==================== mult_div_unit
==> mult_div_unit/gate_families.png <==
Scale bar: 100 um.
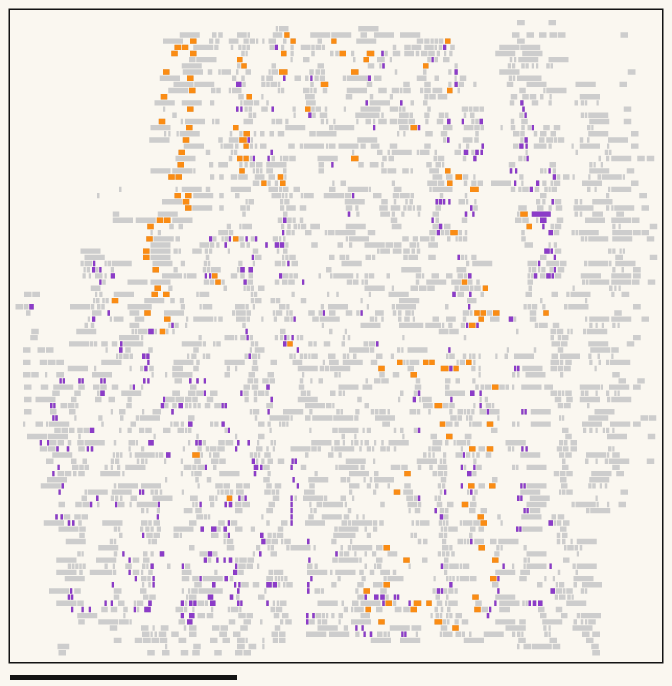

--- src/rtl/mult_div_unit.sv ---
// Iterative signed multiply/divide: radix-2 shift-add multiply and restoring divide, one bit per clock.
// Optional macro MDU_ZERO_SHORTCUT_EN: zero-operand multiplies/divides finish at the first edge.
module mult_div_unit #(
  parameter int WIDTH = 32,
  parameter int CNT_W = 6
) (
  input  logic             clk,
  input  logic             reset,
  input  logic             mult_start,
  input  logic             div_start,
  input  logic [WIDTH-1:0] a_in,
  input  logic [WIDTH-1:0] b_in,
  output logic             mult_done,
  output logic             div_done,
  output logic [WIDTH-1:0] hi_out,
  output logic [WIDTH-1:0] lo_out,
  output logic             busy,
  output logic             div_by_zero
);

  typedef enum logic [1:0] {IDLE, MUL_RUN, DIV_RUN, DONE} state_t;

  state_t               state_q, state_d;
  logic [CNT_W-1:0]     cnt_q, cnt_d;
  logic [2*WIDTH-1:0]   acc_q, acc_d;
  logic [2*WIDTH-1:0]   mcand_q, mcand_d;
  logic [WIDTH-1:0]     mplier_q, mplier_d;
  logic [WIDTH-1:0]     hi_q, hi_d, lo_q, lo_d;
  logic                 op_div_q, op_div_d;
  logic                 rsign_q, rsign_d, dsign_q, dsign_d;
  logic                 dbz_q, dbz_d, zero_q, zero_d;
  logic [WIDTH:0]       div_shift;
  logic                 div_ge;
  logic [WIDTH-1:0]     div_rem;

  function automatic logic [WIDTH-1:0] mag(input logic signed [WIDTH-1:0] v);
    return v[WIDTH-1] ? -v : v;
  endfunction

  function automatic logic [WIDTH-1:0] neg_w(input logic [WIDTH-1:0] v, input logic s);
    return s ? -v : v;
  endfunction

  function automatic logic [2*WIDTH-1:0] neg_p(input logic [2*WIDTH-1:0] v, input logic s);
    return s ? -v : v;
  endfunction

  // Restoring step: accumulator holds {remainder, dividend/quotient shift register}.
  always_comb begin
    div_shift = {acc_q[2*WIDTH-1:WIDTH], acc_q[WIDTH-1]};
    div_ge    = div_shift >= {1'b0, mcand_q[WIDTH-1:0]};
    div_rem   = div_ge ? WIDTH'(div_shift - {1'b0, mcand_q[WIDTH-1:0]}) : div_shift[WIDTH-1:0];
  end

  always_comb begin
    state_d  = state_q;
    cnt_d    = cnt_q;
    acc_d    = acc_q;
    mcand_d  = mcand_q;
    mplier_d = mplier_q;
    hi_d     = hi_q;
    lo_d     = lo_q;
    op_div_d = op_div_q;
    rsign_d  = rsign_q;
    dsign_d  = dsign_q;
    dbz_d    = dbz_q;
    zero_d   = zero_q;
    unique case (state_q)
      IDLE: begin
        if (mult_start || div_start) begin
          cnt_d    = '0;
          rsign_d  = a_in[WIDTH-1] ^ b_in[WIDTH-1];
          dsign_d  = a_in[WIDTH-1];
          mcand_d  = {{WIDTH{1'b0}}, mag(mult_start ? a_in : b_in)};
          op_div_d = !mult_start;
          if (mult_start) begin
            state_d  = MUL_RUN;
            acc_d    = '0;
            mplier_d = mag(b_in);
            dbz_d    = 1'b0;
`ifdef MDU_ZERO_SHORTCUT_EN
            zero_d   = (a_in == '0) || (b_in == '0);
`else
            zero_d   = 1'b0;
`endif
          end else begin
            state_d  = DIV_RUN;
            acc_d    = {{WIDTH{1'b0}}, mag(a_in)};
            mplier_d = '0;
            dbz_d    = (b_in == '0);
`ifdef MDU_ZERO_SHORTCUT_EN
            zero_d   = (a_in == '0) && (b_in != '0);
`else
            zero_d   = 1'b0;
`endif
          end
        end
      end
      MUL_RUN: begin
        if (zero_q) begin
          hi_d    = '0;
          lo_d    = '0;
          state_d = DONE;
        end else if (cnt_q == CNT_W'(WIDTH)) begin
          {hi_d, lo_d} = neg_p(acc_q, rsign_q);
          state_d      = DONE;
        end else begin
          acc_d    = acc_q + (mplier_q[0] ? mcand_q : '0);
          mcand_d  = mcand_q << 1;
          mplier_d = mplier_q >> 1;
          cnt_d    = cnt_q + 1'b1;
        end
      end
      DIV_RUN: begin
        if (dbz_q) begin
          state_d = DONE;
        end else if (zero_q) begin
          hi_d    = '0;
          lo_d    = '0;
          state_d = DONE;
        end else if (cnt_q == CNT_W'(WIDTH)) begin
          lo_d    = neg_w(acc_q[WIDTH-1:0], rsign_q);
          hi_d    = neg_w(acc_q[2*WIDTH-1:WIDTH], dsign_q);
          state_d = DONE;
        end else begin
          acc_d = {div_rem, acc_q[WIDTH-2:0], div_ge};
          cnt_d = cnt_q + 1'b1;
        end
      end
      DONE:    state_d = IDLE;
      default: state_d = IDLE;
    endcase
  end

  always_ff @(posedge clk or negedge reset) begin
    if (!reset) begin
      state_q  <= IDLE;
      cnt_q    <= '0;
      acc_q    <= '0;
      mcand_q  <= '0;
      mplier_q <= '0;
      hi_q     <= '0;
      lo_q     <= '0;
      op_div_q <= 1'b0;
      rsign_q  <= 1'b0;
      dsign_q  <= 1'b0;
      dbz_q    <= 1'b0;
      zero_q   <= 1'b0;
    end else begin
      state_q  <= state_d;
      cnt_q    <= cnt_d;
      acc_q    <= acc_d;
      mcand_q  <= mcand_d;
      mplier_q <= mplier_d;
      hi_q     <= hi_d;
      lo_q     <= lo_d;
      op_div_q <= op_div_d;
      rsign_q  <= rsign_d;
      dsign_q  <= dsign_d;
      dbz_q    <= dbz_d;
      zero_q   <= zero_d;
    end
  end

  assign busy        = (state_q != IDLE);
  assign mult_done   = (state_q == DONE) && !op_div_q;
  assign div_done    = (state_q == DONE) && op_div_q;
  assign div_by_zero = div_done && dbz_q;
  assign hi_out      = hi_q;
  assign lo_out      = lo_q;

endmodule

--- config.mk ---
export PLATFORM = sky130hd
export DESIGN_NAME = mult_div_unit
export DESIGN_NICKNAME = d
export VERILOG_FILES = /design/src/rtl/mult_div_unit.sv
export SDC_FILE = /design/constraint.sdc
export NUM_CORES = 1
export LEC_CHECK = 0
export CAP_MARGIN = 0
export CORE_MARGIN = 1.5
export CORE_UTILIZATION = 25
export DETAILED_ROUTE_END_ITERATION = 6
export GPL_TIMING_DRIVEN = 0
export PLACE_DENSITY_LB_ADDON = 0.08
export SYNTH_ARGS = -nofsm -noshare
export SYNTH_HDL_FRONTEND = slang
export SYNTH_SLANG_ARGS = --single-unit
export TNS_END_PERCENT = 50
--- constraint.sdc ---
create_clock -name clk -period 5.86 [get_ports clk]
set_input_delay 0.586 -clock clk [delete_from_list [all_inputs] [get_ports clk]]
set_output_delay 0.586 -clock clk [all_outputs]
set_load 0.02 [all_outputs]
==================== counter_sweep_ctrl
[src/rtl/sweep_pkg.sv]
// Shared definitions for the counter sweep controller: default widths and FSM state encoding.
package sweep_pkg;

  localparam int unsigned WIDTH_DEF = 8;
  localparam int unsigned CYC_W_DEF = 4;

  typedef enum logic [2:0] {
    IDLE,
    UP,
    DOWN,
    DONE,
    ERR
  } state_e;

endpackage

[src/rtl/updown_counter_ld.sv]
// Loadable up/down counter; load takes precedence over count enable.
module updown_counter_ld
  import sweep_pkg::*;
#(
  parameter int unsigned WIDTH = WIDTH_DEF
) (
  input  logic             clk,
  input  logic             rst,
  input  logic             en,
  input  logic             up,
  input  logic             ld,
  input  logic [WIDTH-1:0] ld_val,
  output logic [WIDTH-1:0] count
);

  logic [WIDTH-1:0] count_q;
  logic [WIDTH-1:0] count_d;

  always_comb begin
    count_d = count_q;
    if (ld) begin
      count_d = ld_val;
    end else if (en) begin
      count_d = up ? count_q + 1'b1 : count_q - 1'b1;
    end
  end

  always_ff @(posedge clk) begin
    if (rst) begin
      count_q <= '0;
    end else begin
      count_q <= count_d;
    end
  end

  assign count = count_q;

endmodule

[src/rtl/counter_sweep_ctrl.sv]
// Triangle sweep controller: counts lo->hi->lo for a latched number of cycles.
module counter_sweep_ctrl
  import sweep_pkg::*;
#(
  parameter int unsigned WIDTH = WIDTH_DEF,
  parameter int unsigned CYC_W = CYC_W_DEF
) (
  input  logic             clk,
  input  logic             rst,
  input  logic             start,
  input  logic             stop,
  input  logic             pause,
  input  logic [WIDTH-1:0] lo,
  input  logic [WIDTH-1:0] hi,
  input  logic [CYC_W-1:0] cycles,
  output logic [WIDTH-1:0] count,
  output logic             dir,
  output logic             busy,
  output logic             done,
  output logic             err
);

  state_e           state_q, state_d;
  logic [WIDTH-1:0] lo_q, lo_d;
  logic [WIDTH-1:0] hi_q, hi_d;
  logic [CYC_W-1:0] rem_q, rem_d;
  logic             dir_q, dir_d;
  logic             busy_q, busy_d;
  logic             done_q, done_d;
  logic             err_q, err_d;

  logic             cnt_en;
  logic             cnt_up;
  logic             cnt_ld;
  logic [WIDTH-1:0] cnt_ld_val;

  updown_counter_ld #(
    .WIDTH(WIDTH)
  ) u_cnt (
    .clk   (clk),
    .rst   (rst),
    .en    (cnt_en),
    .up    (cnt_up),
    .ld    (cnt_ld),
    .ld_val(cnt_ld_val),
    .count (count)
  );

  always_comb begin
    state_d    = state_q;
    lo_d       = lo_q;
    hi_d       = hi_q;
    rem_d      = rem_q;
    cnt_en     = 1'b0;
    cnt_up     = 1'b0;
    cnt_ld     = 1'b0;
    cnt_ld_val = lo_q;

    unique case (state_q)
      IDLE: begin
        if (start) begin
          if ((lo < hi) && (cycles != '0)) begin
            lo_d       = lo;
            hi_d       = hi;
            rem_d      = cycles;
            cnt_ld     = 1'b1;
            cnt_ld_val = lo;
            state_d    = UP;
          end else begin
            state_d = ERR;
          end
        end
      end
      UP: begin
        if (stop) begin
          state_d = IDLE;
        end else if (!pause) begin
          cnt_en = 1'b1;
          if (count != hi_q) begin
            cnt_up = 1'b1;
          end else begin
            state_d = DOWN;
          end
        end
      end
      DOWN: begin
        if (stop) begin
          state_d = IDLE;
        end else if (!pause) begin
          if (count != lo_q) begin
            cnt_en = 1'b1;
          end else if (rem_q > CYC_W'(1)) begin
            // Turnaround at lo skips a repeated lo so each triangle spans 2*(hi-lo) steps.
            rem_d      = rem_q - 1'b1;
            cnt_ld     = 1'b1;
            cnt_ld_val = lo_q + 1'b1;
            state_d    = UP;
          end else begin
            state_d = DONE;
          end
        end
      end
      DONE:    state_d = IDLE;
      ERR:     state_d = IDLE;
      default: state_d = IDLE;
    endcase

    dir_d  = (state_d == UP);
    busy_d = (state_d == UP) || (state_d == DOWN);
    done_d = (state_d == DONE);
    err_d  = (state_d == ERR);
  end

  always_ff @(posedge clk) begin
    if (rst) begin
      state_q <= IDLE;
      lo_q    <= '0;
      hi_q    <= '0;
      rem_q   <= '0;
      dir_q   <= 1'b0;
      busy_q  <= 1'b0;
      done_q  <= 1'b0;
      err_q   <= 1'b0;
    end else begin
      state_q <= state_d;
      lo_q    <= lo_d;
      hi_q    <= hi_d;
      rem_q   <= rem_d;
      dir_q   <= dir_d;
      busy_q  <= busy_d;
      done_q  <= done_d;
      err_q   <= err_d;
    end
  end

  assign dir  = dir_q;
  assign busy = busy_q;
  assign done = done_q;
  assign err  = err_q;

endmodule

[config.mk]
export PLATFORM = sky130hd
export DESIGN_NAME = counter_sweep_ctrl
export DESIGN_NICKNAME = d
export VERILOG_FILES = /design/src/rtl/sweep_pkg.sv /design/src/rtl/updown_counter_ld.sv /design/src/rtl/counter_sweep_ctrl.sv
export SDC_FILE = /design/constraint.sdc
export NUM_CORES = 1
export LEC_CHECK = 0
export CAP_MARGIN = 20
export CELL_PAD_IN_SITES_DETAIL_PLACEMENT = 0
export CELL_PAD_IN_SITES_GLOBAL_PLACEMENT = 1
export CORE_MARGIN = 2
export CORE_UTILIZATION = 36
export CTS_CLUSTER_DIAMETER = 30
export DETAILED_ROUTE_END_ITERATION = 16
export PLACE_DENSITY_LB_ADDON = 0.1
export SETUP_SLACK_MARGIN = 0.02
export SLEW_MARGIN = 10
export SYNTH_ARGS = -nofsm -noshare
export SYNTH_HDL_FRONTEND = slang
export SYNTH_SLANG_ARGS = --single-unit
[constraint.sdc]
create_clock -name clk -period 3.9 [get_ports clk]
set_input_delay 1.17 -clock clk [delete_from_list [all_inputs] [get_ports clk]]
set_output_delay 1.17 -clock clk [all_outputs]
set_load 0.02 [all_outputs]
==> counter_sweep_ctrl/gate_families.png <==
Scale bar: 20 um.
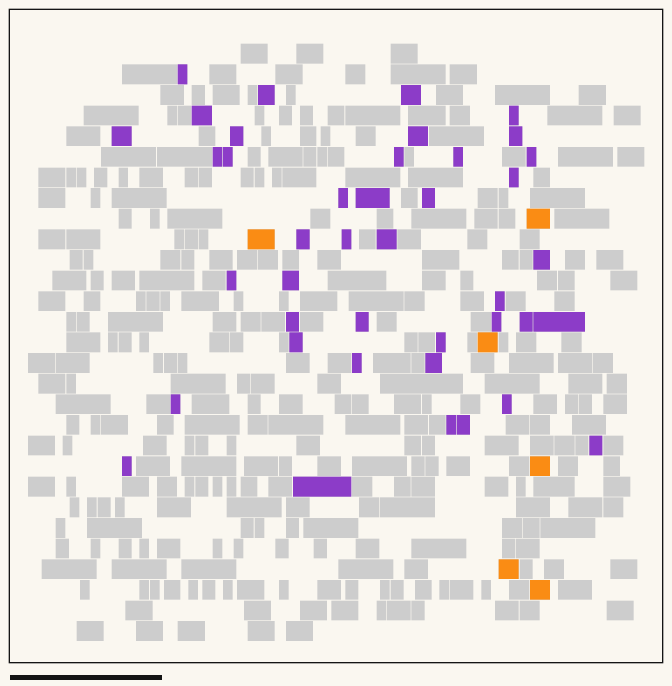
Orange stands for AND-OR and OR-AND gates, cells 6, most used a21o_1. Purple stands for NOR gates, cells 41, most used nor2_1.
most numerous logic cell after layout: sky130_fd_sc_hd__nand2_1
Final Instance Count excl. Fillers: 441

==> counter_sweep_ctrl/density.png <==
The die is cut into 9 by 9 equal tiles; dark blue is low, red is high, 0 to 100% covered.
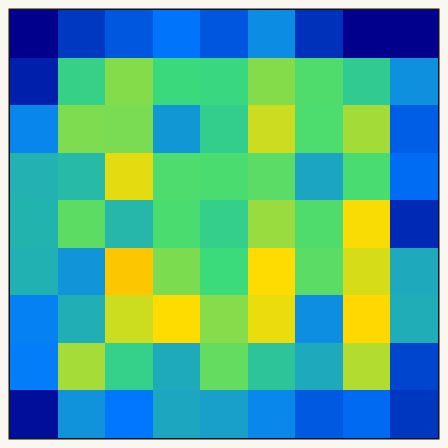
2.5% of the tiles are over 75% full. The mean over all tiles is 42%. The fullest tile reaches 78%.
post-route core utilization: 49.4%
initial core utilization: 37.7%
core area: 6420 um2

==> run notes, counter_sweep_ctrl <==
Results of an implementation run.

Once synthesis finished, the tally of register bits stood at 35. The initial antenna violation count was 0. OpenROAD emitted warnings numbering 28.

37 I/O pins were placed. The synthesis report lists the Yosys warning total as 0. The area overhead of the layout relative to synthesis is 31.1%. The portion of total power attributed to sequential cells is 35.3%. The synth_stat.txt file lists the number of cells as a little over 300. For this run, global-route usage on met2 was measured as between 30% and 40%. The met1 usage in global routing is between 20% and 30%. The setup slack of the worst register-to-register path is 1030 ps.

The signal on the critical path passes through clkdlybuf4s50_1 > or3_1 > nor3b_4 > o21ai_4 > ha_1 > a21o_1 > a221oi_2 > xnor2_1 > and3b_1 > nor3_1 > o211ai_1 > o41ai_1. Counting endpoints that fail hold in the final report gives 0. The clock network latency to the later pin of the worst-skew pair is between 200 and 300 ps.

The number of placement rows is 29. Per the layout report, the design carries roughly 670 filler cells. Combinational cells account for a little under two fifths of the total power. The power report shows net switching accounting for approximately 34% of the total. The library cells used most frequently in the layout, excluding fill and tap cells, are sky130_fd_sc_hd__nand2_1 (45), sky130_fd_sc_hd__clkdlybuf4s50_1 (36), sky130_fd_sc_hd__dfxtp_1 (35). Per the synthesis report, the dominant area consumer among library cells is sky130_fd_sc_hd__dfxtp_1. The portion of netlist area occupied by mux cells is 0.413%. For the pin with the worst max-slew slack, the measured transition is 721 ps. The die boundary height is between 80 and 90 um. The run finished with clean final reports.

The synthesized chip area reported by yosys is ~2400 um2. The depth of the CTS H-tree is 2. The total overflow left after global routing is 0. Based on the critical path, the design can be clocked at up to 267 MHz. Per the post-run analysis, buffers plus inverters along the critical path come to 1.
[counter_sweep_ctrl: layer usage]
layer / vias up / part of all wire (%)
met5: - / 0
met4: 0 / 0.43
met3: 2 / 5.9
met2: 51 / 43
met1: 1058 / 51
li1: 1200 / -
[counter_sweep_ctrl: worst min path at each step]
| stage | start | endpoint | slack, ps | cells after the start |
|---|---|---|---|---|
| final | hi_q[2] | hi_q[2] | 470 | 2 |
| after global routing | hi_q[6] | hi_q[6] | 500 | 2 |
| after CTS | hi_q[2] | hi_q[2] | 470 | 2 |
| after detailed placement | hi_q[2] | hi_q[2] | 460 | 2 |
| after global placement | hi_q[1] | hi_q[1] | 460 | 2 |
| after floorplan | rem_q[1] | rem_q[1] | 440 | 2 |
[counter_sweep_ctrl: flip-flops by register name, summed over array words and instances, names as in the netlist]
| register | flops |
|---|---|
| rem_q | 4 |
| state_q | 3 |
| hi_q | 8 |
| lo_q | 8 |
| busy | 1 |
| dir | 1 |
| err | 1 |
| done | 1 |
| u_cnt.count | 8 |
[counter_sweep_ctrl: stage by stage]
step                      cells  setup WS (ps)
after global routing        441           27.2
after CTS                   440           84.6
after global placement      432           -235
after floorplan             311            142
after detailed placement    432           -339
final                       441            156
==> mult_div_unit/clock_map.png <==
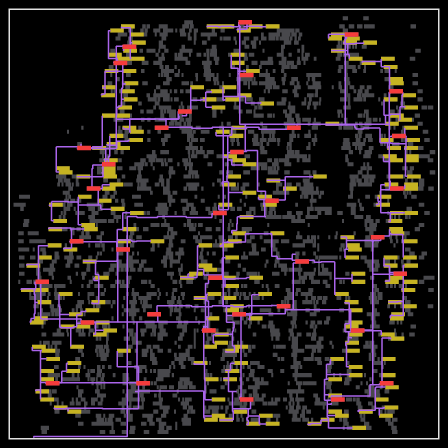
Red stands for cells driving clock nets, count 35. Yellow stands for flip-flops, count 236. Purple stands for clock wires, length 4830 um.
Position of the flops: spread over the die.
Clock Power: 2.27 mW
source-to-sink clock delay at the later pin of the worst-skew pair: 570 ps
Setup Skew: 47.2 ps

About mult_div_unit/gate_families.png:
Purple stands for NOR gates, cells 337, most used nor2_1, where spread over the die. Orange stands for AND-OR and OR-AND gates, cells 124, most used a22o_1.
Final Instance Count excl. Fillers: 3784
most numerous logic cell after layout: sky130_fd_sc_hd__nand2_1
share of the final layout cell area in multi-input gates: 55.5%

==> run notes, mult_div_unit <==
Results of an implementation run.

The core utilization before placement is about 25%. Per the hold report, the tightest min-delay path originates at lo_out[7]. In the layout the commonest cells are sky130_fd_sc_hd__nand2_1 (262), sky130_fd_sc_hd__nor2_1 (237), sky130_fd_sc_hd__o21ai_0 (236), sky130_fd_sc_hd__dfrtp_1 (236), sky130_fd_sc_hd__a21oi_1 (196).

The count of flip-flops with a built-in enable after synthesis is 0. The number of inserted filler cells in the final layout is 8651. The count of port buffers added during placement is ~120. The data arrival time of the critical path is around 5900 ps. The largest share of the power goes to combinational cells. The total of endpoints with negative setup slack in the final report is 0. The multi-input combinational cell count is roughly 2000. The synthesized area per cell is ~8 um2. The most used flip-flop cell after synthesis is sky130_fd_sc_hd__dfrtp_1.

The post-synthesis register bit count is ~240. The flow ran to the end, and the final reports show no timing, DRC or antenna violations. Looking at the post-CTS report, the setup buffer insertion count equals 0. The global-route congestion overflow total is 0.

Of all the cell area in the finished design, non-clock buffers hold 8.18%. The synthesized chip area reported by yosys is 20200 um2. The sequential cell count is 236.

The static leakage power is ~10 nW. The worst hold path cell count is 2. The number of tap instances is approximately 1100.
## mult_div_unit: Yosys cell counts (all sizes together) (20+ instances only)
master / count
nand2: 262
o21ai: 243
nor2: 237
dfrtp: 236
a21oi: 197
clkbuf: 160
xnor2: 126
xor2: 108
ha: 107
inv: 79
and2: 74
a22o: 59
nor3: 58
mux2i: 52
o31ai: 48
a211oi: 45
a221oi: 43
nand4: 38
nand3: 34
a21o: 33
a22oi: 27
a31oi: 23
or3: 23
nor4: 20
## mult_div_unit: cells by family (layout without fill, tap and decap cells)
logic type	count (synthesis)	after routing	share of synthesized area [%]
AND-OR/OR-AND	826	826	26.3
XOR/XNOR	234	234	10.2
adder cells (fa/ha/maj)	109	109	6.83
buffers and inverters	255	439	4.79
flip-flops	236	236	29.3
multiplexers	66	66	3.36
other	0	1	0
AND/OR/NAND/NOR	823	823	19.2
## mult_div_unit: metrics by stage
stage	setup slack (ps)	std cells
6_report	402	3784
5_1_grt	87.1	3783
4_1_cts	389	3783
3_5_place_dp	178	3723
3_3_place_gp	-7060	3721
2_1_floorplan	1680	2549

==> gallery <==
Congestion heat map.
(a)
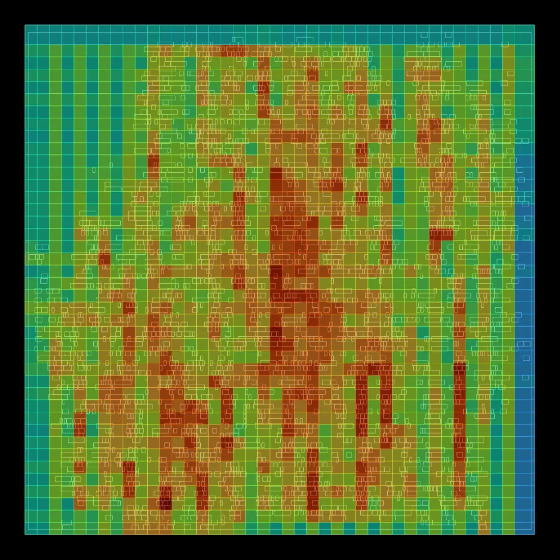
(b)
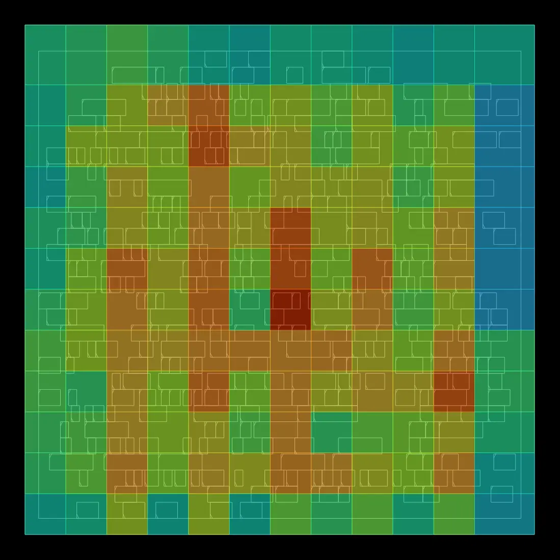
(b) -> counter_sweep_ctrl
(a) -> mult_div_unit


==================== edge_delay_filter_array
==> edge_delay_filter_array/final_congestion.png <==
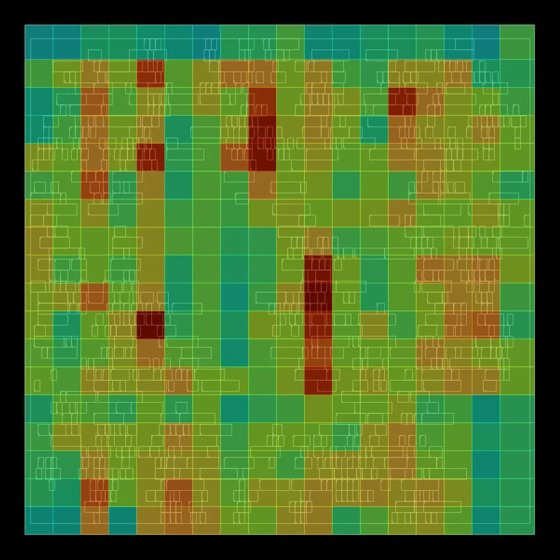

[src/rtl/edge_delay_filter_array.sv]
// Multi-channel edge delay filter: per-channel debounce, hold/trigger modes,
// sticky event flags and a maskable registered interrupt.
//
// state   | meaning
// --------+-----------------------------------------------------------
// IDLE    | waiting for an enabled match, cnt held at 0
// QUALIFY | counting consecutive matched edges towards the delay
// ACTIVE  | qualified; hold: level high, trigger: pulsed once, waiting
// RELEASE | hold mode only: counting consecutive mismatched edges
module edge_delay_filter_array #(
  parameter int CHANNELS = 8,
  parameter int WIDTH    = 4
) (
  input  logic                      clk,
  input  logic                      rst,
  input  logic [CHANNELS-1:0]       din_i,
  input  logic [CHANNELS-1:0]       en_i,
  input  logic [CHANNELS-1:0]       pol_i,
  input  logic [CHANNELS-1:0]       mode_i,
  input  logic [CHANNELS-1:0]       force_i,
  input  logic [CHANNELS*WIDTH-1:0] delay_i,
  input  logic [CHANNELS-1:0]       irq_en_i,
  input  logic [CHANNELS-1:0]       evt_clr_i,
  output logic [CHANNELS-1:0]       valid_o,
  output logic [CHANNELS-1:0]       rise_o,
  output logic [CHANNELS-1:0]       fall_o,
  output logic [CHANNELS-1:0]       evt_o,
  output logic                      irq_o
);

  typedef enum logic [1:0] {
    S_IDLE    = 2'd0,
    S_QUALIFY = 2'd1,
    S_ACTIVE  = 2'd2,
    S_RELEASE = 2'd3
  } state_t;

  localparam logic [WIDTH-1:0] CNT_ONE = WIDTH'(1);

  logic irq_q;

  for (genvar gi = 0; gi < CHANNELS; gi++) begin : g_ch
    state_t           state_q, state_d;
    logic [WIDTH-1:0] cnt_q, cnt_d;
    logic [WIDTH-1:0] dly;
    logic             match;
    logic             hold;
    logic             valid_q, valid_d;
    logic             rise_q, rise_d;
    logic             fall_q, fall_d;
    logic             evt_q, evt_d;
    logic             set_evt;

    assign dly   = delay_i[gi*WIDTH +: WIDTH];
    assign match = force_i[gi] | (din_i[gi] == pol_i[gi]);
    assign hold  = ~mode_i[gi];

    // Next-state and counter: disable overrides everything; >= compares keep
    // a mid-count delay reduction from stalling.
    always_comb begin
      state_d = state_q;
      cnt_d   = cnt_q;
      if (!en_i[gi]) begin
        state_d = S_IDLE;
        cnt_d   = '0;
      end else begin
        case (state_q)
          S_IDLE: begin
            cnt_d = '0;
            if (match) begin
              if (dly == '0) begin
                state_d = S_ACTIVE;
              end else begin
                state_d = S_QUALIFY;
                cnt_d   = CNT_ONE;
              end
            end
          end
          S_QUALIFY: begin
            if (!match) begin
              state_d = S_IDLE;
              cnt_d   = '0;
            end else if (cnt_q >= dly) begin
              state_d = S_ACTIVE;
              cnt_d   = '0;
            end else begin
              cnt_d = cnt_q + 1'b1;
            end
          end
          S_ACTIVE: begin
            cnt_d = '0;
            if (!match) begin
              if (!hold || dly == '0) begin
                state_d = S_IDLE;
              end else begin
                state_d = S_RELEASE;
                cnt_d   = CNT_ONE;
              end
            end
          end
          S_RELEASE: begin
            if (!hold) begin
              state_d = S_IDLE;
              cnt_d   = '0;
            end else if (match) begin
              state_d = S_ACTIVE;
              cnt_d   = '0;
            end else if (cnt_q >= dly) begin
              state_d = S_IDLE;
              cnt_d   = '0;
            end else begin
              cnt_d = cnt_q + 1'b1;
            end
          end
          default: begin
            state_d = S_IDLE;
            cnt_d   = '0;
          end
        endcase
      end
    end

    // Output decode from the next state so every output is registered
    // alongside the state it describes; a disable drop never makes fall.
    always_comb begin
      valid_d = 1'b0;
      rise_d  = 1'b0;
      fall_d  = 1'b0;
      set_evt = 1'b0;
      if (hold) begin
        valid_d = (state_d == S_ACTIVE) || (state_d == S_RELEASE);
        rise_d  = valid_d & ~valid_q;
        fall_d  = en_i[gi] & valid_q & ~valid_d;
        set_evt = rise_d;
      end else begin
        valid_d = (state_d == S_ACTIVE) && (state_q != S_ACTIVE);
        set_evt = valid_d;
      end
      evt_d = set_evt | (evt_q & ~evt_clr_i[gi]);
    end

    // Channel state, counter and registered outputs.
    always_ff @(posedge clk) begin
      if (rst) begin
        state_q <= S_IDLE;
        cnt_q   <= '0;
        valid_q <= 1'b0;
        rise_q  <= 1'b0;
        fall_q  <= 1'b0;
        evt_q   <= 1'b0;
      end else begin
        state_q <= state_d;
        cnt_q   <= cnt_d;
        valid_q <= valid_d;
        rise_q  <= rise_d;
        fall_q  <= fall_d;
        evt_q   <= evt_d;
      end
    end

    assign valid_o[gi] = valid_q;
    assign rise_o[gi]  = rise_q;
    assign fall_o[gi]  = fall_q;
    assign evt_o[gi]   = evt_q;
  end

  // Interrupt is the masked OR of the current sticky flags, one cycle late.
  always_ff @(posedge clk) begin
    if (rst) begin
      irq_q <= 1'b0;
    end else begin
      irq_q <= |(evt_o & irq_en_i);
    end
  end

  assign irq_o = irq_q;

endmodule

[config.mk]
export PLATFORM = sky130hd
export DESIGN_NAME = edge_delay_filter_array
export DESIGN_NICKNAME = d
export VERILOG_FILES = /design/src/rtl/edge_delay_filter_array.sv
export SDC_FILE = /design/constraint.sdc
export NUM_CORES = 1
export LEC_CHECK = 0
export ABC_AREA = 1
export ABC_CLOCK_PERIOD_IN_PS = 1650
export CAP_MARGIN = 0
export CORE_UTILIZATION = 35
export DETAILED_ROUTE_END_ITERATION = 10
export DONT_BUFFER_PORTS = 1
export PLACE_DENSITY = 0.48
export SLEW_MARGIN = 20
export SYNTH_ARGS = -nofsm -noshare
export SYNTH_HDL_FRONTEND = slang
export SYNTH_SLANG_ARGS = --single-unit
[constraint.sdc]
create_clock -name clk -period 1.65 [get_ports clk]
set_input_delay 0.165 -clock clk [delete_from_list [all_inputs] [get_ports clk]]
set_output_delay 0.165 -clock clk [all_outputs]
set_load 0.02 [all_outputs]
==================== div32_seq
**src/rtl/div32_seq.sv**
```systemverilog
// Iterative signed non-restoring divider, one add/sub per cycle; DIV32_REMAINDER_EN adds data_remainder.
// Result pulse WIDTH+2 edges after start (1 edge on divide-by-zero); a new ctrl_div always restarts.
module div32_seq #(
  parameter int WIDTH = 32
) (
  input  logic             clock,
  input  logic             reset_n,
  input  logic             ctrl_div,
  input  logic [WIDTH-1:0] data_operandA,
  input  logic [WIDTH-1:0] data_operandB,
  output logic [WIDTH-1:0] data_result,
  output logic             data_exception,
  output logic             data_resultRDY,
  output logic             data_busy
`ifdef DIV32_REMAINDER_EN
  ,
  output logic [WIDTH-1:0] data_remainder
`endif
);

  localparam int CW = (WIDTH > 1) ? $clog2(WIDTH) : 1;

  localparam logic [2:0] S_IDLE = 3'd0;
  localparam logic [2:0] S_PREP = 3'd1;
  localparam logic [2:0] S_ITER = 3'd2;
  localparam logic [2:0] S_FIX  = 3'd3;
  localparam logic [2:0] S_DONE = 3'd4;

  logic [2:0]       r_state;
  logic [WIDTH-1:0] r_a;
  logic [WIDTH-1:0] r_b;
  logic             r_sa;
  logic             r_sb;
  logic [WIDTH:0]   r_rem;
  logic [WIDTH-1:0] r_quo;
  logic [CW-1:0]    r_cnt;
  logic [WIDTH-1:0] r_result;
  logic             r_exc;
  logic             r_rdy;
  logic             r_busy;

  logic [2:0]       w_state_nx;
  logic             w_b_zero;
  logic [WIDTH-1:0] w_abs_a;
  logic [WIDTH-1:0] w_abs_b;
  logic [WIDTH:0]   w_b_ext;
  logic [WIDTH:0]   w_rem_sh;
  logic             w_sub;
  logic [WIDTH:0]   w_addend;
  logic [WIDTH:0]   w_rem_nx;
  logic [WIDTH-1:0] w_quo_nx;
  logic [WIDTH-1:0] w_q_fix;

  assign w_b_zero = (r_b == '0);
  assign w_abs_a  = r_sa ? (~r_a + 1'b1) : r_a;
  assign w_abs_b  = r_sb ? (~r_b + 1'b1) : r_b;

  // After PREP r_b holds |B|; zero-extended so |MIN| stays positive in WIDTH+1 bits.
  assign w_b_ext  = {1'b0, r_b};
  assign w_rem_sh = {r_rem[WIDTH-1:0], r_quo[WIDTH-1]};
  assign w_sub    = ~r_rem[WIDTH];
  assign w_addend = w_sub ? ~w_b_ext : w_b_ext;
  assign w_rem_nx = w_rem_sh + w_addend + {{WIDTH{1'b0}}, w_sub};
  assign w_quo_nx = {r_quo[WIDTH-2:0], ~w_rem_nx[WIDTH]};
  assign w_q_fix  = (r_sa ^ r_sb) ? (~r_quo + 1'b1) : r_quo;

`ifdef DIV32_REMAINDER_EN
  logic [WIDTH-1:0] r_remainder;
  logic [WIDTH:0]   w_rem_corr;
  logic [WIDTH-1:0] w_rem_out;

  assign w_rem_corr = r_rem[WIDTH] ? (r_rem + w_b_ext) : r_rem;
  assign w_rem_out  = r_sa ? (~w_rem_corr[WIDTH-1:0] + 1'b1) : w_rem_corr[WIDTH-1:0];
  assign data_remainder = r_remainder;
`endif

  always_comb begin
    w_state_nx = r_state;
    case (r_state)
      S_IDLE:  w_state_nx = S_IDLE;
      S_PREP:  w_state_nx = w_b_zero ? S_DONE : S_ITER;
      S_ITER:  w_state_nx = (r_cnt == CW'(WIDTH - 1)) ? S_FIX : S_ITER;
      S_FIX:   w_state_nx = S_DONE;
      S_DONE:  w_state_nx = S_IDLE;
      default: w_state_nx = S_IDLE;
    endcase
    // A start in any state wins, including DONE whose pulse is already registered.
    if (ctrl_div) begin
      w_state_nx = S_PREP;
    end
  end

  always_ff @(posedge clock or negedge reset_n) begin
    if (!reset_n) begin
      r_state <= S_IDLE;
      r_busy  <= 1'b0;
    end else begin
      r_state <= w_state_nx;
      r_busy  <= (w_state_nx == S_ITER) || (w_state_nx == S_FIX);
    end
  end

  always_ff @(posedge clock or negedge reset_n) begin
    if (!reset_n) begin
      r_a   <= '0;
      r_b   <= '0;
      r_sa  <= 1'b0;
      r_sb  <= 1'b0;
      r_rem <= '0;
      r_quo <= '0;
      r_cnt <= '0;
    end else if (ctrl_div) begin
      r_a  <= data_operandA;
      r_b  <= data_operandB;
      r_sa <= data_operandA[WIDTH-1];
      r_sb <= data_operandB[WIDTH-1];
    end else begin
      case (r_state)
        S_PREP: begin
          if (!w_b_zero) begin
            r_b   <= w_abs_b;
            r_quo <= w_abs_a;
            r_rem <= '0;
            r_cnt <= '0;
          end
        end
        S_ITER: begin
          r_rem <= w_rem_nx;
          r_quo <= w_quo_nx;
          r_cnt <= r_cnt + CW'(1);
        end
        default: begin
        end
      endcase
    end
  end

  always_ff @(posedge clock or negedge reset_n) begin
    if (!reset_n) begin
      r_result <= '0;
      r_exc    <= 1'b0;
      r_rdy    <= 1'b0;
`ifdef DIV32_REMAINDER_EN
      r_remainder <= '0;
`endif
    end else begin
      r_rdy <= 1'b0;
      if (!ctrl_div && (r_state == S_PREP) && w_b_zero) begin
        r_result <= '0;
        r_exc    <= 1'b1;
        r_rdy    <= 1'b1;
`ifdef DIV32_REMAINDER_EN
        r_remainder <= r_a;
`endif
      end else if (!ctrl_div && (r_state == S_FIX)) begin
        r_result <= w_q_fix;
        r_exc    <= 1'b0;
        r_rdy    <= 1'b1;
`ifdef DIV32_REMAINDER_EN
        r_remainder <= w_rem_out;
`endif
      end
    end
  end

  assign data_result    = r_result;
  assign data_exception = r_exc;
  assign data_resultRDY = r_rdy;
  assign data_busy      = r_busy;

endmodule
```
**config.mk**
```make
export PLATFORM = sky130hd
export DESIGN_NAME = div32_seq
export DESIGN_NICKNAME = d
export VERILOG_FILES = /design/src/rtl/div32_seq.sv
export SDC_FILE = /design/constraint.sdc
export NUM_CORES = 1
export LEC_CHECK = 0
export ABC_AREA = 1
export CAP_MARGIN = 20
export CORE_MARGIN = 2
export CORE_UTILIZATION = 39
export DETAILED_ROUTE_END_ITERATION = 7
export SYNTH_ARGS = -nofsm -noshare
export SYNTH_HDL_FRONTEND = slang
export SYNTH_SLANG_ARGS = --single-unit
```
**constraint.sdc**
```tcl
create_clock -name clock -period 3.1 [get_ports clock]
set_input_delay 0.465 -clock clock [delete_from_list [all_inputs] [get_ports clock]]
set_output_delay 0.465 -clock clock [all_outputs]
set_load 0.01 [all_outputs]
```
==================== cordic_phase_estimator
==> src/rtl/cordic_pkg.sv <==
// Shared constants and FSM state type for the vectoring-mode CORDIC phase estimator.
// Phase units: 65536 = 2*pi, so the arctangent table is in the same unsigned 16-bit format.
package cordic_pkg;

  localparam logic [15:0] ATAN_TABLE [16] = '{
    16'd8192, 16'd4836, 16'd2555, 16'd1297, 16'd651, 16'd326, 16'd163, 16'd81,
    16'd41,   16'd20,   16'd10,   16'd5,    16'd3,   16'd1,   16'd1,   16'd0
  };

  localparam logic [15:0] PHASE_PI      = 16'd32768;
  localparam logic [15:0] PHASE_HALF_PI = 16'd16384;

  // 2^15 / 1.64676, the reciprocal of the accumulated CORDIC gain
  localparam int unsigned MAG_COMP_K = 19898;

  typedef enum logic [1:0] {
    IDLE,
    ROTATE,
    COMP,
    DONE
  } state_t;

endpackage

==> src/rtl/cordic_vector_step.sv <==
// One combinational vectoring micro-rotation: drives y toward zero, accumulating the angle in z.
// Both x and y updates use the incoming (old) x and y; z wraps modulo 2^16.
module cordic_vector_step
  import cordic_pkg::*;
#(
  parameter int INT_W = 18
) (
  input  logic signed [INT_W-1:0] x,
  input  logic signed [INT_W-1:0] y,
  input  logic        [15:0]      z,
  input  logic        [3:0]       k,
  output logic signed [INT_W-1:0] x_next,
  output logic signed [INT_W-1:0] y_next,
  output logic        [15:0]      z_next
);

  logic signed [INT_W-1:0] x_sh;
  logic signed [INT_W-1:0] y_sh;
  logic                    y_neg;

  assign x_sh  = x >>> k;
  assign y_sh  = y >>> k;
  assign y_neg = y[INT_W-1];

  assign x_next = y_neg ? (x - y_sh) : (x + y_sh);
  assign y_next = y_neg ? (y + x_sh) : (y - x_sh);
  assign z_next = y_neg ? (z - ATAN_TABLE[k]) : (z + ATAN_TABLE[k]);

endmodule

==> src/rtl/cordic_phase_estimator.sv <==
// Iterative vectoring CORDIC: (I, Q) -> 16-bit phase and magnitude, one micro-rotation per clock.
// Define CORDIC_MAG_COMP_EN to add a COMP state that removes the CORDIC gain from out_mag.
module cordic_phase_estimator
  import cordic_pkg::*;
#(
  parameter int ITERATIONS = 14,
  parameter int DATA_W     = 16,
  parameter int INT_W      = 18
) (
  input  logic              clock,
  input  logic              reset_n,
  input  logic              in_valid,
  output logic              in_ready,
  input  logic [DATA_W-1:0] in_i,
  input  logic [DATA_W-1:0] in_q,
  output logic              out_valid,
  input  logic              out_ready,
  output logic [15:0]       out_phase,
  output logic [DATA_W:0]   out_mag
);

  generate
    if (ITERATIONS < 1 || ITERATIONS > 16) begin : g_bad_iterations
      $error("cordic_phase_estimator: ITERATIONS must be in 1..16");
    end
    if (INT_W < DATA_W + 2) begin : g_bad_int_w
      $error("cordic_phase_estimator: INT_W must be at least DATA_W+2");
    end
  endgenerate

  state_t state_q, state_d;

  logic signed [INT_W-1:0] x_q, y_q;
  logic        [15:0]      z_q;
  logic        [3:0]       cnt_q;
  logic                    zero_q;
  logic        [15:0]      phase_q;
  logic        [DATA_W:0]  mag_q;

  logic signed [INT_W-1:0] x_nx, y_nx;
  logic        [15:0]      z_nx;
  logic signed [INT_W-1:0] i_ext, q_ext;
  logic                    last_step;

  // Widen before negating so that -(-2^(DATA_W-1)) is representable
  assign i_ext = {{(INT_W-DATA_W){in_i[DATA_W-1]}}, in_i};
  assign q_ext = {{(INT_W-DATA_W){in_q[DATA_W-1]}}, in_q};

  assign last_step = (cnt_q == 4'(ITERATIONS - 1));

  cordic_vector_step #(
    .INT_W (INT_W)
  ) u_step (
    .x      (x_q),
    .y      (y_q),
    .z      (z_q),
    .k      (cnt_q),
    .x_next (x_nx),
    .y_next (y_nx),
    .z_next (z_nx)
  );

`ifdef CORDIC_MAG_COMP_EN
  logic [INT_W+14:0] mag_prod;
  assign mag_prod = (INT_W+15)'(x_q) * (INT_W+15)'(MAG_COMP_K);
`endif

  always_ff @(posedge clock or negedge reset_n) begin
    if (!reset_n) state_q <= IDLE;
    else          state_q <= state_d;
  end

  always_comb begin
    state_d = state_q;
    case (state_q)
      IDLE:   if (in_valid) state_d = ROTATE;
`ifdef CORDIC_MAG_COMP_EN
      ROTATE: if (last_step) state_d = COMP;
`else
      ROTATE: if (last_step) state_d = DONE;
`endif
      COMP:   state_d = DONE;
      DONE:   if (out_ready) state_d = IDLE;
      default: state_d = IDLE;
    endcase
  end

  always_ff @(posedge clock or negedge reset_n) begin
    if (!reset_n) begin
      x_q     <= '0;
      y_q     <= '0;
      z_q     <= '0;
      cnt_q   <= '0;
      zero_q  <= 1'b0;
      phase_q <= '0;
      mag_q   <= '0;
    end else begin
      case (state_q)
        IDLE: begin
          if (in_valid) begin
            // Left half-plane is folded by pi so the rotation only has to cover +-pi/2
            if (in_i[DATA_W-1]) begin
              x_q <= -i_ext;
              y_q <= -q_ext;
              z_q <= PHASE_PI;
            end else begin
              x_q <= i_ext;
              y_q <= q_ext;
              z_q <= '0;
            end
            cnt_q  <= '0;
            zero_q <= (in_i == '0) && (in_q == '0);
          end
        end
        ROTATE: begin
          x_q   <= x_nx;
          y_q   <= y_nx;
          z_q   <= z_nx;
          cnt_q <= cnt_q + 4'd1;
`ifndef CORDIC_MAG_COMP_EN
          if (last_step) begin
            phase_q <= zero_q ? '0 : z_nx;
            mag_q   <= zero_q ? '0 : x_nx[DATA_W:0];
          end
`endif
        end
        COMP: begin
`ifdef CORDIC_MAG_COMP_EN
          phase_q <= zero_q ? '0 : z_q;
          mag_q   <= zero_q ? '0 : mag_prod[15 +: DATA_W+1];
`endif
        end
        default: ;
      endcase
    end
  end

  assign in_ready  = (state_q == IDLE);
  assign out_valid = (state_q == DONE);
  assign out_phase = phase_q;
  assign out_mag   = mag_q;

endmodule

==> config.mk <==
export PLATFORM = sky130hd
export DESIGN_NAME = cordic_phase_estimator
export DESIGN_NICKNAME = d
export VERILOG_FILES = /design/src/rtl/cordic_pkg.sv /design/src/rtl/cordic_vector_step.sv /design/src/rtl/cordic_phase_estimator.sv
export SDC_FILE = /design/constraint.sdc
export NUM_CORES = 1
export LEC_CHECK = 0
export ABC_CLOCK_PERIOD_IN_PS = 7000
export CORE_MARGIN = 3
export CORE_UTILIZATION = 53
export CTS_BUF_LIST = sky130_fd_sc_hd__clkbuf_8
export DETAILED_ROUTE_END_ITERATION = 7
export DONT_BUFFER_PORTS = 1
export PLACE_DENSITY = 0.73
export SKIP_CTS_REPAIR_TIMING = 1
export SYNTH_ARGS = -nofsm -noshare
export SYNTH_HDL_FRONTEND = slang
export SYNTH_SLANG_ARGS = --single-unit
==> constraint.sdc <==
create_clock -name clock -period 7 [get_ports clock]
set_input_delay 1.4 -clock clock [delete_from_list [all_inputs] [get_ports clock]]
set_output_delay 1.4 -clock clock [all_outputs]
set_load 0.005 [all_outputs]
==================== pwm_fade_sequencer
`src/rtl/pwm_fade_sequencer.sv`:
```
// pwm_fade_sequencer: bus-programmed duty ramp (one-shot or bounce) feeding a pwm core.
module pwm_fade_sequencer #(
   parameter int CtrSize       = 8,
   parameter int PrescaleWidth = 16,
   parameter int AddrWidth     = 32,
   parameter int DataWidth     = 32
) (
   input  logic                 clk_i,
   input  logic                 rst_i,
   input  logic                 device_req_i,
   input  logic [AddrWidth-1:0] device_addr_i,
   input  logic                 device_we_i,
   input  logic [3:0]           device_be_i,
   input  logic [DataWidth-1:0] device_wdata_i,
   output logic                 device_rvalid_o,
   output logic [DataWidth-1:0] device_rdata_o,
   output logic [CtrSize-1:0]   pulse_width_o,
   output logic [CtrSize-1:0]   max_counter_o,
   output logic                 done_o
);
   typedef enum logic [1:0] {Idle, Up, Down, Done} state_e;
   state_e state;
   logic en, bounce, wr, tick, unused;
   logic [2:0] sel;
   logic [CtrSize-1:0] lim_min, lim_max, period, duty;
   logic [PrescaleWidth-1:0] step, cnt;
   logic [DataWidth-1:0] status, rd_mux;
   assign wr = device_req_i & device_we_i;
   assign sel = device_addr_i[4:2];
   assign tick = cnt == step;
   assign pulse_width_o = duty;
   assign max_counter_o = period;
   assign done_o = state == Done;
   assign unused = ^{device_be_i, device_addr_i, device_wdata_i};
   always_comb begin
      status = '0;
      status[CtrSize-1:0] = duty;
      status[16] = state == Down;
      status[17] = state == Done;
   end
   always_comb begin
      rd_mux = '0;
      case (sel)
         3'd0: rd_mux[1:0] = {bounce, en};
         3'd1: rd_mux[2*CtrSize-1:0] = {lim_max, lim_min};
         3'd2: rd_mux[PrescaleWidth-1:0] = step;
         3'd3: rd_mux = status;
         3'd4: rd_mux[CtrSize-1:0] = period;
         default: rd_mux = '0;
      endcase
   end
   always_ff @(posedge clk_i) begin
      if (rst_i) begin
         device_rvalid_o <= 1'b0;
         device_rdata_o <= '0;
         en <= 1'b0;
         bounce <= 1'b0;
         lim_min <= '0;
         lim_max <= '0;
         step <= '0;
         period <= '0;
         cnt <= '0;
         duty <= '0;
         state <= Idle;
      end else begin
         device_rvalid_o <= device_req_i;
         device_rdata_o <= (device_req_i & ~device_we_i) ? rd_mux : '0;
         if (wr) begin
            case (sel)
               3'd0: {bounce, en} <= device_wdata_i[1:0];
               3'd1: {lim_max, lim_min} <= device_wdata_i[2*CtrSize-1:0];
               3'd2: step <= device_wdata_i[PrescaleWidth-1:0];
               3'd4: period <= device_wdata_i[CtrSize-1:0];
               default: ;
            endcase
         end
         // restart the step interval whenever a ramp starts or the interval changes
         cnt <= ((wr && sel == 3'd2) || (state == Idle && en) || tick) ? '0 : cnt + 1'b1;
         if (!en) begin
            state <= Idle;
            duty <= lim_min;
         end else begin
            case (state)
               Idle: begin
                  state <= Up;
                  duty <= lim_min;
               end
               Up: if (tick) begin
                  if (duty < lim_max) duty <= duty + 1'b1;
                  else state <= bounce ? Down : Done;
               end
               Down: if (tick) begin
                  if (duty > lim_min) duty <= duty - 1'b1;
                  else state <= Up;
               end
               default: ;
            endcase
         end
      end
   end
endmodule

```
`config.mk`:
```
export PLATFORM = sky130hd
export DESIGN_NAME = pwm_fade_sequencer
export DESIGN_NICKNAME = d
export VERILOG_FILES = /design/src/rtl/pwm_fade_sequencer.sv
export SDC_FILE = /design/constraint.sdc
export NUM_CORES = 1
export LEC_CHECK = 0
export CAP_MARGIN = 10
export CORE_AREA = 4 4 106 108
export DETAILED_ROUTE_END_ITERATION = 16
export DIE_AREA = 0 0 110 112
export GPL_TIMING_DRIVEN = 0
export PLACE_DENSITY = 0.78
export SKIP_LAST_GASP = 1
export SLEW_MARGIN = 20
export SYNTH_ARGS = -nofsm -noshare
export SYNTH_HDL_FRONTEND = slang
export SYNTH_SLANG_ARGS = --single-unit
```
`constraint.sdc`:
```
create_clock -name clk_i -period 2.5 [get_ports clk_i]
set_input_delay 0.5 -clock clk_i [delete_from_list [all_inputs] [get_ports clk_i]]
set_output_delay 0.5 -clock clk_i [all_outputs]
set_load 0.02 [all_outputs]
```
==> div32_seq/final_congestion.png <==
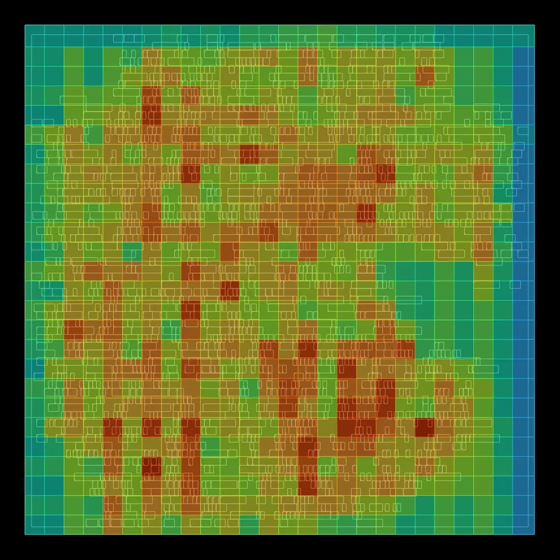
average wire per cell in the routed design: 15.8 um
overall routing resource usage: 22.3%
post-route core utilization: 46.1%
routing usage on met2: 30.7%

==> div32_seq/gate_families.png <==
Scale bar: 50 um.
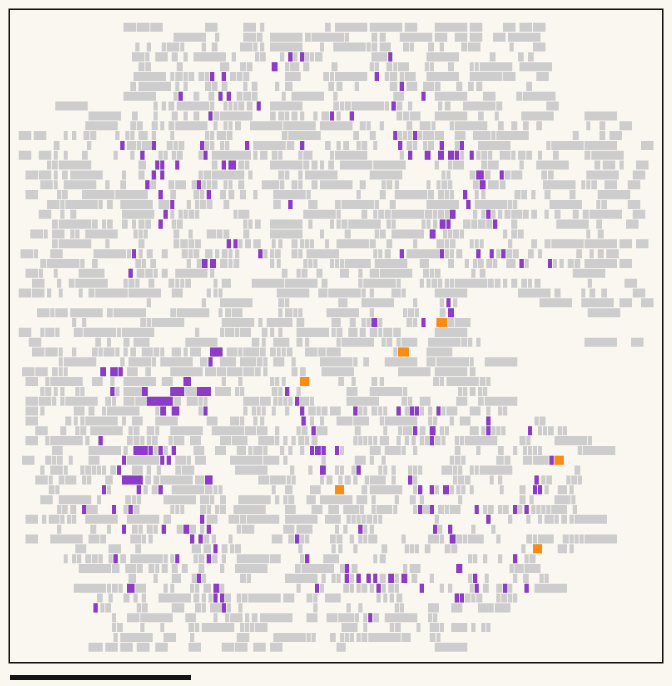
Purple stands for NOR gates, cells 189, most used nor2_1. Orange stands for AND-OR and OR-AND gates, cells 6, most used a21o_1.
share of the final layout cell area in multi-input gates: 48.1%
Final Instance Count excl. Fillers: 2270
most numerous logic cell after layout: sky130_fd_sc_hd__nand2_1

==> run notes, div32_seq <==
Results of an implementation run.

The stage-log warning count is 29. The global-route wire length before repair is between 50 and 60 mm. Per STA, the worst path accumulates the most delay in the family simple AND/OR/NAND/NOR gates. The fraction of layout instances using a drive strength above 1 is ~4.8%. Traced cell by cell, the critical path runs through buf_12 > xnor2_1 > ha_1 > nand2_1 > nand2_1 > a21oi_1 > nand2_1 > a21oi_1 > nand2_1 > nand2_1 > nand3_1 > nand2_1 > nand2_1.

The run finished with clean final reports. The post-synthesis cell area is around 12000 um2. The pin count of the biggest net entering global routing is roughly 110.

The tightest hold path in the finished design has a slack of between 30 and 40 ps. Ranking logic cells in the layout by count gives the top entries sky130_fd_sc_hd__nand2_1 (553), sky130_fd_sc_hd__nand3_1 (188), sky130_fd_sc_hd__inv_1 (185). The met2 wire length is ~14 mm.

The maximum single-stage delay on the critical path is around 400 ps. The net count entering floorplan is around 1900. The core utilization before placement is between 30% and 40%. The OpenROAD report gives the critical path a data arrival time of between 2000 and 3000 ps.

The wire length reported by the detailed router is around 36 mm. The highest net fanout along the worst path is 34.
[div32_seq: state kept, by name, indices dropped and copies added, names as in the netlist]
signal	flops
r_rem	33
data_result	32
r_a	32
r_cnt	5
r_b	32
r_sb	1
r_state	3
data_busy	1
r_quo	32
data_exception	1
data_resultRDY	1
[div32_seq: area by class of cell]
cell class	instances	area [um2]
sequential	173	4330
timing repair buffer	121	1200
inverter	191	717
multi-input combinational	1357	6780
tap	396	495
fill	3185	16500
clock inverter	11	105
clock buffer	21	470
[div32_seq: worst max-delay path by stage]
stage                 to  slack (ps)  cells past startpoint
6_report        r_quo[0]         500                     13
5_1_grt         r_quo[0]         300                     13
4_1_cts         r_quo[0]         500                     13
3_5_place_dp    r_quo[0]         510                     13
3_3_place_gp   r_rem[27]         520                     12
2_1_floorplan   r_rem[9]         570                     11
[div32_seq: kinds of logic (layout without fill, tap and decap cells)]
group | after synthesis | count (layout) | synth area share [%]
buffers and inverters | 252 | 344 | 8.29
flip-flops | 173 | 173 | 35.7
XOR/XNOR | 82 | 82 | 5.93
AND-OR/OR-AND | 260 | 260 | 11.5
multiplexers | 2 | 2 | 0.165
adder cells (fa/ha/maj) | 38 | 38 | 3.99
AND/OR/NAND/NOR | 975 | 975 | 34.3
==> cordic_phase_estimator/final_congestion.png <==
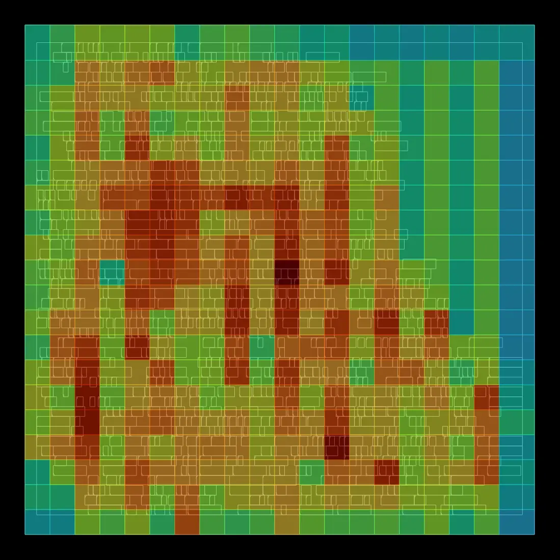
most utilized layer in the global route result: met2
grt met1 use: 35.7%

==> run notes, cordic_phase_estimator <==
Results of an implementation run.

The worst setup path is of the flip-flop to flip-flop kind. By count the netlist is led by sky130_fd_sc_hd__nand2_1 (130), sky130_fd_sc_hd__nor2_1 (124), sky130_fd_sc_hd__dfrtp_1 (92). The routed layout reports a DRC error count of 0. Hold is met by just over 500 ps. The final instance area is about 9900 um2. The start point of the worst hold path is z_q[2]. Max-slew check failures listed in the final report amount to 0. Summing all flip-flop and latch instances after layout gives approximately 2300 um2. The pin count of the biggest net entering global routing is 93. The top cell type in the final layout, fill and taps aside, is sky130_fd_sc_hd__nand2_1. The synthesized area per cell is roughly 8.4 um2. The minimum period implied by the final worst setup slack is 5910 ps. The highest net fanout along the worst path is 24. The run finished with clean final reports. The synthesized chip area reported by yosys is ~9600 um2. The number of buffers on the longest clock path is 2. The area share of and/or/nand/nor cells after synthesis is ~16%. The final cell count without fillers is approximately 1300.

The dominant synthesized flop cell is sky130_fd_sc_hd__dfrtp_1. The floorplan step defined a core boundary enclosing ~18000 um2. After synthesis, the cell types taking the most area are sky130_fd_sc_hd__dfrtp_1 (24%), sky130_fd_sc_hd__ha_1 (8.3%), sky130_fd_sc_hd__mux4_2 (7.5%). The post-synth count of flops with an enable pin is 0.
==> cordic_phase_estimator: layer usage <==
metal	track usage [%]	share of wire, %	up-vias
li1	-	-	4092
met1	35.7	44	4092
met2	41.2	46	317
met3	5.39	6.7	56
met4	9.43	3.5	0
met5	0	0	-
==> cordic_phase_estimator: area by class of cell <==
| class | instances | area share, % |
|---|---|---|
| well taps | 225 | 2.84 |
| repair buffers | 12 | 0.909 |
| multi-input cells | 951 | 69.6 |
| clock buffers | 9 | 1.25 |
| inverters | 36 | 1.36 |
| flip-flops and latches | 92 | 23.3 |
| clock inverters | 6 | 0.719 |
==> cordic_phase_estimator: state kept, by name, summed over array words and instances, names as in the netlist <==
register   cells
x_q           18
y_q           18
out_mag       17
out_phase     16
z_q           16
cnt_q          4
state_q        2
zero_q         1
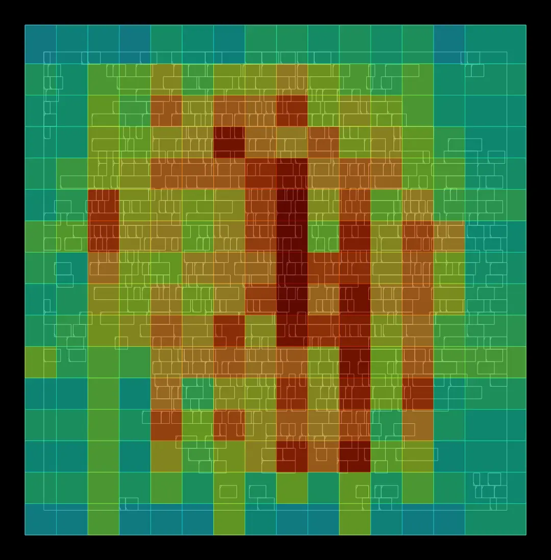
(pwm_fade_sequencer/final_congestion.png)
routing usage on met2: 33.4%
post-route core utilization: 54.3%
grt met1 use: 27.0%

==> pwm_fade_sequencer/gate_families.png <==
Scale bar: 20 um.
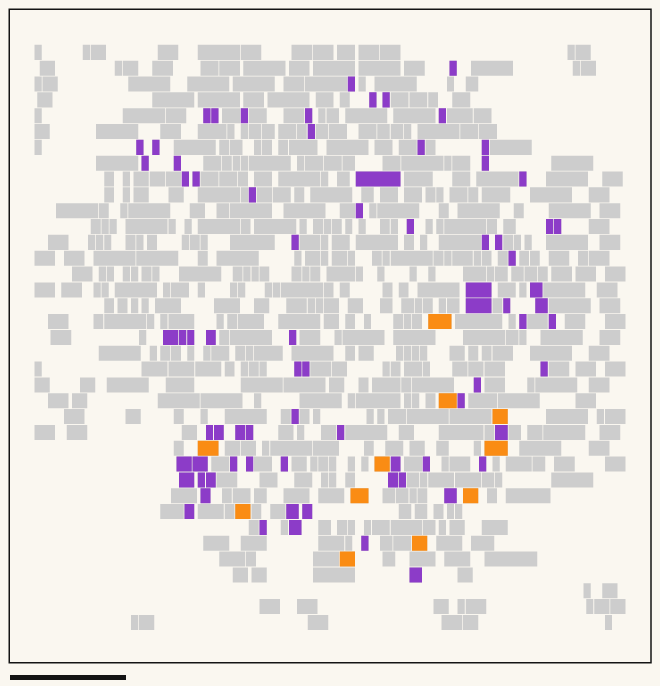
Orange stands for AND-OR and OR-AND gates, cells 11. Purple stands for NOR gates, cells 76, most used nor2_1.
share of the final layout cell area in multi-input gates: 45.8%
Final Instance Count excl. Fillers: 774
most numerous logic cell after layout: sky130_fd_sc_hd__nand2_1

==> run notes, pwm_fade_sequencer <==
Results of an implementation run.

The flow ran to the end, and the final reports show no timing, DRC or antenna violations. Setup repair after global routing could not meet its margin everywhere. The largest registers in the layout are device_rdata_o: 18 flops, cnt: 16 flops, step: 16 flops. The first TritonRoute pass finished after 5 iterations. The final report lists the setup-violating endpoint count as 0. The layout buffer count excluding clock buffers is a little over 100. The max-slew violation count is 0. The combinational family with the most area after synthesis is simple AND/OR/NAND/NOR gates. Counting endpoints that fail hold in the final report gives 0. The stage-log warning count is 79. For the final database, setup skew stands at approximately 7 ps.

The routed layout has around 4200 vias. The count of port buffers added during placement is approximately 55. The number of clock buffers in the layout is 9. The area overhead of the layout relative to synthesis is 21.6%. The number of antenna diodes in the final layout is 0. In the layout the tool counted multi-input logic cells amounting to ~410.

The core utilization before placement is between 40 and 50%. The number of non-clock inverters in the layout is 22.

The cell-mix breakdown from Yosys lists the XOR/XNOR area share as between 6 and 7%. The number of cells in the yosys synthesis report is roughly 550. The synthesized-area fraction occupied by adder cells is 7.56%.

The number of vias per cell after detailed routing is roughly 5.4.
## pwm_fade_sequencer: worst paths after layout
path                                  startpoint          endpoint  slack, ps  cells past startpoint
worst max-delay path            pulse_width_o[0]  pulse_width_o[3]        170                     10
worst min-delay path                  lim_max[6]        lim_max[6]        480                      2
worst max register to register  pulse_width_o[0]  pulse_width_o[3]        170                     10
worst min register to register        lim_max[6]        lim_max[6]        480                      2
## pwm_fade_sequencer: metrics by stage
| step | util, % | setup WS, ps |
|---|---|---|
| after floorplan | - | 216 |
| after global placement | 52.2 | -95.3 |
| after detailed placement | 52.2 | -174 |
| after CTS | 54.0 | 4.19 |
| after global routing | 54.3 | -20.7 |
| final | 54.3 | 174 |
## pwm_fade_sequencer: cell usage after synthesis, drive strengths merged (3+ instances only)
cell	number
xor2	11
nand3	8
a21oi	57
o21a	3
buf	30
dfxtp	87
nand2b	6
inv	22
ha	26
a22oi	18
nor2	54
a21o	3
a211oi	4
nor2b	6
mux2i	13
clkbuf	17
nand2	87
o21ai	13
nor3	9
and3	10
xnor2	22
nand4	9
nor3b	6
==> edge_delay_filter_array/clock_map.png <==
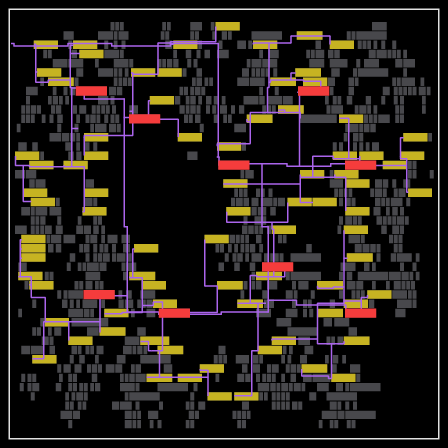
Red stands for cells driving clock nets, count 9. Purple stands for clock wires, length 1260 um. Yellow stands for flip-flops, count 81.
Position of the flops: spread over the die.
Setup Skew: 5.80 ps

About edge_delay_filter_array/final_congestion.png:
post-route core utilization: 41.4%
met3 GRT Util: 5.14%

==> run notes, edge_delay_filter_array <==
Results of an implementation run.

The library cell contributing the largest single delay on the critical path is sky130_fd_sc_hd__dfxtp_1. The most critical hold endpoint after final layout shows a slack of -121 ps. Summed over its instances, the top area cell type makes up a little under a third of the synthesized netlist area. The fraction of layout instances using a drive strength above 1 is a little under a fifth. The number of inserted filler cells in the final layout is 1577. The repair_antennas step left the layout with diodes totalling 0. The global-route congestion overflow total is 0.

The routed metal-1 wire length is about 6 mm. The number of nets in the synthesized netlist is between 900 and 1000. The pin count of the biggest net entering global routing is 19. RePlAce ended its routability-driven mode at a weighted congestion of 0.843. The portion of netlist area occupied by mux cells is 0%. The checks that failed: negative hold slack. The synthesis report lists the Yosys warning total as 0. Signal routing reaches up to met4. Detailed placement reports a standard cell area of approximately 5400 um2. The largest single stage delay on the critical path is ~320 ps. The flow ran to the end, but the final reports show violations. Counting endpoints that fail hold in the final report gives 19.
==> edge_delay_filter_array: metrics by stage <==
stage	cells	hold slack, ps	TNS [ps]	setup slack (ps)
floorplan	814	243	0	211
global placement	966	240	-4.79	-4.79
detailed placement	966	242	-12.1	-12.1
CTS	988	-137	0	7.88
global route	994	-139	-55.2	-11.8
finish	994	-121	0	84.5
==> edge_delay_filter_array: critical path: cells and delay by family (launching register included) <==
family / cells / cell delay [ps]
DFF: 1 / 320
AOI/OAI and AO/OA: 3 / 450
adders and majority gates: 1 / 290
buffers and inverters: 1 / 140
and+or+nand+nor: 2 / 280
==> edge_delay_filter_array: sequential cells by signal, indices dropped and copies added (netlist names) <==
register / count
irq_o: 1
g_ch.evt_q: 8
g_ch.valid_q: 8
g_ch.state_q: 16
g_ch.fall_q: 8
g_ch.cnt_q: 32
g_ch.rise_q: 8
==> edge_delay_filter_array: repair_timing <==
item / CTS / global route
pin swaps: 0 / 15
buffers inserted: 0 / 6
resized: 3 / 72
endpoints found under the setup margin: 2 / 39
endpoints found under the hold margin: 26 / 20

==================== regfile_wb_arbiter_flat
File: src/rtl/regfile_wb_arbiter_pkg.sv
// Shared constants and types for the writeback arbiter slice.
// Queue entry layout and the hardwired zero register live here.
package rf_arb_pkg;

  localparam int DW_DEF    = 64;
  localparam int AW_DEF    = 5;
  localparam int DEPTH_DEF = 2;

  localparam logic [AW_DEF-1:0] REG_ZERO = 5'd31;

  typedef struct packed {
    logic [AW_DEF-1:0] addr;
    logic [DW_DEF-1:0] data;
  } wb_entry_t;

endpackage

File: src/rtl/regfile_wb_arbiter_if.sv
// Writeback request, hazard query and register-file write port bundle.
// master drives requests; slave is the arbiter.
interface regfile_wb_arbiter_if
  import rf_arb_pkg::*;
#(
  parameter int DW = DW_DEF,
  parameter int AW = AW_DEF
);

  logic [1:0]    req_valid;
  logic [AW-1:0] req_addr0;
  logic [AW-1:0] req_addr1;
  logic [DW-1:0] req_data0;
  logic [DW-1:0] req_data1;
  logic [1:0]    req_ready;
  logic          wb_hold;
  logic [AW-1:0] rd_addr1;
  logic [AW-1:0] rd_addr2;
  logic          hazard1;
  logic          hazard2;
  logic          RegWrite;
  logic [AW-1:0] WriteRegister;
  logic [DW-1:0] WriteData;

  modport master (
    output req_valid, req_addr0, req_addr1,
    output req_data0, req_data1, wb_hold,
    output rd_addr1, rd_addr2,
    input  req_ready, hazard1, hazard2,
    input  RegWrite, WriteRegister, WriteData
  );

  modport slave (
    input  req_valid, req_addr0, req_addr1,
    input  req_data0, req_data1, wb_hold,
    input  rd_addr1, rd_addr2,
    output req_ready, hazard1, hazard2,
    output RegWrite, WriteRegister, WriteData
  );

endinterface

File: src/rtl/rr_arb2.sv
// Two-way round-robin grant with a 1-bit priority pointer.
// A lone requester always wins; contention goes to the pointer.
module rr_arb2 (
  input  logic       clk,
  input  logic       rst,
  input  logic [1:0] req,
  input  logic       advance,
  output logic [1:0] gnt
);

  logic ptr;

  // after an accept from requester i, favour requester 1-i
  always_ff @(posedge clk) begin
    if (!rst) begin
      ptr <= 1'b0;
    end else if (advance) begin
      ptr <= gnt[0];
    end
  end

  // grant decode
  always_comb begin
    gnt = 2'b00;
    unique case (1'b1)
      req == 2'b01:          gnt = 2'b01;
      req == 2'b10:          gnt = 2'b10;
      req == 2'b11 && !ptr:  gnt = 2'b01;
      req == 2'b11 &&  ptr:  gnt = 2'b10;
      default:               gnt = 2'b00;
    endcase
  end

endmodule

File: src/rtl/regfile_wb_arbiter.sv
// Merges ALU and load writebacks into one in-order write queue
// feeding a registered register-file port, with hazard lookup.
module regfile_wb_arbiter
  import rf_arb_pkg::*;
#(
  parameter int DW    = DW_DEF,
  parameter int AW    = AW_DEF,
  parameter int DEPTH = DEPTH_DEF
) (
  input logic             clk,
  input logic             rst,
  regfile_wb_arbiter_if.slave bus
);

  localparam int PW = (DEPTH > 1) ? $clog2(DEPTH) : 1;
  localparam int CW = $clog2(DEPTH + 1);

  wb_entry_t     q [DEPTH];
  logic [PW-1:0] wp;
  logic [PW-1:0] rp;
  logic [CW-1:0] count;
  logic [1:0]    gnt;
  logic [1:0]    ready;
  logic [1:0]    acc;
  logic          pop;
  logic          push;
  logic          space;
  logic [AW-1:0] in_addr;
  logic [DW-1:0] in_data;
  logic          reg_write;
  logic [AW-1:0] wr_reg;
  logic [DW-1:0] wr_data;
  logic          hz1;
  logic          hz2;
  logic [PW-1:0] idx;

  function automatic logic [PW-1:0] nxt(input logic [PW-1:0] p);
    return (p == PW'(DEPTH - 1)) ? '0 : p + 1'b1;
  endfunction

  rr_arb2 u_arb (
    .clk     (clk),
    .rst     (rst),
    .req     (bus.req_valid),
    .advance (|acc),
    .gnt     (gnt)
  );

  // accept/push/pop decisions; a pop frees a slot the same cycle
  always_comb begin
    pop     = (count != '0) && !bus.wb_hold;
    space   = (count < CW'(DEPTH)) || pop;
    ready   = (rst && space) ? gnt : 2'b00;
    acc     = bus.req_valid & ready;
    in_addr = acc[1] ? bus.req_addr1 : bus.req_addr0;
    in_data = acc[1] ? bus.req_data1 : bus.req_data0;
    push    = (|acc) && (in_addr != AW'(REG_ZERO));
  end

  // write queue pointers, count and storage
  always_ff @(posedge clk) begin
    if (!rst) begin
      wp    <= '0;
      rp    <= '0;
      count <= '0;
    end else begin
      if (push) begin
        q[wp] <= '{addr: in_addr, data: in_data};
        wp    <= nxt(wp);
      end
      if (pop) begin
        rp <= nxt(rp);
      end
      count <= count + CW'(push) - CW'(pop);
    end
  end

  // registered register-file write port
  always_ff @(posedge clk) begin
    if (!rst) begin
      reg_write <= 1'b0;
      wr_reg    <= '0;
      wr_data   <= '0;
    end else if (pop) begin
      reg_write <= 1'b1;
      wr_reg    <= q[rp].addr;
      wr_data   <= q[rp].data;
    end else begin
      reg_write <= 1'b0;
    end
  end

  // hazard: read address matches a queued or issuing write
  always_comb begin
    hz1 = 1'b0;
    hz2 = 1'b0;
    idx = '0;
    for (int i = 0; i < DEPTH; i++) begin
      idx = PW'((int'(rp) + i) % DEPTH);
      if (CW'(i) < count) begin
        if (q[idx].addr == bus.rd_addr1) hz1 = 1'b1;
        if (q[idx].addr == bus.rd_addr2) hz2 = 1'b1;
      end
    end
    if (reg_write && wr_reg == bus.rd_addr1) hz1 = 1'b1;
    if (reg_write && wr_reg == bus.rd_addr2) hz2 = 1'b1;
  end

  assign bus.req_ready     = ready;
  assign bus.RegWrite      = reg_write;
  assign bus.WriteRegister = wr_reg;
  assign bus.WriteData     = wr_data;
  assign bus.hazard1 = rst && hz1 &&
                       (bus.rd_addr1 != AW'(REG_ZERO));
  assign bus.hazard2 = rst && hz2 &&
                       (bus.rd_addr2 != AW'(REG_ZERO));

endmodule
File: src/flat_wrapper.sv
// flat-port wrapper written by rule: the top's interface ports become plain ports
module regfile_wb_arbiter_flat import rf_arb_pkg::*;
#(
  parameter int DW    = DW_DEF,
  parameter int AW    = AW_DEF,
  parameter int DEPTH = DEPTH_DEF
)
  (clk, rst, bus_req_valid, bus_req_addr0, bus_req_addr1, bus_req_data0, bus_req_data1, bus_wb_hold, bus_rd_addr1, bus_rd_addr2, bus_req_ready, bus_hazard1, bus_hazard2, bus_RegWrite, bus_WriteRegister, bus_WriteData);
  regfile_wb_arbiter_if #(.DW(DW), .AW(AW)) bus_i ();
  input logic clk;
  input logic rst;
  input wire logic [$bits(bus_i.req_valid)-1:0] bus_req_valid;
  input wire logic [$bits(bus_i.req_addr0)-1:0] bus_req_addr0;
  input wire logic [$bits(bus_i.req_addr1)-1:0] bus_req_addr1;
  input wire logic [$bits(bus_i.req_data0)-1:0] bus_req_data0;
  input wire logic [$bits(bus_i.req_data1)-1:0] bus_req_data1;
  input wire logic [$bits(bus_i.wb_hold)-1:0] bus_wb_hold;
  input wire logic [$bits(bus_i.rd_addr1)-1:0] bus_rd_addr1;
  input wire logic [$bits(bus_i.rd_addr2)-1:0] bus_rd_addr2;
  output wire logic [$bits(bus_i.req_ready)-1:0] bus_req_ready;
  output wire logic [$bits(bus_i.hazard1)-1:0] bus_hazard1;
  output wire logic [$bits(bus_i.hazard2)-1:0] bus_hazard2;
  output wire logic [$bits(bus_i.RegWrite)-1:0] bus_RegWrite;
  output wire logic [$bits(bus_i.WriteRegister)-1:0] bus_WriteRegister;
  output wire logic [$bits(bus_i.WriteData)-1:0] bus_WriteData;
  assign bus_i.req_valid = bus_req_valid;
  assign bus_i.req_addr0 = bus_req_addr0;
  assign bus_i.req_addr1 = bus_req_addr1;
  assign bus_i.req_data0 = bus_req_data0;
  assign bus_i.req_data1 = bus_req_data1;
  assign bus_i.wb_hold = bus_wb_hold;
  assign bus_i.rd_addr1 = bus_rd_addr1;
  assign bus_i.rd_addr2 = bus_rd_addr2;
  assign bus_req_ready = bus_i.req_ready;
  assign bus_hazard1 = bus_i.hazard1;
  assign bus_hazard2 = bus_i.hazard2;
  assign bus_RegWrite = bus_i.RegWrite;
  assign bus_WriteRegister = bus_i.WriteRegister;
  assign bus_WriteData = bus_i.WriteData;
  regfile_wb_arbiter #(.DW(DW), .AW(AW), .DEPTH(DEPTH)) u_core (.clk(clk), .rst(rst), .bus(bus_i));
endmodule
File: config.mk
export PLATFORM = sky130hd
export DESIGN_NAME = regfile_wb_arbiter_flat
export DESIGN_NICKNAME = d
export VERILOG_FILES = /design/src/rtl/regfile_wb_arbiter_pkg.sv /design/src/rtl/regfile_wb_arbiter_if.sv /design/src/rtl/rr_arb2.sv /design/src/rtl/regfile_wb_arbiter.sv /design/src/flat_wrapper.sv
export SDC_FILE = /design/constraint.sdc
export NUM_CORES = 1
export LEC_CHECK = 0
export CAP_MARGIN = 20
export CORE_UTILIZATION = 50
export CTS_CLUSTER_SIZE = 14
export DETAILED_ROUTE_END_ITERATION = 12
export PLACE_DENSITY = 0.89
export REMOVE_ABC_BUFFERS = 1
export SYNTH_ARGS = -nofsm -noshare
export SYNTH_HDL_FRONTEND = slang
export SYNTH_SLANG_ARGS = --single-unit
File: constraint.sdc
create_clock -name clk -period 14.65 [get_ports clk]
set_input_delay 2.93 -clock clk [delete_from_list [all_inputs] [get_ports clk]]
set_output_delay 2.93 -clock clk [all_outputs]
set_load 0.005 [all_outputs]
==================== exec_trace_buffer_flat
`config.mk`:
```
export PLATFORM = sky130hd
export DESIGN_NAME = exec_trace_buffer_flat
export DESIGN_NICKNAME = d
export VERILOG_FILES = /design/src/rtl/exec_trace_buffer_if.sv /design/src/rtl/exec_trace_buffer.sv /design/src/flat_wrapper.sv
export SDC_FILE = /design/constraint.sdc
export NUM_CORES = 1
export LEC_CHECK = 0
export ABC_AREA = 0
export ABC_CLOCK_PERIOD_IN_PS = 10900
export CAP_MARGIN = 20
export CORE_MARGIN = 3
export CORE_UTILIZATION = 35
export DETAILED_ROUTE_END_ITERATION = 6
export REMOVE_ABC_BUFFERS = 1
export SLEW_MARGIN = 40
export SYNTH_ARGS = -nofsm -noshare
export SYNTH_HDL_FRONTEND = slang
export SYNTH_SLANG_ARGS = --single-unit
```
`constraint.sdc`:
```
create_clock -name CLK -period 10.9 [get_ports CLK]
set_input_delay 2.18 -clock CLK [delete_from_list [all_inputs] [get_ports CLK]]
set_output_delay 2.18 -clock CLK [all_outputs]
set_load 0.1 [all_outputs]
```
`src/rtl/exec_trace_buffer_if.sv`:
```
// exec_trace_buffer_if: valid/ready channel carrying trace entries to the consumer.
interface exec_trace_buffer_if #(parameter int W = 26);
  logic out_valid;
  logic out_ready;
  logic [W-1:0] out_data;
  modport master(output out_valid, out_data, input out_ready);
  modport slave(input out_valid, out_data, output out_ready);
endinterface

```
`src/rtl/exec_trace_buffer.sv`:
```
// exec_trace_buffer: captures retired register/memory writes tagged with PC into a FWFT FIFO.
// Define TRACE_OVERWRITE_EN to overwrite the oldest entry on overflow instead of dropping the newest.
module exec_trace_buffer #(
  parameter int DEPTH = 16,
  parameter int PC_W = 8,
  parameter int DATA_W = 16
) (
  input  logic CLK,
  input  logic start,
  input  logic halt,
  input  logic [PC_W-1:0] PC,
  input  logic REG_WRITE,
  input  logic [DATA_W-1:0] regWriteValue,
  input  logic MEM_WRITE,
  input  logic [DATA_W-1:0] memWriteValue,
  exec_trace_buffer_if.master out,
  output logic [$clog2(DEPTH):0] level,
  output logic [7:0] drop_count,
  output logic done
);
  localparam int AW = $clog2(DEPTH);
  localparam int W = 2 + PC_W + DATA_W;
  typedef enum logic [1:0] {IDLE, RUN, DRAIN, DONE} state_t;
  state_t state, state_nx;
  logic [W-1:0] mem [DEPTH];
  logic [AW-1:0] head, tail;
  logic push, pop, full, ovf, wr, adv;
  always_comb begin
    push = state == RUN && !halt && (REG_WRITE || MEM_WRITE);
    pop = out.out_valid && out.out_ready;
    full = level == (AW+1)'(DEPTH);
    ovf = push && full && !pop;
`ifdef TRACE_OVERWRITE_EN
    wr = push;
    adv = pop || ovf;
`else
    wr = push && !ovf;
    adv = pop;
`endif
    state_nx = state == IDLE ? RUN :
               state == RUN && halt ? DRAIN :
               state == DRAIN && (level == '0 || (level == (AW+1)'(1) && pop)) ? DONE : state;
  end
  assign out.out_valid = level != '0;
  assign out.out_data = mem[head];
  assign done = state == DONE;
  always_ff @(posedge CLK) state <= start ? IDLE : state_nx;
  // kind is {MEM_WRITE, REG_WRITE}; the register value wins when both strobes fire
  always_ff @(posedge CLK)
    if (wr) mem[tail] <= {MEM_WRITE, REG_WRITE, PC, REG_WRITE ? regWriteValue : memWriteValue};
  always_ff @(posedge CLK) begin
    if (start) begin
      head <= '0;
      tail <= '0;
      level <= '0;
      drop_count <= '0;
    end else begin
      if (wr) tail <= tail + AW'(1);
      if (adv) head <= head + AW'(1);
      if (wr && !adv) level <= level + (AW+1)'(1);
      else if (adv && !wr) level <= level - (AW+1)'(1);
      if (ovf && drop_count != 8'hFF) drop_count <= drop_count + 8'd1;
    end
  end
endmodule

```
`src/flat_wrapper.sv`:
```
// flat-port wrapper written by rule: the top's interface ports become plain ports
module exec_trace_buffer_flat 
#(
  parameter int DEPTH = 16,
  parameter int PC_W = 8,
  parameter int DATA_W = 16
)
  (CLK, start, halt, PC, REG_WRITE, regWriteValue, MEM_WRITE, memWriteValue, level, drop_count, done, out_out_valid, out_out_data, out_out_ready);
  exec_trace_buffer_if #(.W((2 + PC_W + DATA_W))) out_i ();
  input  logic CLK;
  input  logic start;
  input  logic halt;
  input  logic [PC_W-1:0] PC;
  input  logic REG_WRITE;
  input  logic [DATA_W-1:0] regWriteValue;
  input  logic MEM_WRITE;
  input  logic [DATA_W-1:0] memWriteValue;
  output logic [$clog2(DEPTH):0] level;
  output logic [7:0] drop_count;
  output logic done;
  output wire logic [$bits(out_i.out_valid)-1:0] out_out_valid;
  output wire logic [$bits(out_i.out_data)-1:0] out_out_data;
  input wire logic [$bits(out_i.out_ready)-1:0] out_out_ready;
  assign out_out_valid = out_i.out_valid;
  assign out_out_data = out_i.out_data;
  assign out_i.out_ready = out_out_ready;
  exec_trace_buffer #(.DEPTH(DEPTH), .PC_W(PC_W), .DATA_W(DATA_W)) u_core (.CLK(CLK), .start(start), .halt(halt), .PC(PC), .REG_WRITE(REG_WRITE), .regWriteValue(regWriteValue), .MEM_WRITE(MEM_WRITE), .memWriteValue(memWriteValue), .out(out_i), .level(level), .drop_count(drop_count), .done(done));
endmodule
```
==================== eth_cfg_sequencer
**config.mk**
```make
export PLATFORM = sky130hd
export DESIGN_NAME = eth_cfg_sequencer
export DESIGN_NICKNAME = d
export VERILOG_FILES = /design/src/rtl/eth_cfg_pkg.sv /design/src/rtl/eth_cfg_rom.sv /design/src/rtl/eth_cfg_sequencer.sv
export SDC_FILE = /design/constraint.sdc
export NUM_CORES = 1
export LEC_CHECK = 0
export ABC_AREA = 0
export CORE_MARGIN = 2
export CORE_UTILIZATION = 50
export DETAILED_ROUTE_END_ITERATION = 8
export GPL_TIMING_DRIVEN = 1
export PLACE_DENSITY = 0.92
export SLEW_MARGIN = 40
export SYNTH_ARGS = -nofsm -noshare
export SYNTH_HDL_FRONTEND = slang
export SYNTH_SLANG_ARGS = --single-unit
```
**constraint.sdc**
```tcl
create_clock -name clk_hifreq -period 2.1 [get_ports clk_hifreq]
set_input_delay 0.315 -clock clk_hifreq [delete_from_list [all_inputs] [get_ports clk_hifreq]]
set_output_delay 0.315 -clock clk_hifreq [all_outputs]
set_load 0.05 [all_outputs]
```
**src/rtl/eth_cfg_pkg.sv**
```systemverilog
// Shared types and the Eth0 MAC init table for the configuration sequencer.
package eth_cfg_pkg;

  typedef enum logic [2:0] {
    FETCH = 3'd0,
    ISSUE = 3'd1,
    GAP   = 3'd2,
    WAIT  = 3'd3,
    RUN   = 3'd4
  } state_t;

  typedef enum logic {
    INIT = 1'b0,
    HOST = 1'b1
  } src_t;

  typedef struct packed {
    logic [7:0]  addr;
    logic [31:0] data;
  } cfg_entry_t;

  localparam int INIT_TABLE_LEN = 8;
  localparam int TAB_AW         = $clog2(INIT_TABLE_LEN);

  // Writes replayed into the MAC after every reset, in this order.
  localparam cfg_entry_t ETH0_INIT_TABLE [INIT_TABLE_LEN] = '{
    '{addr: 8'h00, data: 32'h0000_8000},
    '{addr: 8'h04, data: 32'h0000_0003},
    '{addr: 8'h08, data: 32'h1122_3344},
    '{addr: 8'h0C, data: 32'h0000_5566},
    '{addr: 8'h14, data: 32'h0000_05EE},
    '{addr: 8'h18, data: 32'h0000_000C},
    '{addr: 8'h1C, data: 32'hFFFF_0000},
    '{addr: 8'h24, data: 32'h0000_0001}
  };

endpackage

```
**src/rtl/eth_cfg_rom.sv**
```systemverilog
// Synchronous one-cycle-latency lookup into the Eth0 init table.
module eth_cfg_rom
  import eth_cfg_pkg::*;
#(
  parameter int IDX_W = 4
) (
  input  logic             clk_hifreq,
  input  logic             rst_n,
  input  logic [IDX_W-1:0] idx,
  output cfg_entry_t       entry
);

  logic [TAB_AW-1:0] tab_sel_s;
  cfg_entry_t        entry_r;

  assign tab_sel_s = TAB_AW'(idx);
  assign entry     = entry_r;

  // Register the table word addressed by idx; indices past the table read as zero.
  always_ff @(posedge clk_hifreq or negedge rst_n) begin
    if (!rst_n) begin
      entry_r <= '0;
    end else if (int'(idx) < INIT_TABLE_LEN) begin
      entry_r <= ETH0_INIT_TABLE[tab_sel_s];
    end else begin
      entry_r <= '0;
    end
  end

endmodule

```
**src/rtl/eth_cfg_sequencer.sv**
```systemverilog
// Eth0 MAC register-write owner: replays the init table after reset, then
// serves host writes, bounding every write with a busy timeout.
module eth_cfg_sequencer
  import eth_cfg_pkg::*;
#(
  parameter int NUM_INIT   = 8,
  parameter int GAP_CYCLES = 2,
  parameter int TIMEOUT    = 1024
) (
  input  logic        clk_hifreq,
  input  logic        rst_n,
  input  logic        busy,
  input  logic        host_valid,
  output logic        host_ready,
  input  logic [7:0]  host_addr,
  input  logic [31:0] host_data,
  output logic [7:0]  reg_addr,
  output logic [31:0] data_out,
  output logic        wren,
  output logic        init_done,
  output logic        cfg_err,
  output logic [7:0]  timeout_addr
);

  localparam int IDX_W = $clog2(NUM_INIT + 1);
  localparam int GAP_W = $clog2(GAP_CYCLES + 1);
  localparam int TO_W  = $clog2(TIMEOUT + 1);

  localparam logic [IDX_W-1:0] LAST_IDX = IDX_W'(NUM_INIT - 1);
  localparam logic [GAP_W-1:0] GAP_LAST = GAP_W'(GAP_CYCLES - 1);
  localparam logic [TO_W-1:0]  TO_LAST  = TO_W'(TIMEOUT - 1);

  state_t            state_r, state_nxt_s;
  src_t              src_r, src_nxt_s;
  logic [IDX_W-1:0]  idx_r, idx_nxt_s;
  logic [GAP_W-1:0]  gap_cnt_r, gap_cnt_nxt_s;
  logic [TO_W-1:0]   to_cnt_r, to_cnt_nxt_s;
  logic              wren_r, wren_nxt_s;
  logic [7:0]        reg_addr_r, reg_addr_nxt_s;
  logic [31:0]       data_out_r, data_out_nxt_s;
  logic              init_done_r, init_done_nxt_s;
  logic              cfg_err_r, cfg_err_nxt_s;
  logic [7:0]        timeout_addr_r, timeout_addr_nxt_s;
  logic              host_ready_s;
  logic              wr_done_s;
  cfg_entry_t        rom_entry_s;

  eth_cfg_rom #(
    .IDX_W(IDX_W)
  ) u_rom (
    .clk_hifreq(clk_hifreq),
    .rst_n     (rst_n),
    .idx       (idx_r),
    .entry     (rom_entry_s)
  );

  assign host_ready   = host_ready_s;
  assign reg_addr     = reg_addr_r;
  assign data_out     = data_out_r;
  assign wren         = wren_r;
  assign init_done    = init_done_r;
  assign cfg_err      = cfg_err_r;
  assign timeout_addr = timeout_addr_r;

  // Next-state and next-output computation; wren defaults low so every strobe is one cycle.
  always_comb begin
    state_nxt_s        = state_r;
    src_nxt_s          = src_r;
    idx_nxt_s          = idx_r;
    gap_cnt_nxt_s      = gap_cnt_r;
    to_cnt_nxt_s       = to_cnt_r;
    wren_nxt_s         = 1'b0;
    reg_addr_nxt_s     = reg_addr_r;
    data_out_nxt_s     = data_out_r;
    init_done_nxt_s    = init_done_r;
    cfg_err_nxt_s      = cfg_err_r;
    timeout_addr_nxt_s = timeout_addr_r;
    host_ready_s       = 1'b0;
    wr_done_s          = 1'b0;

    case (state_r)
      FETCH: begin
        state_nxt_s = ISSUE;
      end
      ISSUE: begin
        if (!busy) begin
          wren_nxt_s     = 1'b1;
          reg_addr_nxt_s = rom_entry_s.addr;
          data_out_nxt_s = rom_entry_s.data;
          gap_cnt_nxt_s  = '0;
          src_nxt_s      = INIT;
          state_nxt_s    = GAP;
        end else begin
          state_nxt_s = ISSUE;
        end
      end
      GAP: begin
        // busy is not trusted here: the MAC may not have raised it yet.
        if (gap_cnt_r == GAP_LAST) begin
          to_cnt_nxt_s = '0;
          state_nxt_s  = WAIT;
        end else begin
          gap_cnt_nxt_s = gap_cnt_r + GAP_W'(1);
        end
      end
      WAIT: begin
        if (!busy) begin
          wr_done_s = 1'b1;
        end else if (to_cnt_r == TO_LAST) begin
          // Abandon the write but remember where it went.
          wr_done_s          = 1'b1;
          cfg_err_nxt_s      = 1'b1;
          timeout_addr_nxt_s = reg_addr_r;
        end else begin
          to_cnt_nxt_s = to_cnt_r + TO_W'(1);
        end

        if (wr_done_s) begin
          if (src_r == HOST) begin
            state_nxt_s = RUN;
          end else if (idx_r == LAST_IDX) begin
            init_done_nxt_s = 1'b1;
            state_nxt_s     = RUN;
          end else begin
            idx_nxt_s   = idx_r + IDX_W'(1);
            state_nxt_s = FETCH;
          end
        end else begin
          state_nxt_s = WAIT;
        end
      end
      RUN: begin
        host_ready_s = !busy;
        if (host_valid && !busy) begin
          wren_nxt_s     = 1'b1;
          reg_addr_nxt_s = host_addr;
          data_out_nxt_s = host_data;
          gap_cnt_nxt_s  = '0;
          src_nxt_s      = HOST;
          state_nxt_s    = GAP;
        end else begin
          state_nxt_s = RUN;
        end
      end
      default: begin
        state_nxt_s = FETCH;
      end
    endcase
  end

  // State and registered-output update; reset drops wren immediately and restarts the replay.
  always_ff @(posedge clk_hifreq or negedge rst_n) begin
    if (!rst_n) begin
      state_r        <= FETCH;
      src_r          <= INIT;
      idx_r          <= '0;
      gap_cnt_r      <= '0;
      to_cnt_r       <= '0;
      wren_r         <= 1'b0;
      reg_addr_r     <= 8'h00;
      data_out_r     <= 32'h0000_0000;
      init_done_r    <= 1'b0;
      cfg_err_r      <= 1'b0;
      timeout_addr_r <= 8'h00;
    end else begin
      state_r        <= state_nxt_s;
      src_r          <= src_nxt_s;
      idx_r          <= idx_nxt_s;
      gap_cnt_r      <= gap_cnt_nxt_s;
      to_cnt_r       <= to_cnt_nxt_s;
      wren_r         <= wren_nxt_s;
      reg_addr_r     <= reg_addr_nxt_s;
      data_out_r     <= data_out_nxt_s;
      init_done_r    <= init_done_nxt_s;
      cfg_err_r      <= cfg_err_nxt_s;
      timeout_addr_r <= timeout_addr_nxt_s;
    end
  end

endmodule

```
==================== register_scan_reader
**config.mk**
```make
export PLATFORM = sky130hd
export DESIGN_NAME = register_scan_reader
export DESIGN_NICKNAME = d
export VERILOG_FILES = /design/src/rtl/register_scan_reader.sv
export SDC_FILE = /design/constraint.sdc
export NUM_CORES = 1
export LEC_CHECK = 0
export CORE_AREA = 3 3 49 51
export DETAILED_ROUTE_END_ITERATION = 7
export DIE_AREA = 0 0 52 54
export PLACE_DENSITY = 0.76
export SYNTH_ARGS = -nofsm -noshare
export SYNTH_HDL_FRONTEND = slang
export SYNTH_SLANG_ARGS = --single-unit
export TNS_END_PERCENT = 10
```
**constraint.sdc**
```tcl
create_clock -name clock -period 2.3 [get_ports clock]
set_input_delay 0.46 -clock clock [delete_from_list [all_inputs] [get_ports clock]]
set_output_delay 0.46 -clock clock [all_outputs]
set_load 0.02 [all_outputs]
```
**src/rtl/register_scan_reader.sv**
```systemverilog
// -----------------------------------------------------------------------------
// register_scan_reader
//
// Read-side companion to the 8-bit register bank. A start pulse walks the
// bank's read port over addresses 0..NREG-1, captures each value and offers it
// to the debug-monitor transmitter as an {address, data} word on a valid/ready
// handshake. One pass ends with a single-cycle done pulse.
//
// Optional build macro: REGISTER_SCAN_CONTINUOUS_EN
//   When defined, start held high in FINISH chains straight into the next pass
//   (done still pulses) without an IDLE cycle in between.
//
// Ports:
//   clock      in   system clock, rising edge
//   reset      in   asynchronous, active-high reset
//   start      in   begin a scan pass (sampled in IDLE)
//   rd_addr    out  read address to the register bank
//   rd_data    in   bank read data, valid the cycle after rd_addr changes
//   out_valid  out  out_addr/out_data hold a captured word
//   out_ready  in   monitor accepts the word
//   out_addr   out  address of the captured word
//   out_data   out  captured register value
//   busy       out  high in every state except IDLE
//   done       out  one-cycle pulse after the last word is accepted
// -----------------------------------------------------------------------------
module register_scan_reader #(
    parameter int NREG   = 8,
    parameter int ADDR_W = 3
) (
    input  logic              clock,
    input  logic              reset,
    input  logic              start,
    output logic [ADDR_W-1:0] rd_addr,
    input  logic [7:0]        rd_data,
    output logic              out_valid,
    input  logic              out_ready,
    output logic [ADDR_W-1:0] out_addr,
    output logic [7:0]        out_data,
    output logic              busy,
    output logic              done
);

    typedef enum logic [2:0] {
        S_IDLE    = 3'd0,
        S_SETUP   = 3'd1,
        S_CAPTURE = 3'd2,
        S_SEND    = 3'd3,
        S_FINISH  = 3'd4
    } state_t;

    localparam logic [ADDR_W-1:0] LAST_ADDR = ADDR_W'(NREG - 1);
    localparam logic [ADDR_W-1:0] ADDR_ZERO = ADDR_W'(0);
    localparam logic [ADDR_W-1:0] ADDR_ONE  = ADDR_W'(1);

    state_t            state_q,     state_d;
    logic [ADDR_W-1:0] rd_addr_q,   rd_addr_d;
    logic [ADDR_W-1:0] out_addr_q,  out_addr_d;
    logic [7:0]        out_data_q,  out_data_d;
    logic              out_valid_q, out_valid_d;
    logic              busy_q,      busy_d;
    logic              done_q,      done_d;

    // Next-state and next-output logic for the scan sequencer.
    always_comb begin
        state_d     = state_q;
        rd_addr_d   = rd_addr_q;
        out_addr_d  = out_addr_q;
        out_data_d  = out_data_q;
        out_valid_d = out_valid_q;
        done_d      = 1'b0;

        case (state_q)
            S_IDLE: begin
                if (start) begin
                    rd_addr_d = ADDR_ZERO;
                    state_d   = S_SETUP;
                end else begin
                    state_d   = S_IDLE;
                end
            end

            // rd_addr changed on the edge into this state; give the bank's
            // combinational read one full cycle to settle before sampling.
            S_SETUP: begin
                state_d = S_CAPTURE;
            end

            S_CAPTURE: begin
                out_data_d  = rd_data;
                out_addr_d  = rd_addr_q;
                out_valid_d = 1'b1;
                state_d     = S_SEND;
            end

            // The captured word is held in registers, so later bank changes
            // cannot disturb it while the monitor stalls.
            S_SEND: begin
                if (out_valid_q && out_ready) begin
                    out_valid_d = 1'b0;
                    if (rd_addr_q == LAST_ADDR) begin
                        // done is registered, so raise it on the way into
                        // FINISH to make it visible during the FINISH cycle.
                        done_d  = 1'b1;
                        state_d = S_FINISH;
                    end else begin
                        rd_addr_d = rd_addr_q + ADDR_ONE;
                        state_d   = S_SETUP;
                    end
                end else begin
                    state_d = S_SEND;
                end
            end

            S_FINISH: begin
                rd_addr_d = ADDR_ZERO;
`ifdef REGISTER_SCAN_CONTINUOUS_EN
                if (start) begin
                    state_d = S_SETUP;
                end else begin
                    state_d = S_IDLE;
                end
`else
                state_d = S_IDLE;
`endif
            end

            default: begin
                state_d     = S_IDLE;
                rd_addr_d   = ADDR_ZERO;
                out_valid_d = 1'b0;
            end
        endcase

        // busy is registered, so derive it from the state being entered.
        busy_d = (state_d != S_IDLE);
    end

    // State and output registers with asynchronous reset.
    always_ff @(posedge clock or posedge reset) begin
        if (reset) begin
            state_q     <= S_IDLE;
            rd_addr_q   <= ADDR_ZERO;
            out_addr_q  <= ADDR_ZERO;
            out_data_q  <= 8'h00;
            out_valid_q <= 1'b0;
            busy_q      <= 1'b0;
            done_q      <= 1'b0;
        end else begin
            state_q     <= state_d;
            rd_addr_q   <= rd_addr_d;
            out_addr_q  <= out_addr_d;
            out_data_q  <= out_data_d;
            out_valid_q <= out_valid_d;
            busy_q      <= busy_d;
            done_q      <= done_d;
        end
    end

    assign rd_addr   = rd_addr_q;
    assign out_addr  = out_addr_q;
    assign out_data  = out_data_q;
    assign out_valid = out_valid_q;
    assign busy      = busy_q;
    assign done      = done_q;

endmodule

```
==> eth_cfg_sequencer/density.png <==
The die is cut into 9 by 9 equal tiles; dark blue is low, red is high, 0 to 100% covered.
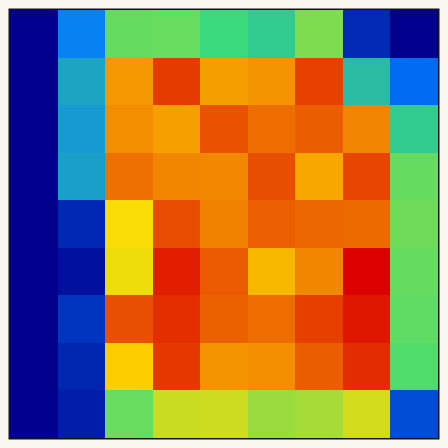
The fullest tile reaches 100%. The mean over all tiles is 59%. The densest ninth of the die: center.
core area: 7730 um2
initial core utilization: 51.6%
post-route core utilization: 68.6%

==> run notes, eth_cfg_sequencer <==
Results of an implementation run.

The flow ran to the end, and the final reports show no timing, DRC or antenna violations. The congestion estimate from routability-driven global placement came to 0.826. The via count of the first global-routing pass is around 3100. Per the area breakdown, the dominant cell category is registers.

The initial antenna violation count is 0. In the detailed route, the total length drawn on met2 is about 4.7 mm. The area of placed instances is 5100 um2. Summing all flip-flop and latch instances after layout gives approximately 2200 um2.

The timing-limited maximum frequency is a little over 500 MHz. The start point of the worst hold path is cfg_err. The logic gate share of total power is 47.7%.

The pin slew with the least headroom to its limit is roughly 640 ps. For this design the total switching power over the nets is between 3 and 4 mW. The DRC violation count after routing is 0. The timing report attributes the biggest portion of critical-path delay to simple AND/OR/NAND/NOR gates.

In the Yosys report, the sequential cells make up a little under three fifths of the chip area. Hold analysis shows the worst path with a depth of 1.
==> eth_cfg_sequencer: synthesized netlist by cell type, drive strengths merged (4+ instances only) <==
| library cell | n | area, um2 |
|---|---|---|
| clkbuf | 10 | 37.5 |
| mux2 | 11 | 124 |
| nor3b | 4 | 30.0 |
| ha | 13 | 163 |
| and3 | 5 | 31.3 |
| nor3 | 6 | 46.3 |
| o31ai | 8 | 73.8 |
| inv | 8 | 30.0 |
| or4 | 6 | 45.0 |
| a21oi | 35 | 175 |
| dfrtp | 89 | 2230 |
| nand3 | 9 | 45.0 |
| nor2 | 7 | 26.3 |
| nand2b | 4 | 25.0 |
| mux2i | 14 | 140 |
| a22o | 6 | 52.6 |
| buf | 10 | 73.8 |
| nor2b | 7 | 43.8 |
| and2b | 4 | 30.0 |
| o21ai | 39 | 195 |
| nand2 | 47 | 176 |
==> eth_cfg_sequencer: layer usage <==
metal / GRT usage (%) / vias up
li1: - / 1493
met1: 26.5 / 1551
met2: 36.9 / 102
met3: 2.58 / 23
met4: 10.4 / 0
met5: 0 / -
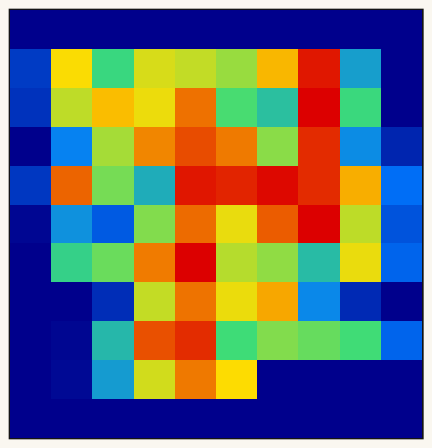
(register_scan_reader/density.png)
The die is cut into 10 by 11 equal tiles; dark blue is low, red is high, 0 to 100% covered.
The densest ninth of the die: center. The emptiest ninth of the die: lower left. 23% of the tiles are over 75% full.
post-route core utilization: 59.8%
initial core utilization: 41.9%
core area: 1980 um2

==> register_scan_reader/gate_families.png <==
Scale bar: 20 um.
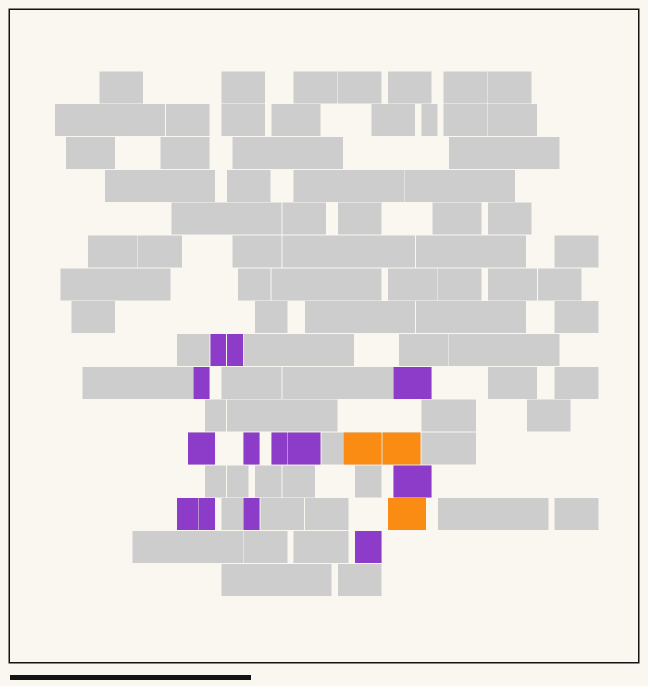
Purple stands for NOR gates, cells 13, most used nor2_1. Orange stands for AND-OR and OR-AND gates, cells 3, most used a31o_2.
Final Instance Count excl. Fillers: 119
share of the final layout cell area in multi-input gates: 25.9%
most numerous logic cell after layout: sky130_fd_sc_hd__clkdlybuf4s50_1

==> run notes, register_scan_reader <==
Results of an implementation run.

The register share of the cell area is a little over two fifths. For reference, the post-synthesis area per instance comes to 13.6 um2. Of all flip-flops after synthesis, the portion carrying an async set or reset was 100%.

Leaving out fill and tap cells, the most frequent cells in the layout are sky130_fd_sc_hd__clkdlybuf4s50_1 (28), sky130_fd_sc_hd__dfrtp_1 (20), sky130_fd_sc_hd__mux2_2 (11). The timing-limited maximum frequency is roughly 540 MHz. The number of cells in the yosys synthesis report is a little over 60. The total power is 1.51 mW. The final timing report lists clock skew as 3.18 ps.

For this run, the detailed router's first-pass iteration total came to 3. Fill cells in the final layout number roughly 160. The post-synthesis compound-gate area fraction is around 6.2%.

The clock-cell share of area is about 4.4%. Data on the critical path arrives at its endpoint at around 1400 ps. Entering global routing, the biggest net connects 21 pins.

The dominant synthesized flop cell is sky130_fd_sc_hd__dfrtp_1. The wire length recorded after detailed routing is around 1.6 mm. The number of design-rule violations left by the first detailed-router iteration is 3. After routing, the total negative slack on setup checks comes to 0 ps.

The number of clock buffers in the layout is 3. The stage-log warning count is 26. Once the clock tree was built, the setup fixing pass inserted 0 buffers. The run finished with clean final reports. The total of endpoints with negative setup slack in the final report is 0. According to the floorplan log, the row count is 16. The data required time reported for the critical path is approximately 1800 ps.

The sequential cell count is 20. The buffer cell driving the clock tree root is sky130_fd_sc_hd__clkbuf_4.
register_scan_reader: registers in the layout (all words and copies together) (netlist names):
register / cells
busy: 1
done: 1
out_addr: 3
out_data: 8
out_valid: 1
rd_addr: 3
state_q: 3
register_scan_reader: power breakdown:
| part | switching, mW | total [mW] | internal (mW) | leakage, nW |
|---|---|---|---|---|
| Clock | 0.113 | 0.289 | 0.176 | 0.0279 |
| Sequential | 0.0943 | 0.575 | 0.481 | 0.241 |
| Combinational | 0.285 | 0.644 | 0.359 | 0.230 |
register_scan_reader: final timing paths:
check                            start           to  slack, ps  cells past startpoint
max                         rd_addr[0]   rd_addr[0]        460                      1
min                        out_data[5]  out_data[5]        520                      1
max reg2reg                 rd_addr[0]   rd_addr[1]        750                      4
min reg2reg                out_data[5]  out_data[5]        520                      1
max in group asynchronous        reset         done       1270                      2
min in group asynchronous        reset  out_addr[1]        570                      2
register_scan_reader: metal layers:
layer	share of wire [%]	global-route usage (%)
met5	0	0
met4	1.5	5.24
met3	4.5	3.32
met2	50	20.5
met1	44	14.5
==> exec_trace_buffer_flat/density.png <==
The die is cut into 23 by 23 equal tiles; dark blue is low, red is high, 0 to 100% covered.
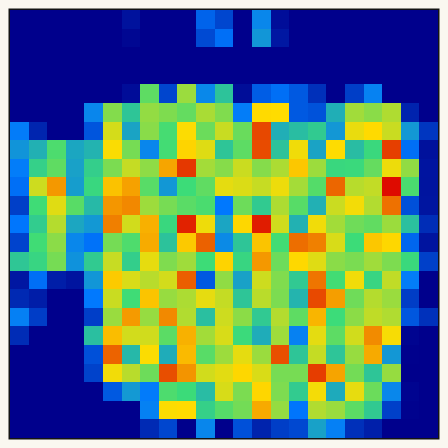
11% of the tiles are over 75% full. 28% of the tiles are nearly empty. The fullest tile reaches 99%. The mean over all tiles is 37%. The densest ninth of the die: center.
post-route core utilization: 41.6%
core area: 48200 um2

==> run notes, exec_trace_buffer_flat <==
Results of an implementation run.

The final power report lists total power as ~4.3 mW. The count of port buffers added during placement is ~86. The pin slew with the least headroom to its limit is slightly above 800 ps. The depth of the CTS H-tree is 2. The worst reg2reg path depth is 5.

Summing all multi-input logic gate instances after layout gives approximately 4100 um2. The critical path maximum fanout is about 43. Entering global routing, the biggest net connects about 75 pins. The clock tree from TritonCTS is done.

The top cell type by total area after synthesis is sky130_fd_sc_hd__edfxtp_1. For the finished layout, the period the worst path requires is 5610 ps. The share of flip-flops with an asynchronous set or reset after synthesis is 0%.

The run finished with clean final reports. The net switching component of the power is around 1.2 mW. The sink of the worst hold path is u_core.drop_count[6]. The core utilization before placement is roughly 36%. The path class of the lowest-slack min-delay path is flip-flop to flip-flop.

The timing-limited maximum frequency is around 180 MHz. The switching power share of the total is about 29%. Post-synth the commonest register cell is sky130_fd_sc_hd__edfxtp_1. The top cell types in the final layout, fill and taps aside, are sky130_fd_sc_hd__edfxtp_1 (416), sky130_fd_sc_hd__mux4_2 (130), sky130_fd_sc_hd__clkbuf_16 (45).

For this run, the number of Yosys warnings is 0. The total CTS buffers is around 44. The combinational gate power is around 0.92 mW.

The number of vias per cell after detailed routing is roughly 5.2. After synthesis the cells add up to between 15000 and 20000 um2. The global placement routability congestion is 0.718. Looking at the power breakdown, sequential logic takes 45.6% of the total. The count of instances resized after the clock tree is built is 0.

The most critical setup path has its endpoint at out_out_data[25].
exec_trace_buffer_flat: metal layers:
metal	vias to the layer above	wire length (um)	GRT usage, %	part of all wire (%)
li1	3508	-	-	-
met4	0	394	2.72	1.1
met2	205	17500	22.2	48
met5	-	0	0	0
met1	4381	16900	20.4	46
met3	36	1970	2.71	5.4
exec_trace_buffer_flat: area by class of cell:
class                   count  area share, %
inverters                   9          0.168
multi-input cells         284           20.6
flip-flops and latches    443           65.0
clock inverters            20          0.698
repair buffers             94           3.65
clock buffers              55           5.80
well taps                 656           4.09
exec_trace_buffer_flat: metrics by stage:
step                      area (um2)  std cells  setup slack (ps)  utilization [%]  hold WS [ps]
after floorplan                17100        736              2980                -           469
after global placement         18900       1485              4770             39.1           474
after detailed placement       18700       1485              5690             38.8           482
after CTS                      20000       1560              5110             41.5           492
after global routing           20100       1561              5060             41.6           529
final                          20100       1561              5290             41.6           486
exec_trace_buffer_flat: worst max-delay path: stages, from the launching register on:
cell	delay, ps
sky130_fd_sc_hd__dfxtp_4	600
sky130_fd_sc_hd__buf_12	250
sky130_fd_sc_hd__buf_6	530
sky130_fd_sc_hd__mux4_2	600
sky130_fd_sc_hd__mux4_2	540
sky130_fd_sc_hd__buf_2	330
==> regfile_wb_arbiter_flat/clock_map.png <==
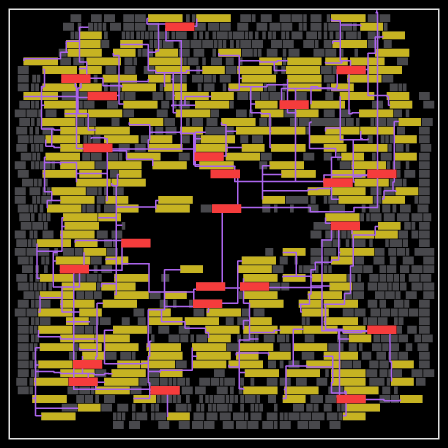
Yellow stands for flip-flops, count 214. Purple stands for clock wires, length 2340 um. Red stands for cells driving clock nets, count 22.
There are 23 routed clock nets.
source-to-sink clock delay at the later pin of the worst-skew pair: 490 ps
power share of the clock group: 28.9%
Setup Skew: 6.96 ps
Clock Power: 0.538 mW

==> run notes, regfile_wb_arbiter_flat <==
Results of an implementation run.

In the post-route report, total wirelength is listed as approximately 19 mm. The TritonCTS sink count is 214. The peak supply drop is ~0.084 mV. The normalized max-slew margin is 33.1%. STA lists the maximum fanout along the critical path as between 70 and 80.

The portion of synthesized area spent on multiplexers is a little under a tenth. From bottom edge to top edge, the die measures 134 um. The number of vias per cell after detailed routing is approximately 5.2. The tightest hold margin is between 400 and 500 ps. In the hold report, the worst path ends at u_core.bus.WriteData[31]. After global routing, the most crowded layer is met2.

The switching power share of the total is 27.9%. The timing-limited maximum frequency is 118 MHz. The top cell types in the final layout, fill and taps aside, are sky130_fd_sc_hd__clkdlybuf4s50_1 (226), sky130_fd_sc_hd__nand2_1 (196), sky130_fd_sc_hd__edfxtp_1 (138).

After synthesis, the largest area contributor takes up 47.2% of total cell area. The area-dominant cell class after layout is registers. For this design the static power due to leakage is roughly 4.3 nW.

The fraction of area in non-clock buffers is roughly a fifth. The die is about 130 um wide. The share of the Yosys chip area taken by registers is between 60% and 70%.

The end of the worst register-to-register path is u_core.q[0][26]. The synthesis run shows the most used standard cells to be sky130_fd_sc_hd__nand2_1 (196), sky130_fd_sc_hd__edfxtp_1 (138), sky130_fd_sc_hd__dfxtp_1 (76). The global-route wire length before repair is roughly 30 mm. The launch point of the critical path is rst. The count of final hold-check violations is 0.

The flow ran to the end, and the final reports show no timing, DRC or antenna violations. Logic depth along the worst register-to-register path is recorded as 6. Summed over all failing endpoints, the final setup total negative slack is 0 ps.
-- regfile_wb_arbiter_flat: power by group through the flow --
stage | clock, mW | sequential, mW | combinational, mW
6_report | 0.538 | 0.833 | 0.489
5_1_grt | 0.571 | 0.844 | 0.535
4_1_cts | 0.550 | 0.834 | 0.494
3_5_place_dp | 0 | 0.845 | 0.490
3_3_place_gp | 0 | 0.839 | 0.475
2_1_floorplan | 0 | 0.850 | 0.255
-- regfile_wb_arbiter_flat: flip-flops by register name (all words and copies together), names as in the netlist, named ones only --
| signal | cells |
|---|---|
| u_core.bus.RegWrite | 1 |
| u_core.bus.WriteData | 64 |
| u_core.bus.WriteRegister | 5 |
| u_core.count | 2 |
| u_core.q | 138 |
| u_core.rp | 1 |
| u_core.u_arb.ptr | 1 |
| u_core.wp | 1 |
-- regfile_wb_arbiter_flat: worst register-to-register path: stages, from the launching register on --
cell	delay (ps)
sky130_fd_sc_hd__dfxtp_1	390
sky130_fd_sc_hd__a21boi_2	230
sky130_fd_sc_hd__nand3_4	80
sky130_fd_sc_hd__buf_4	320
sky130_fd_sc_hd__o2bb2ai_2	400
sky130_fd_sc_hd__nor2b_4	870
sky130_fd_sc_hd__buf_4	600


==> gallery <==
Congestion heat map.
shot_01.png
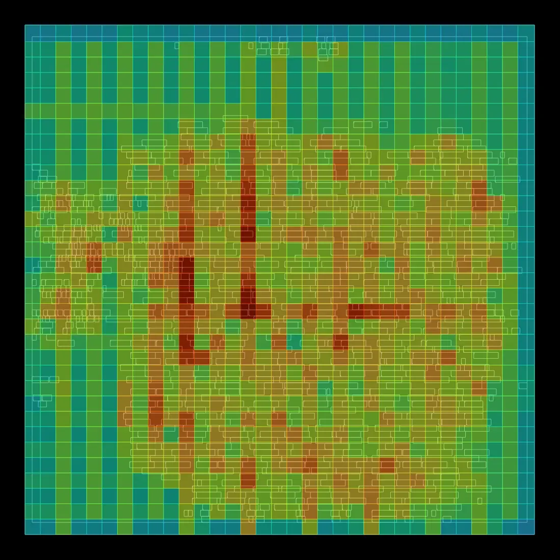
shot_02.png
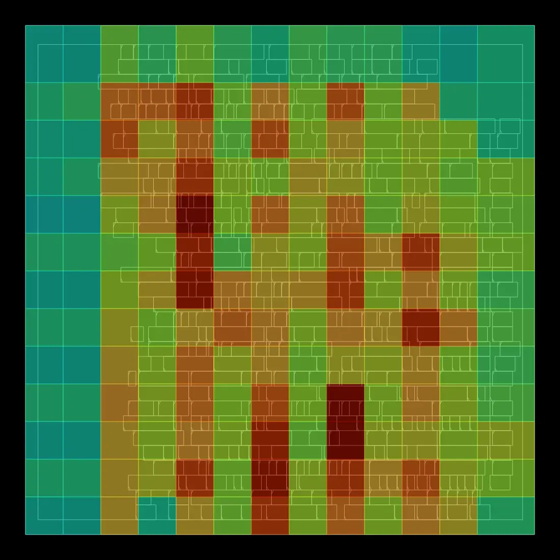
shot_03.png
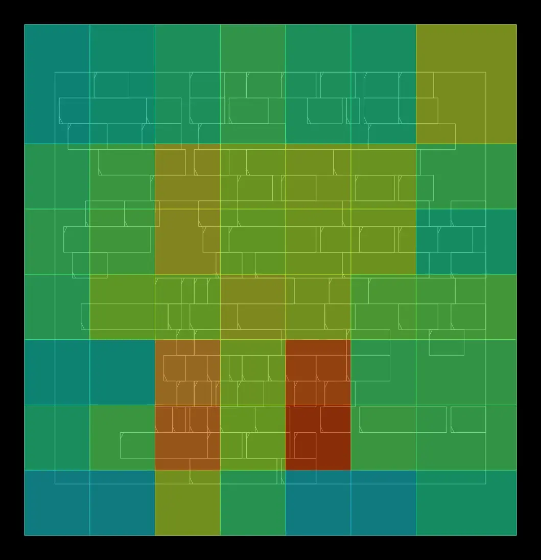
shot_04.png
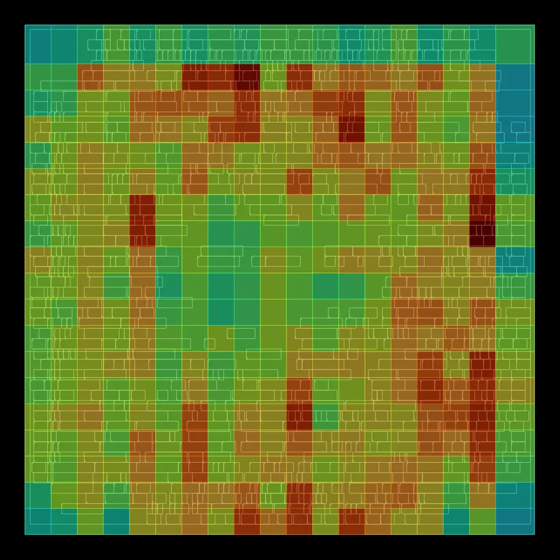
The one with the lowest utilization is shot_01.png.
| picture | from |
|---|---|
| shot_04.png | regfile_wb_arbiter_flat |
| shot_03.png | register_scan_reader |
| shot_01.png | exec_trace_buffer_flat |
| shot_02.png | eth_cfg_sequencer |


==> screenshots <==
Routed clock nets over the placement.
Plate I
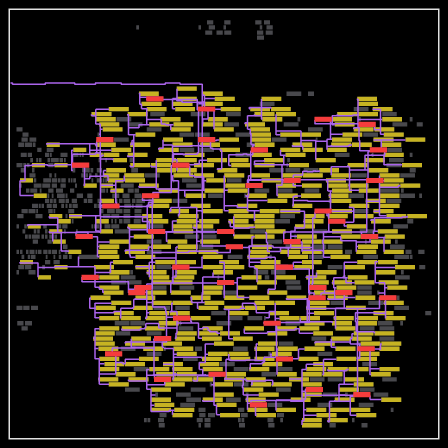
Plate II
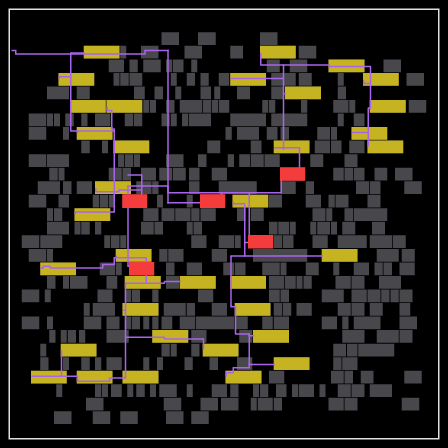
Plate III
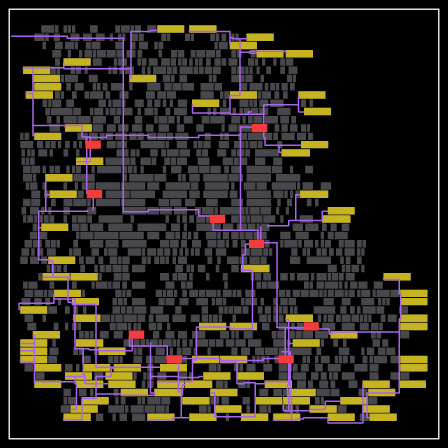
Plate IV
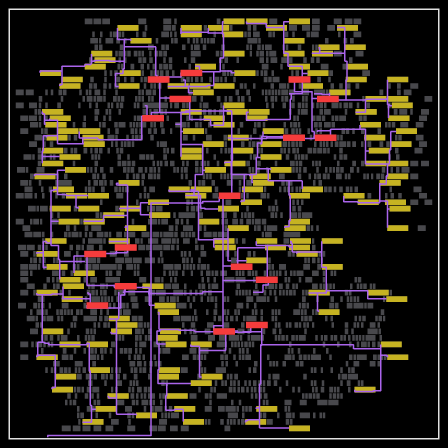
Plate V
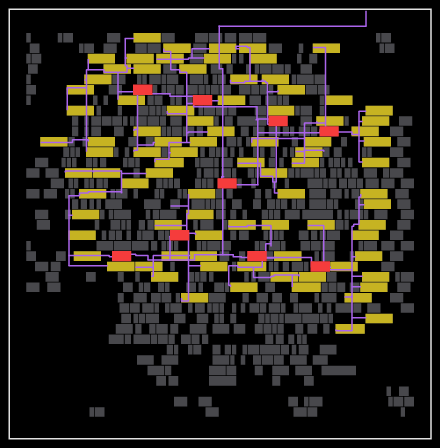
Plate VI
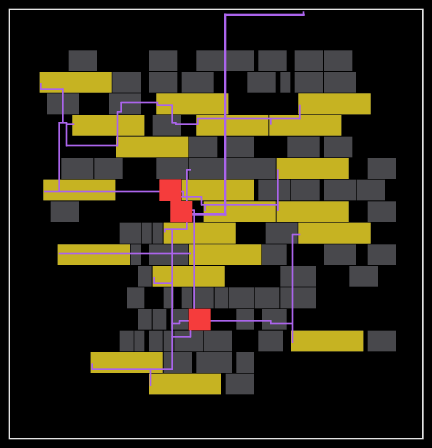
Plate V: pwm_fade_sequencer
Plate II: counter_sweep_ctrl
Plate III: cordic_phase_estimator
Plate IV: div32_seq
Plate I: exec_trace_buffer_flat
Plate VI: register_scan_reader
- fewest sequential cells: Plate VI
- most sequential cells: Plate I

Key to Plate I:
Purple stands for clock wires, length 4970 um. Red stands for cells driving clock nets, count 44. Yellow stands for flip-flops, count 443.
There are 45 routed clock nets.

Power and IR drop assume default switching activity.
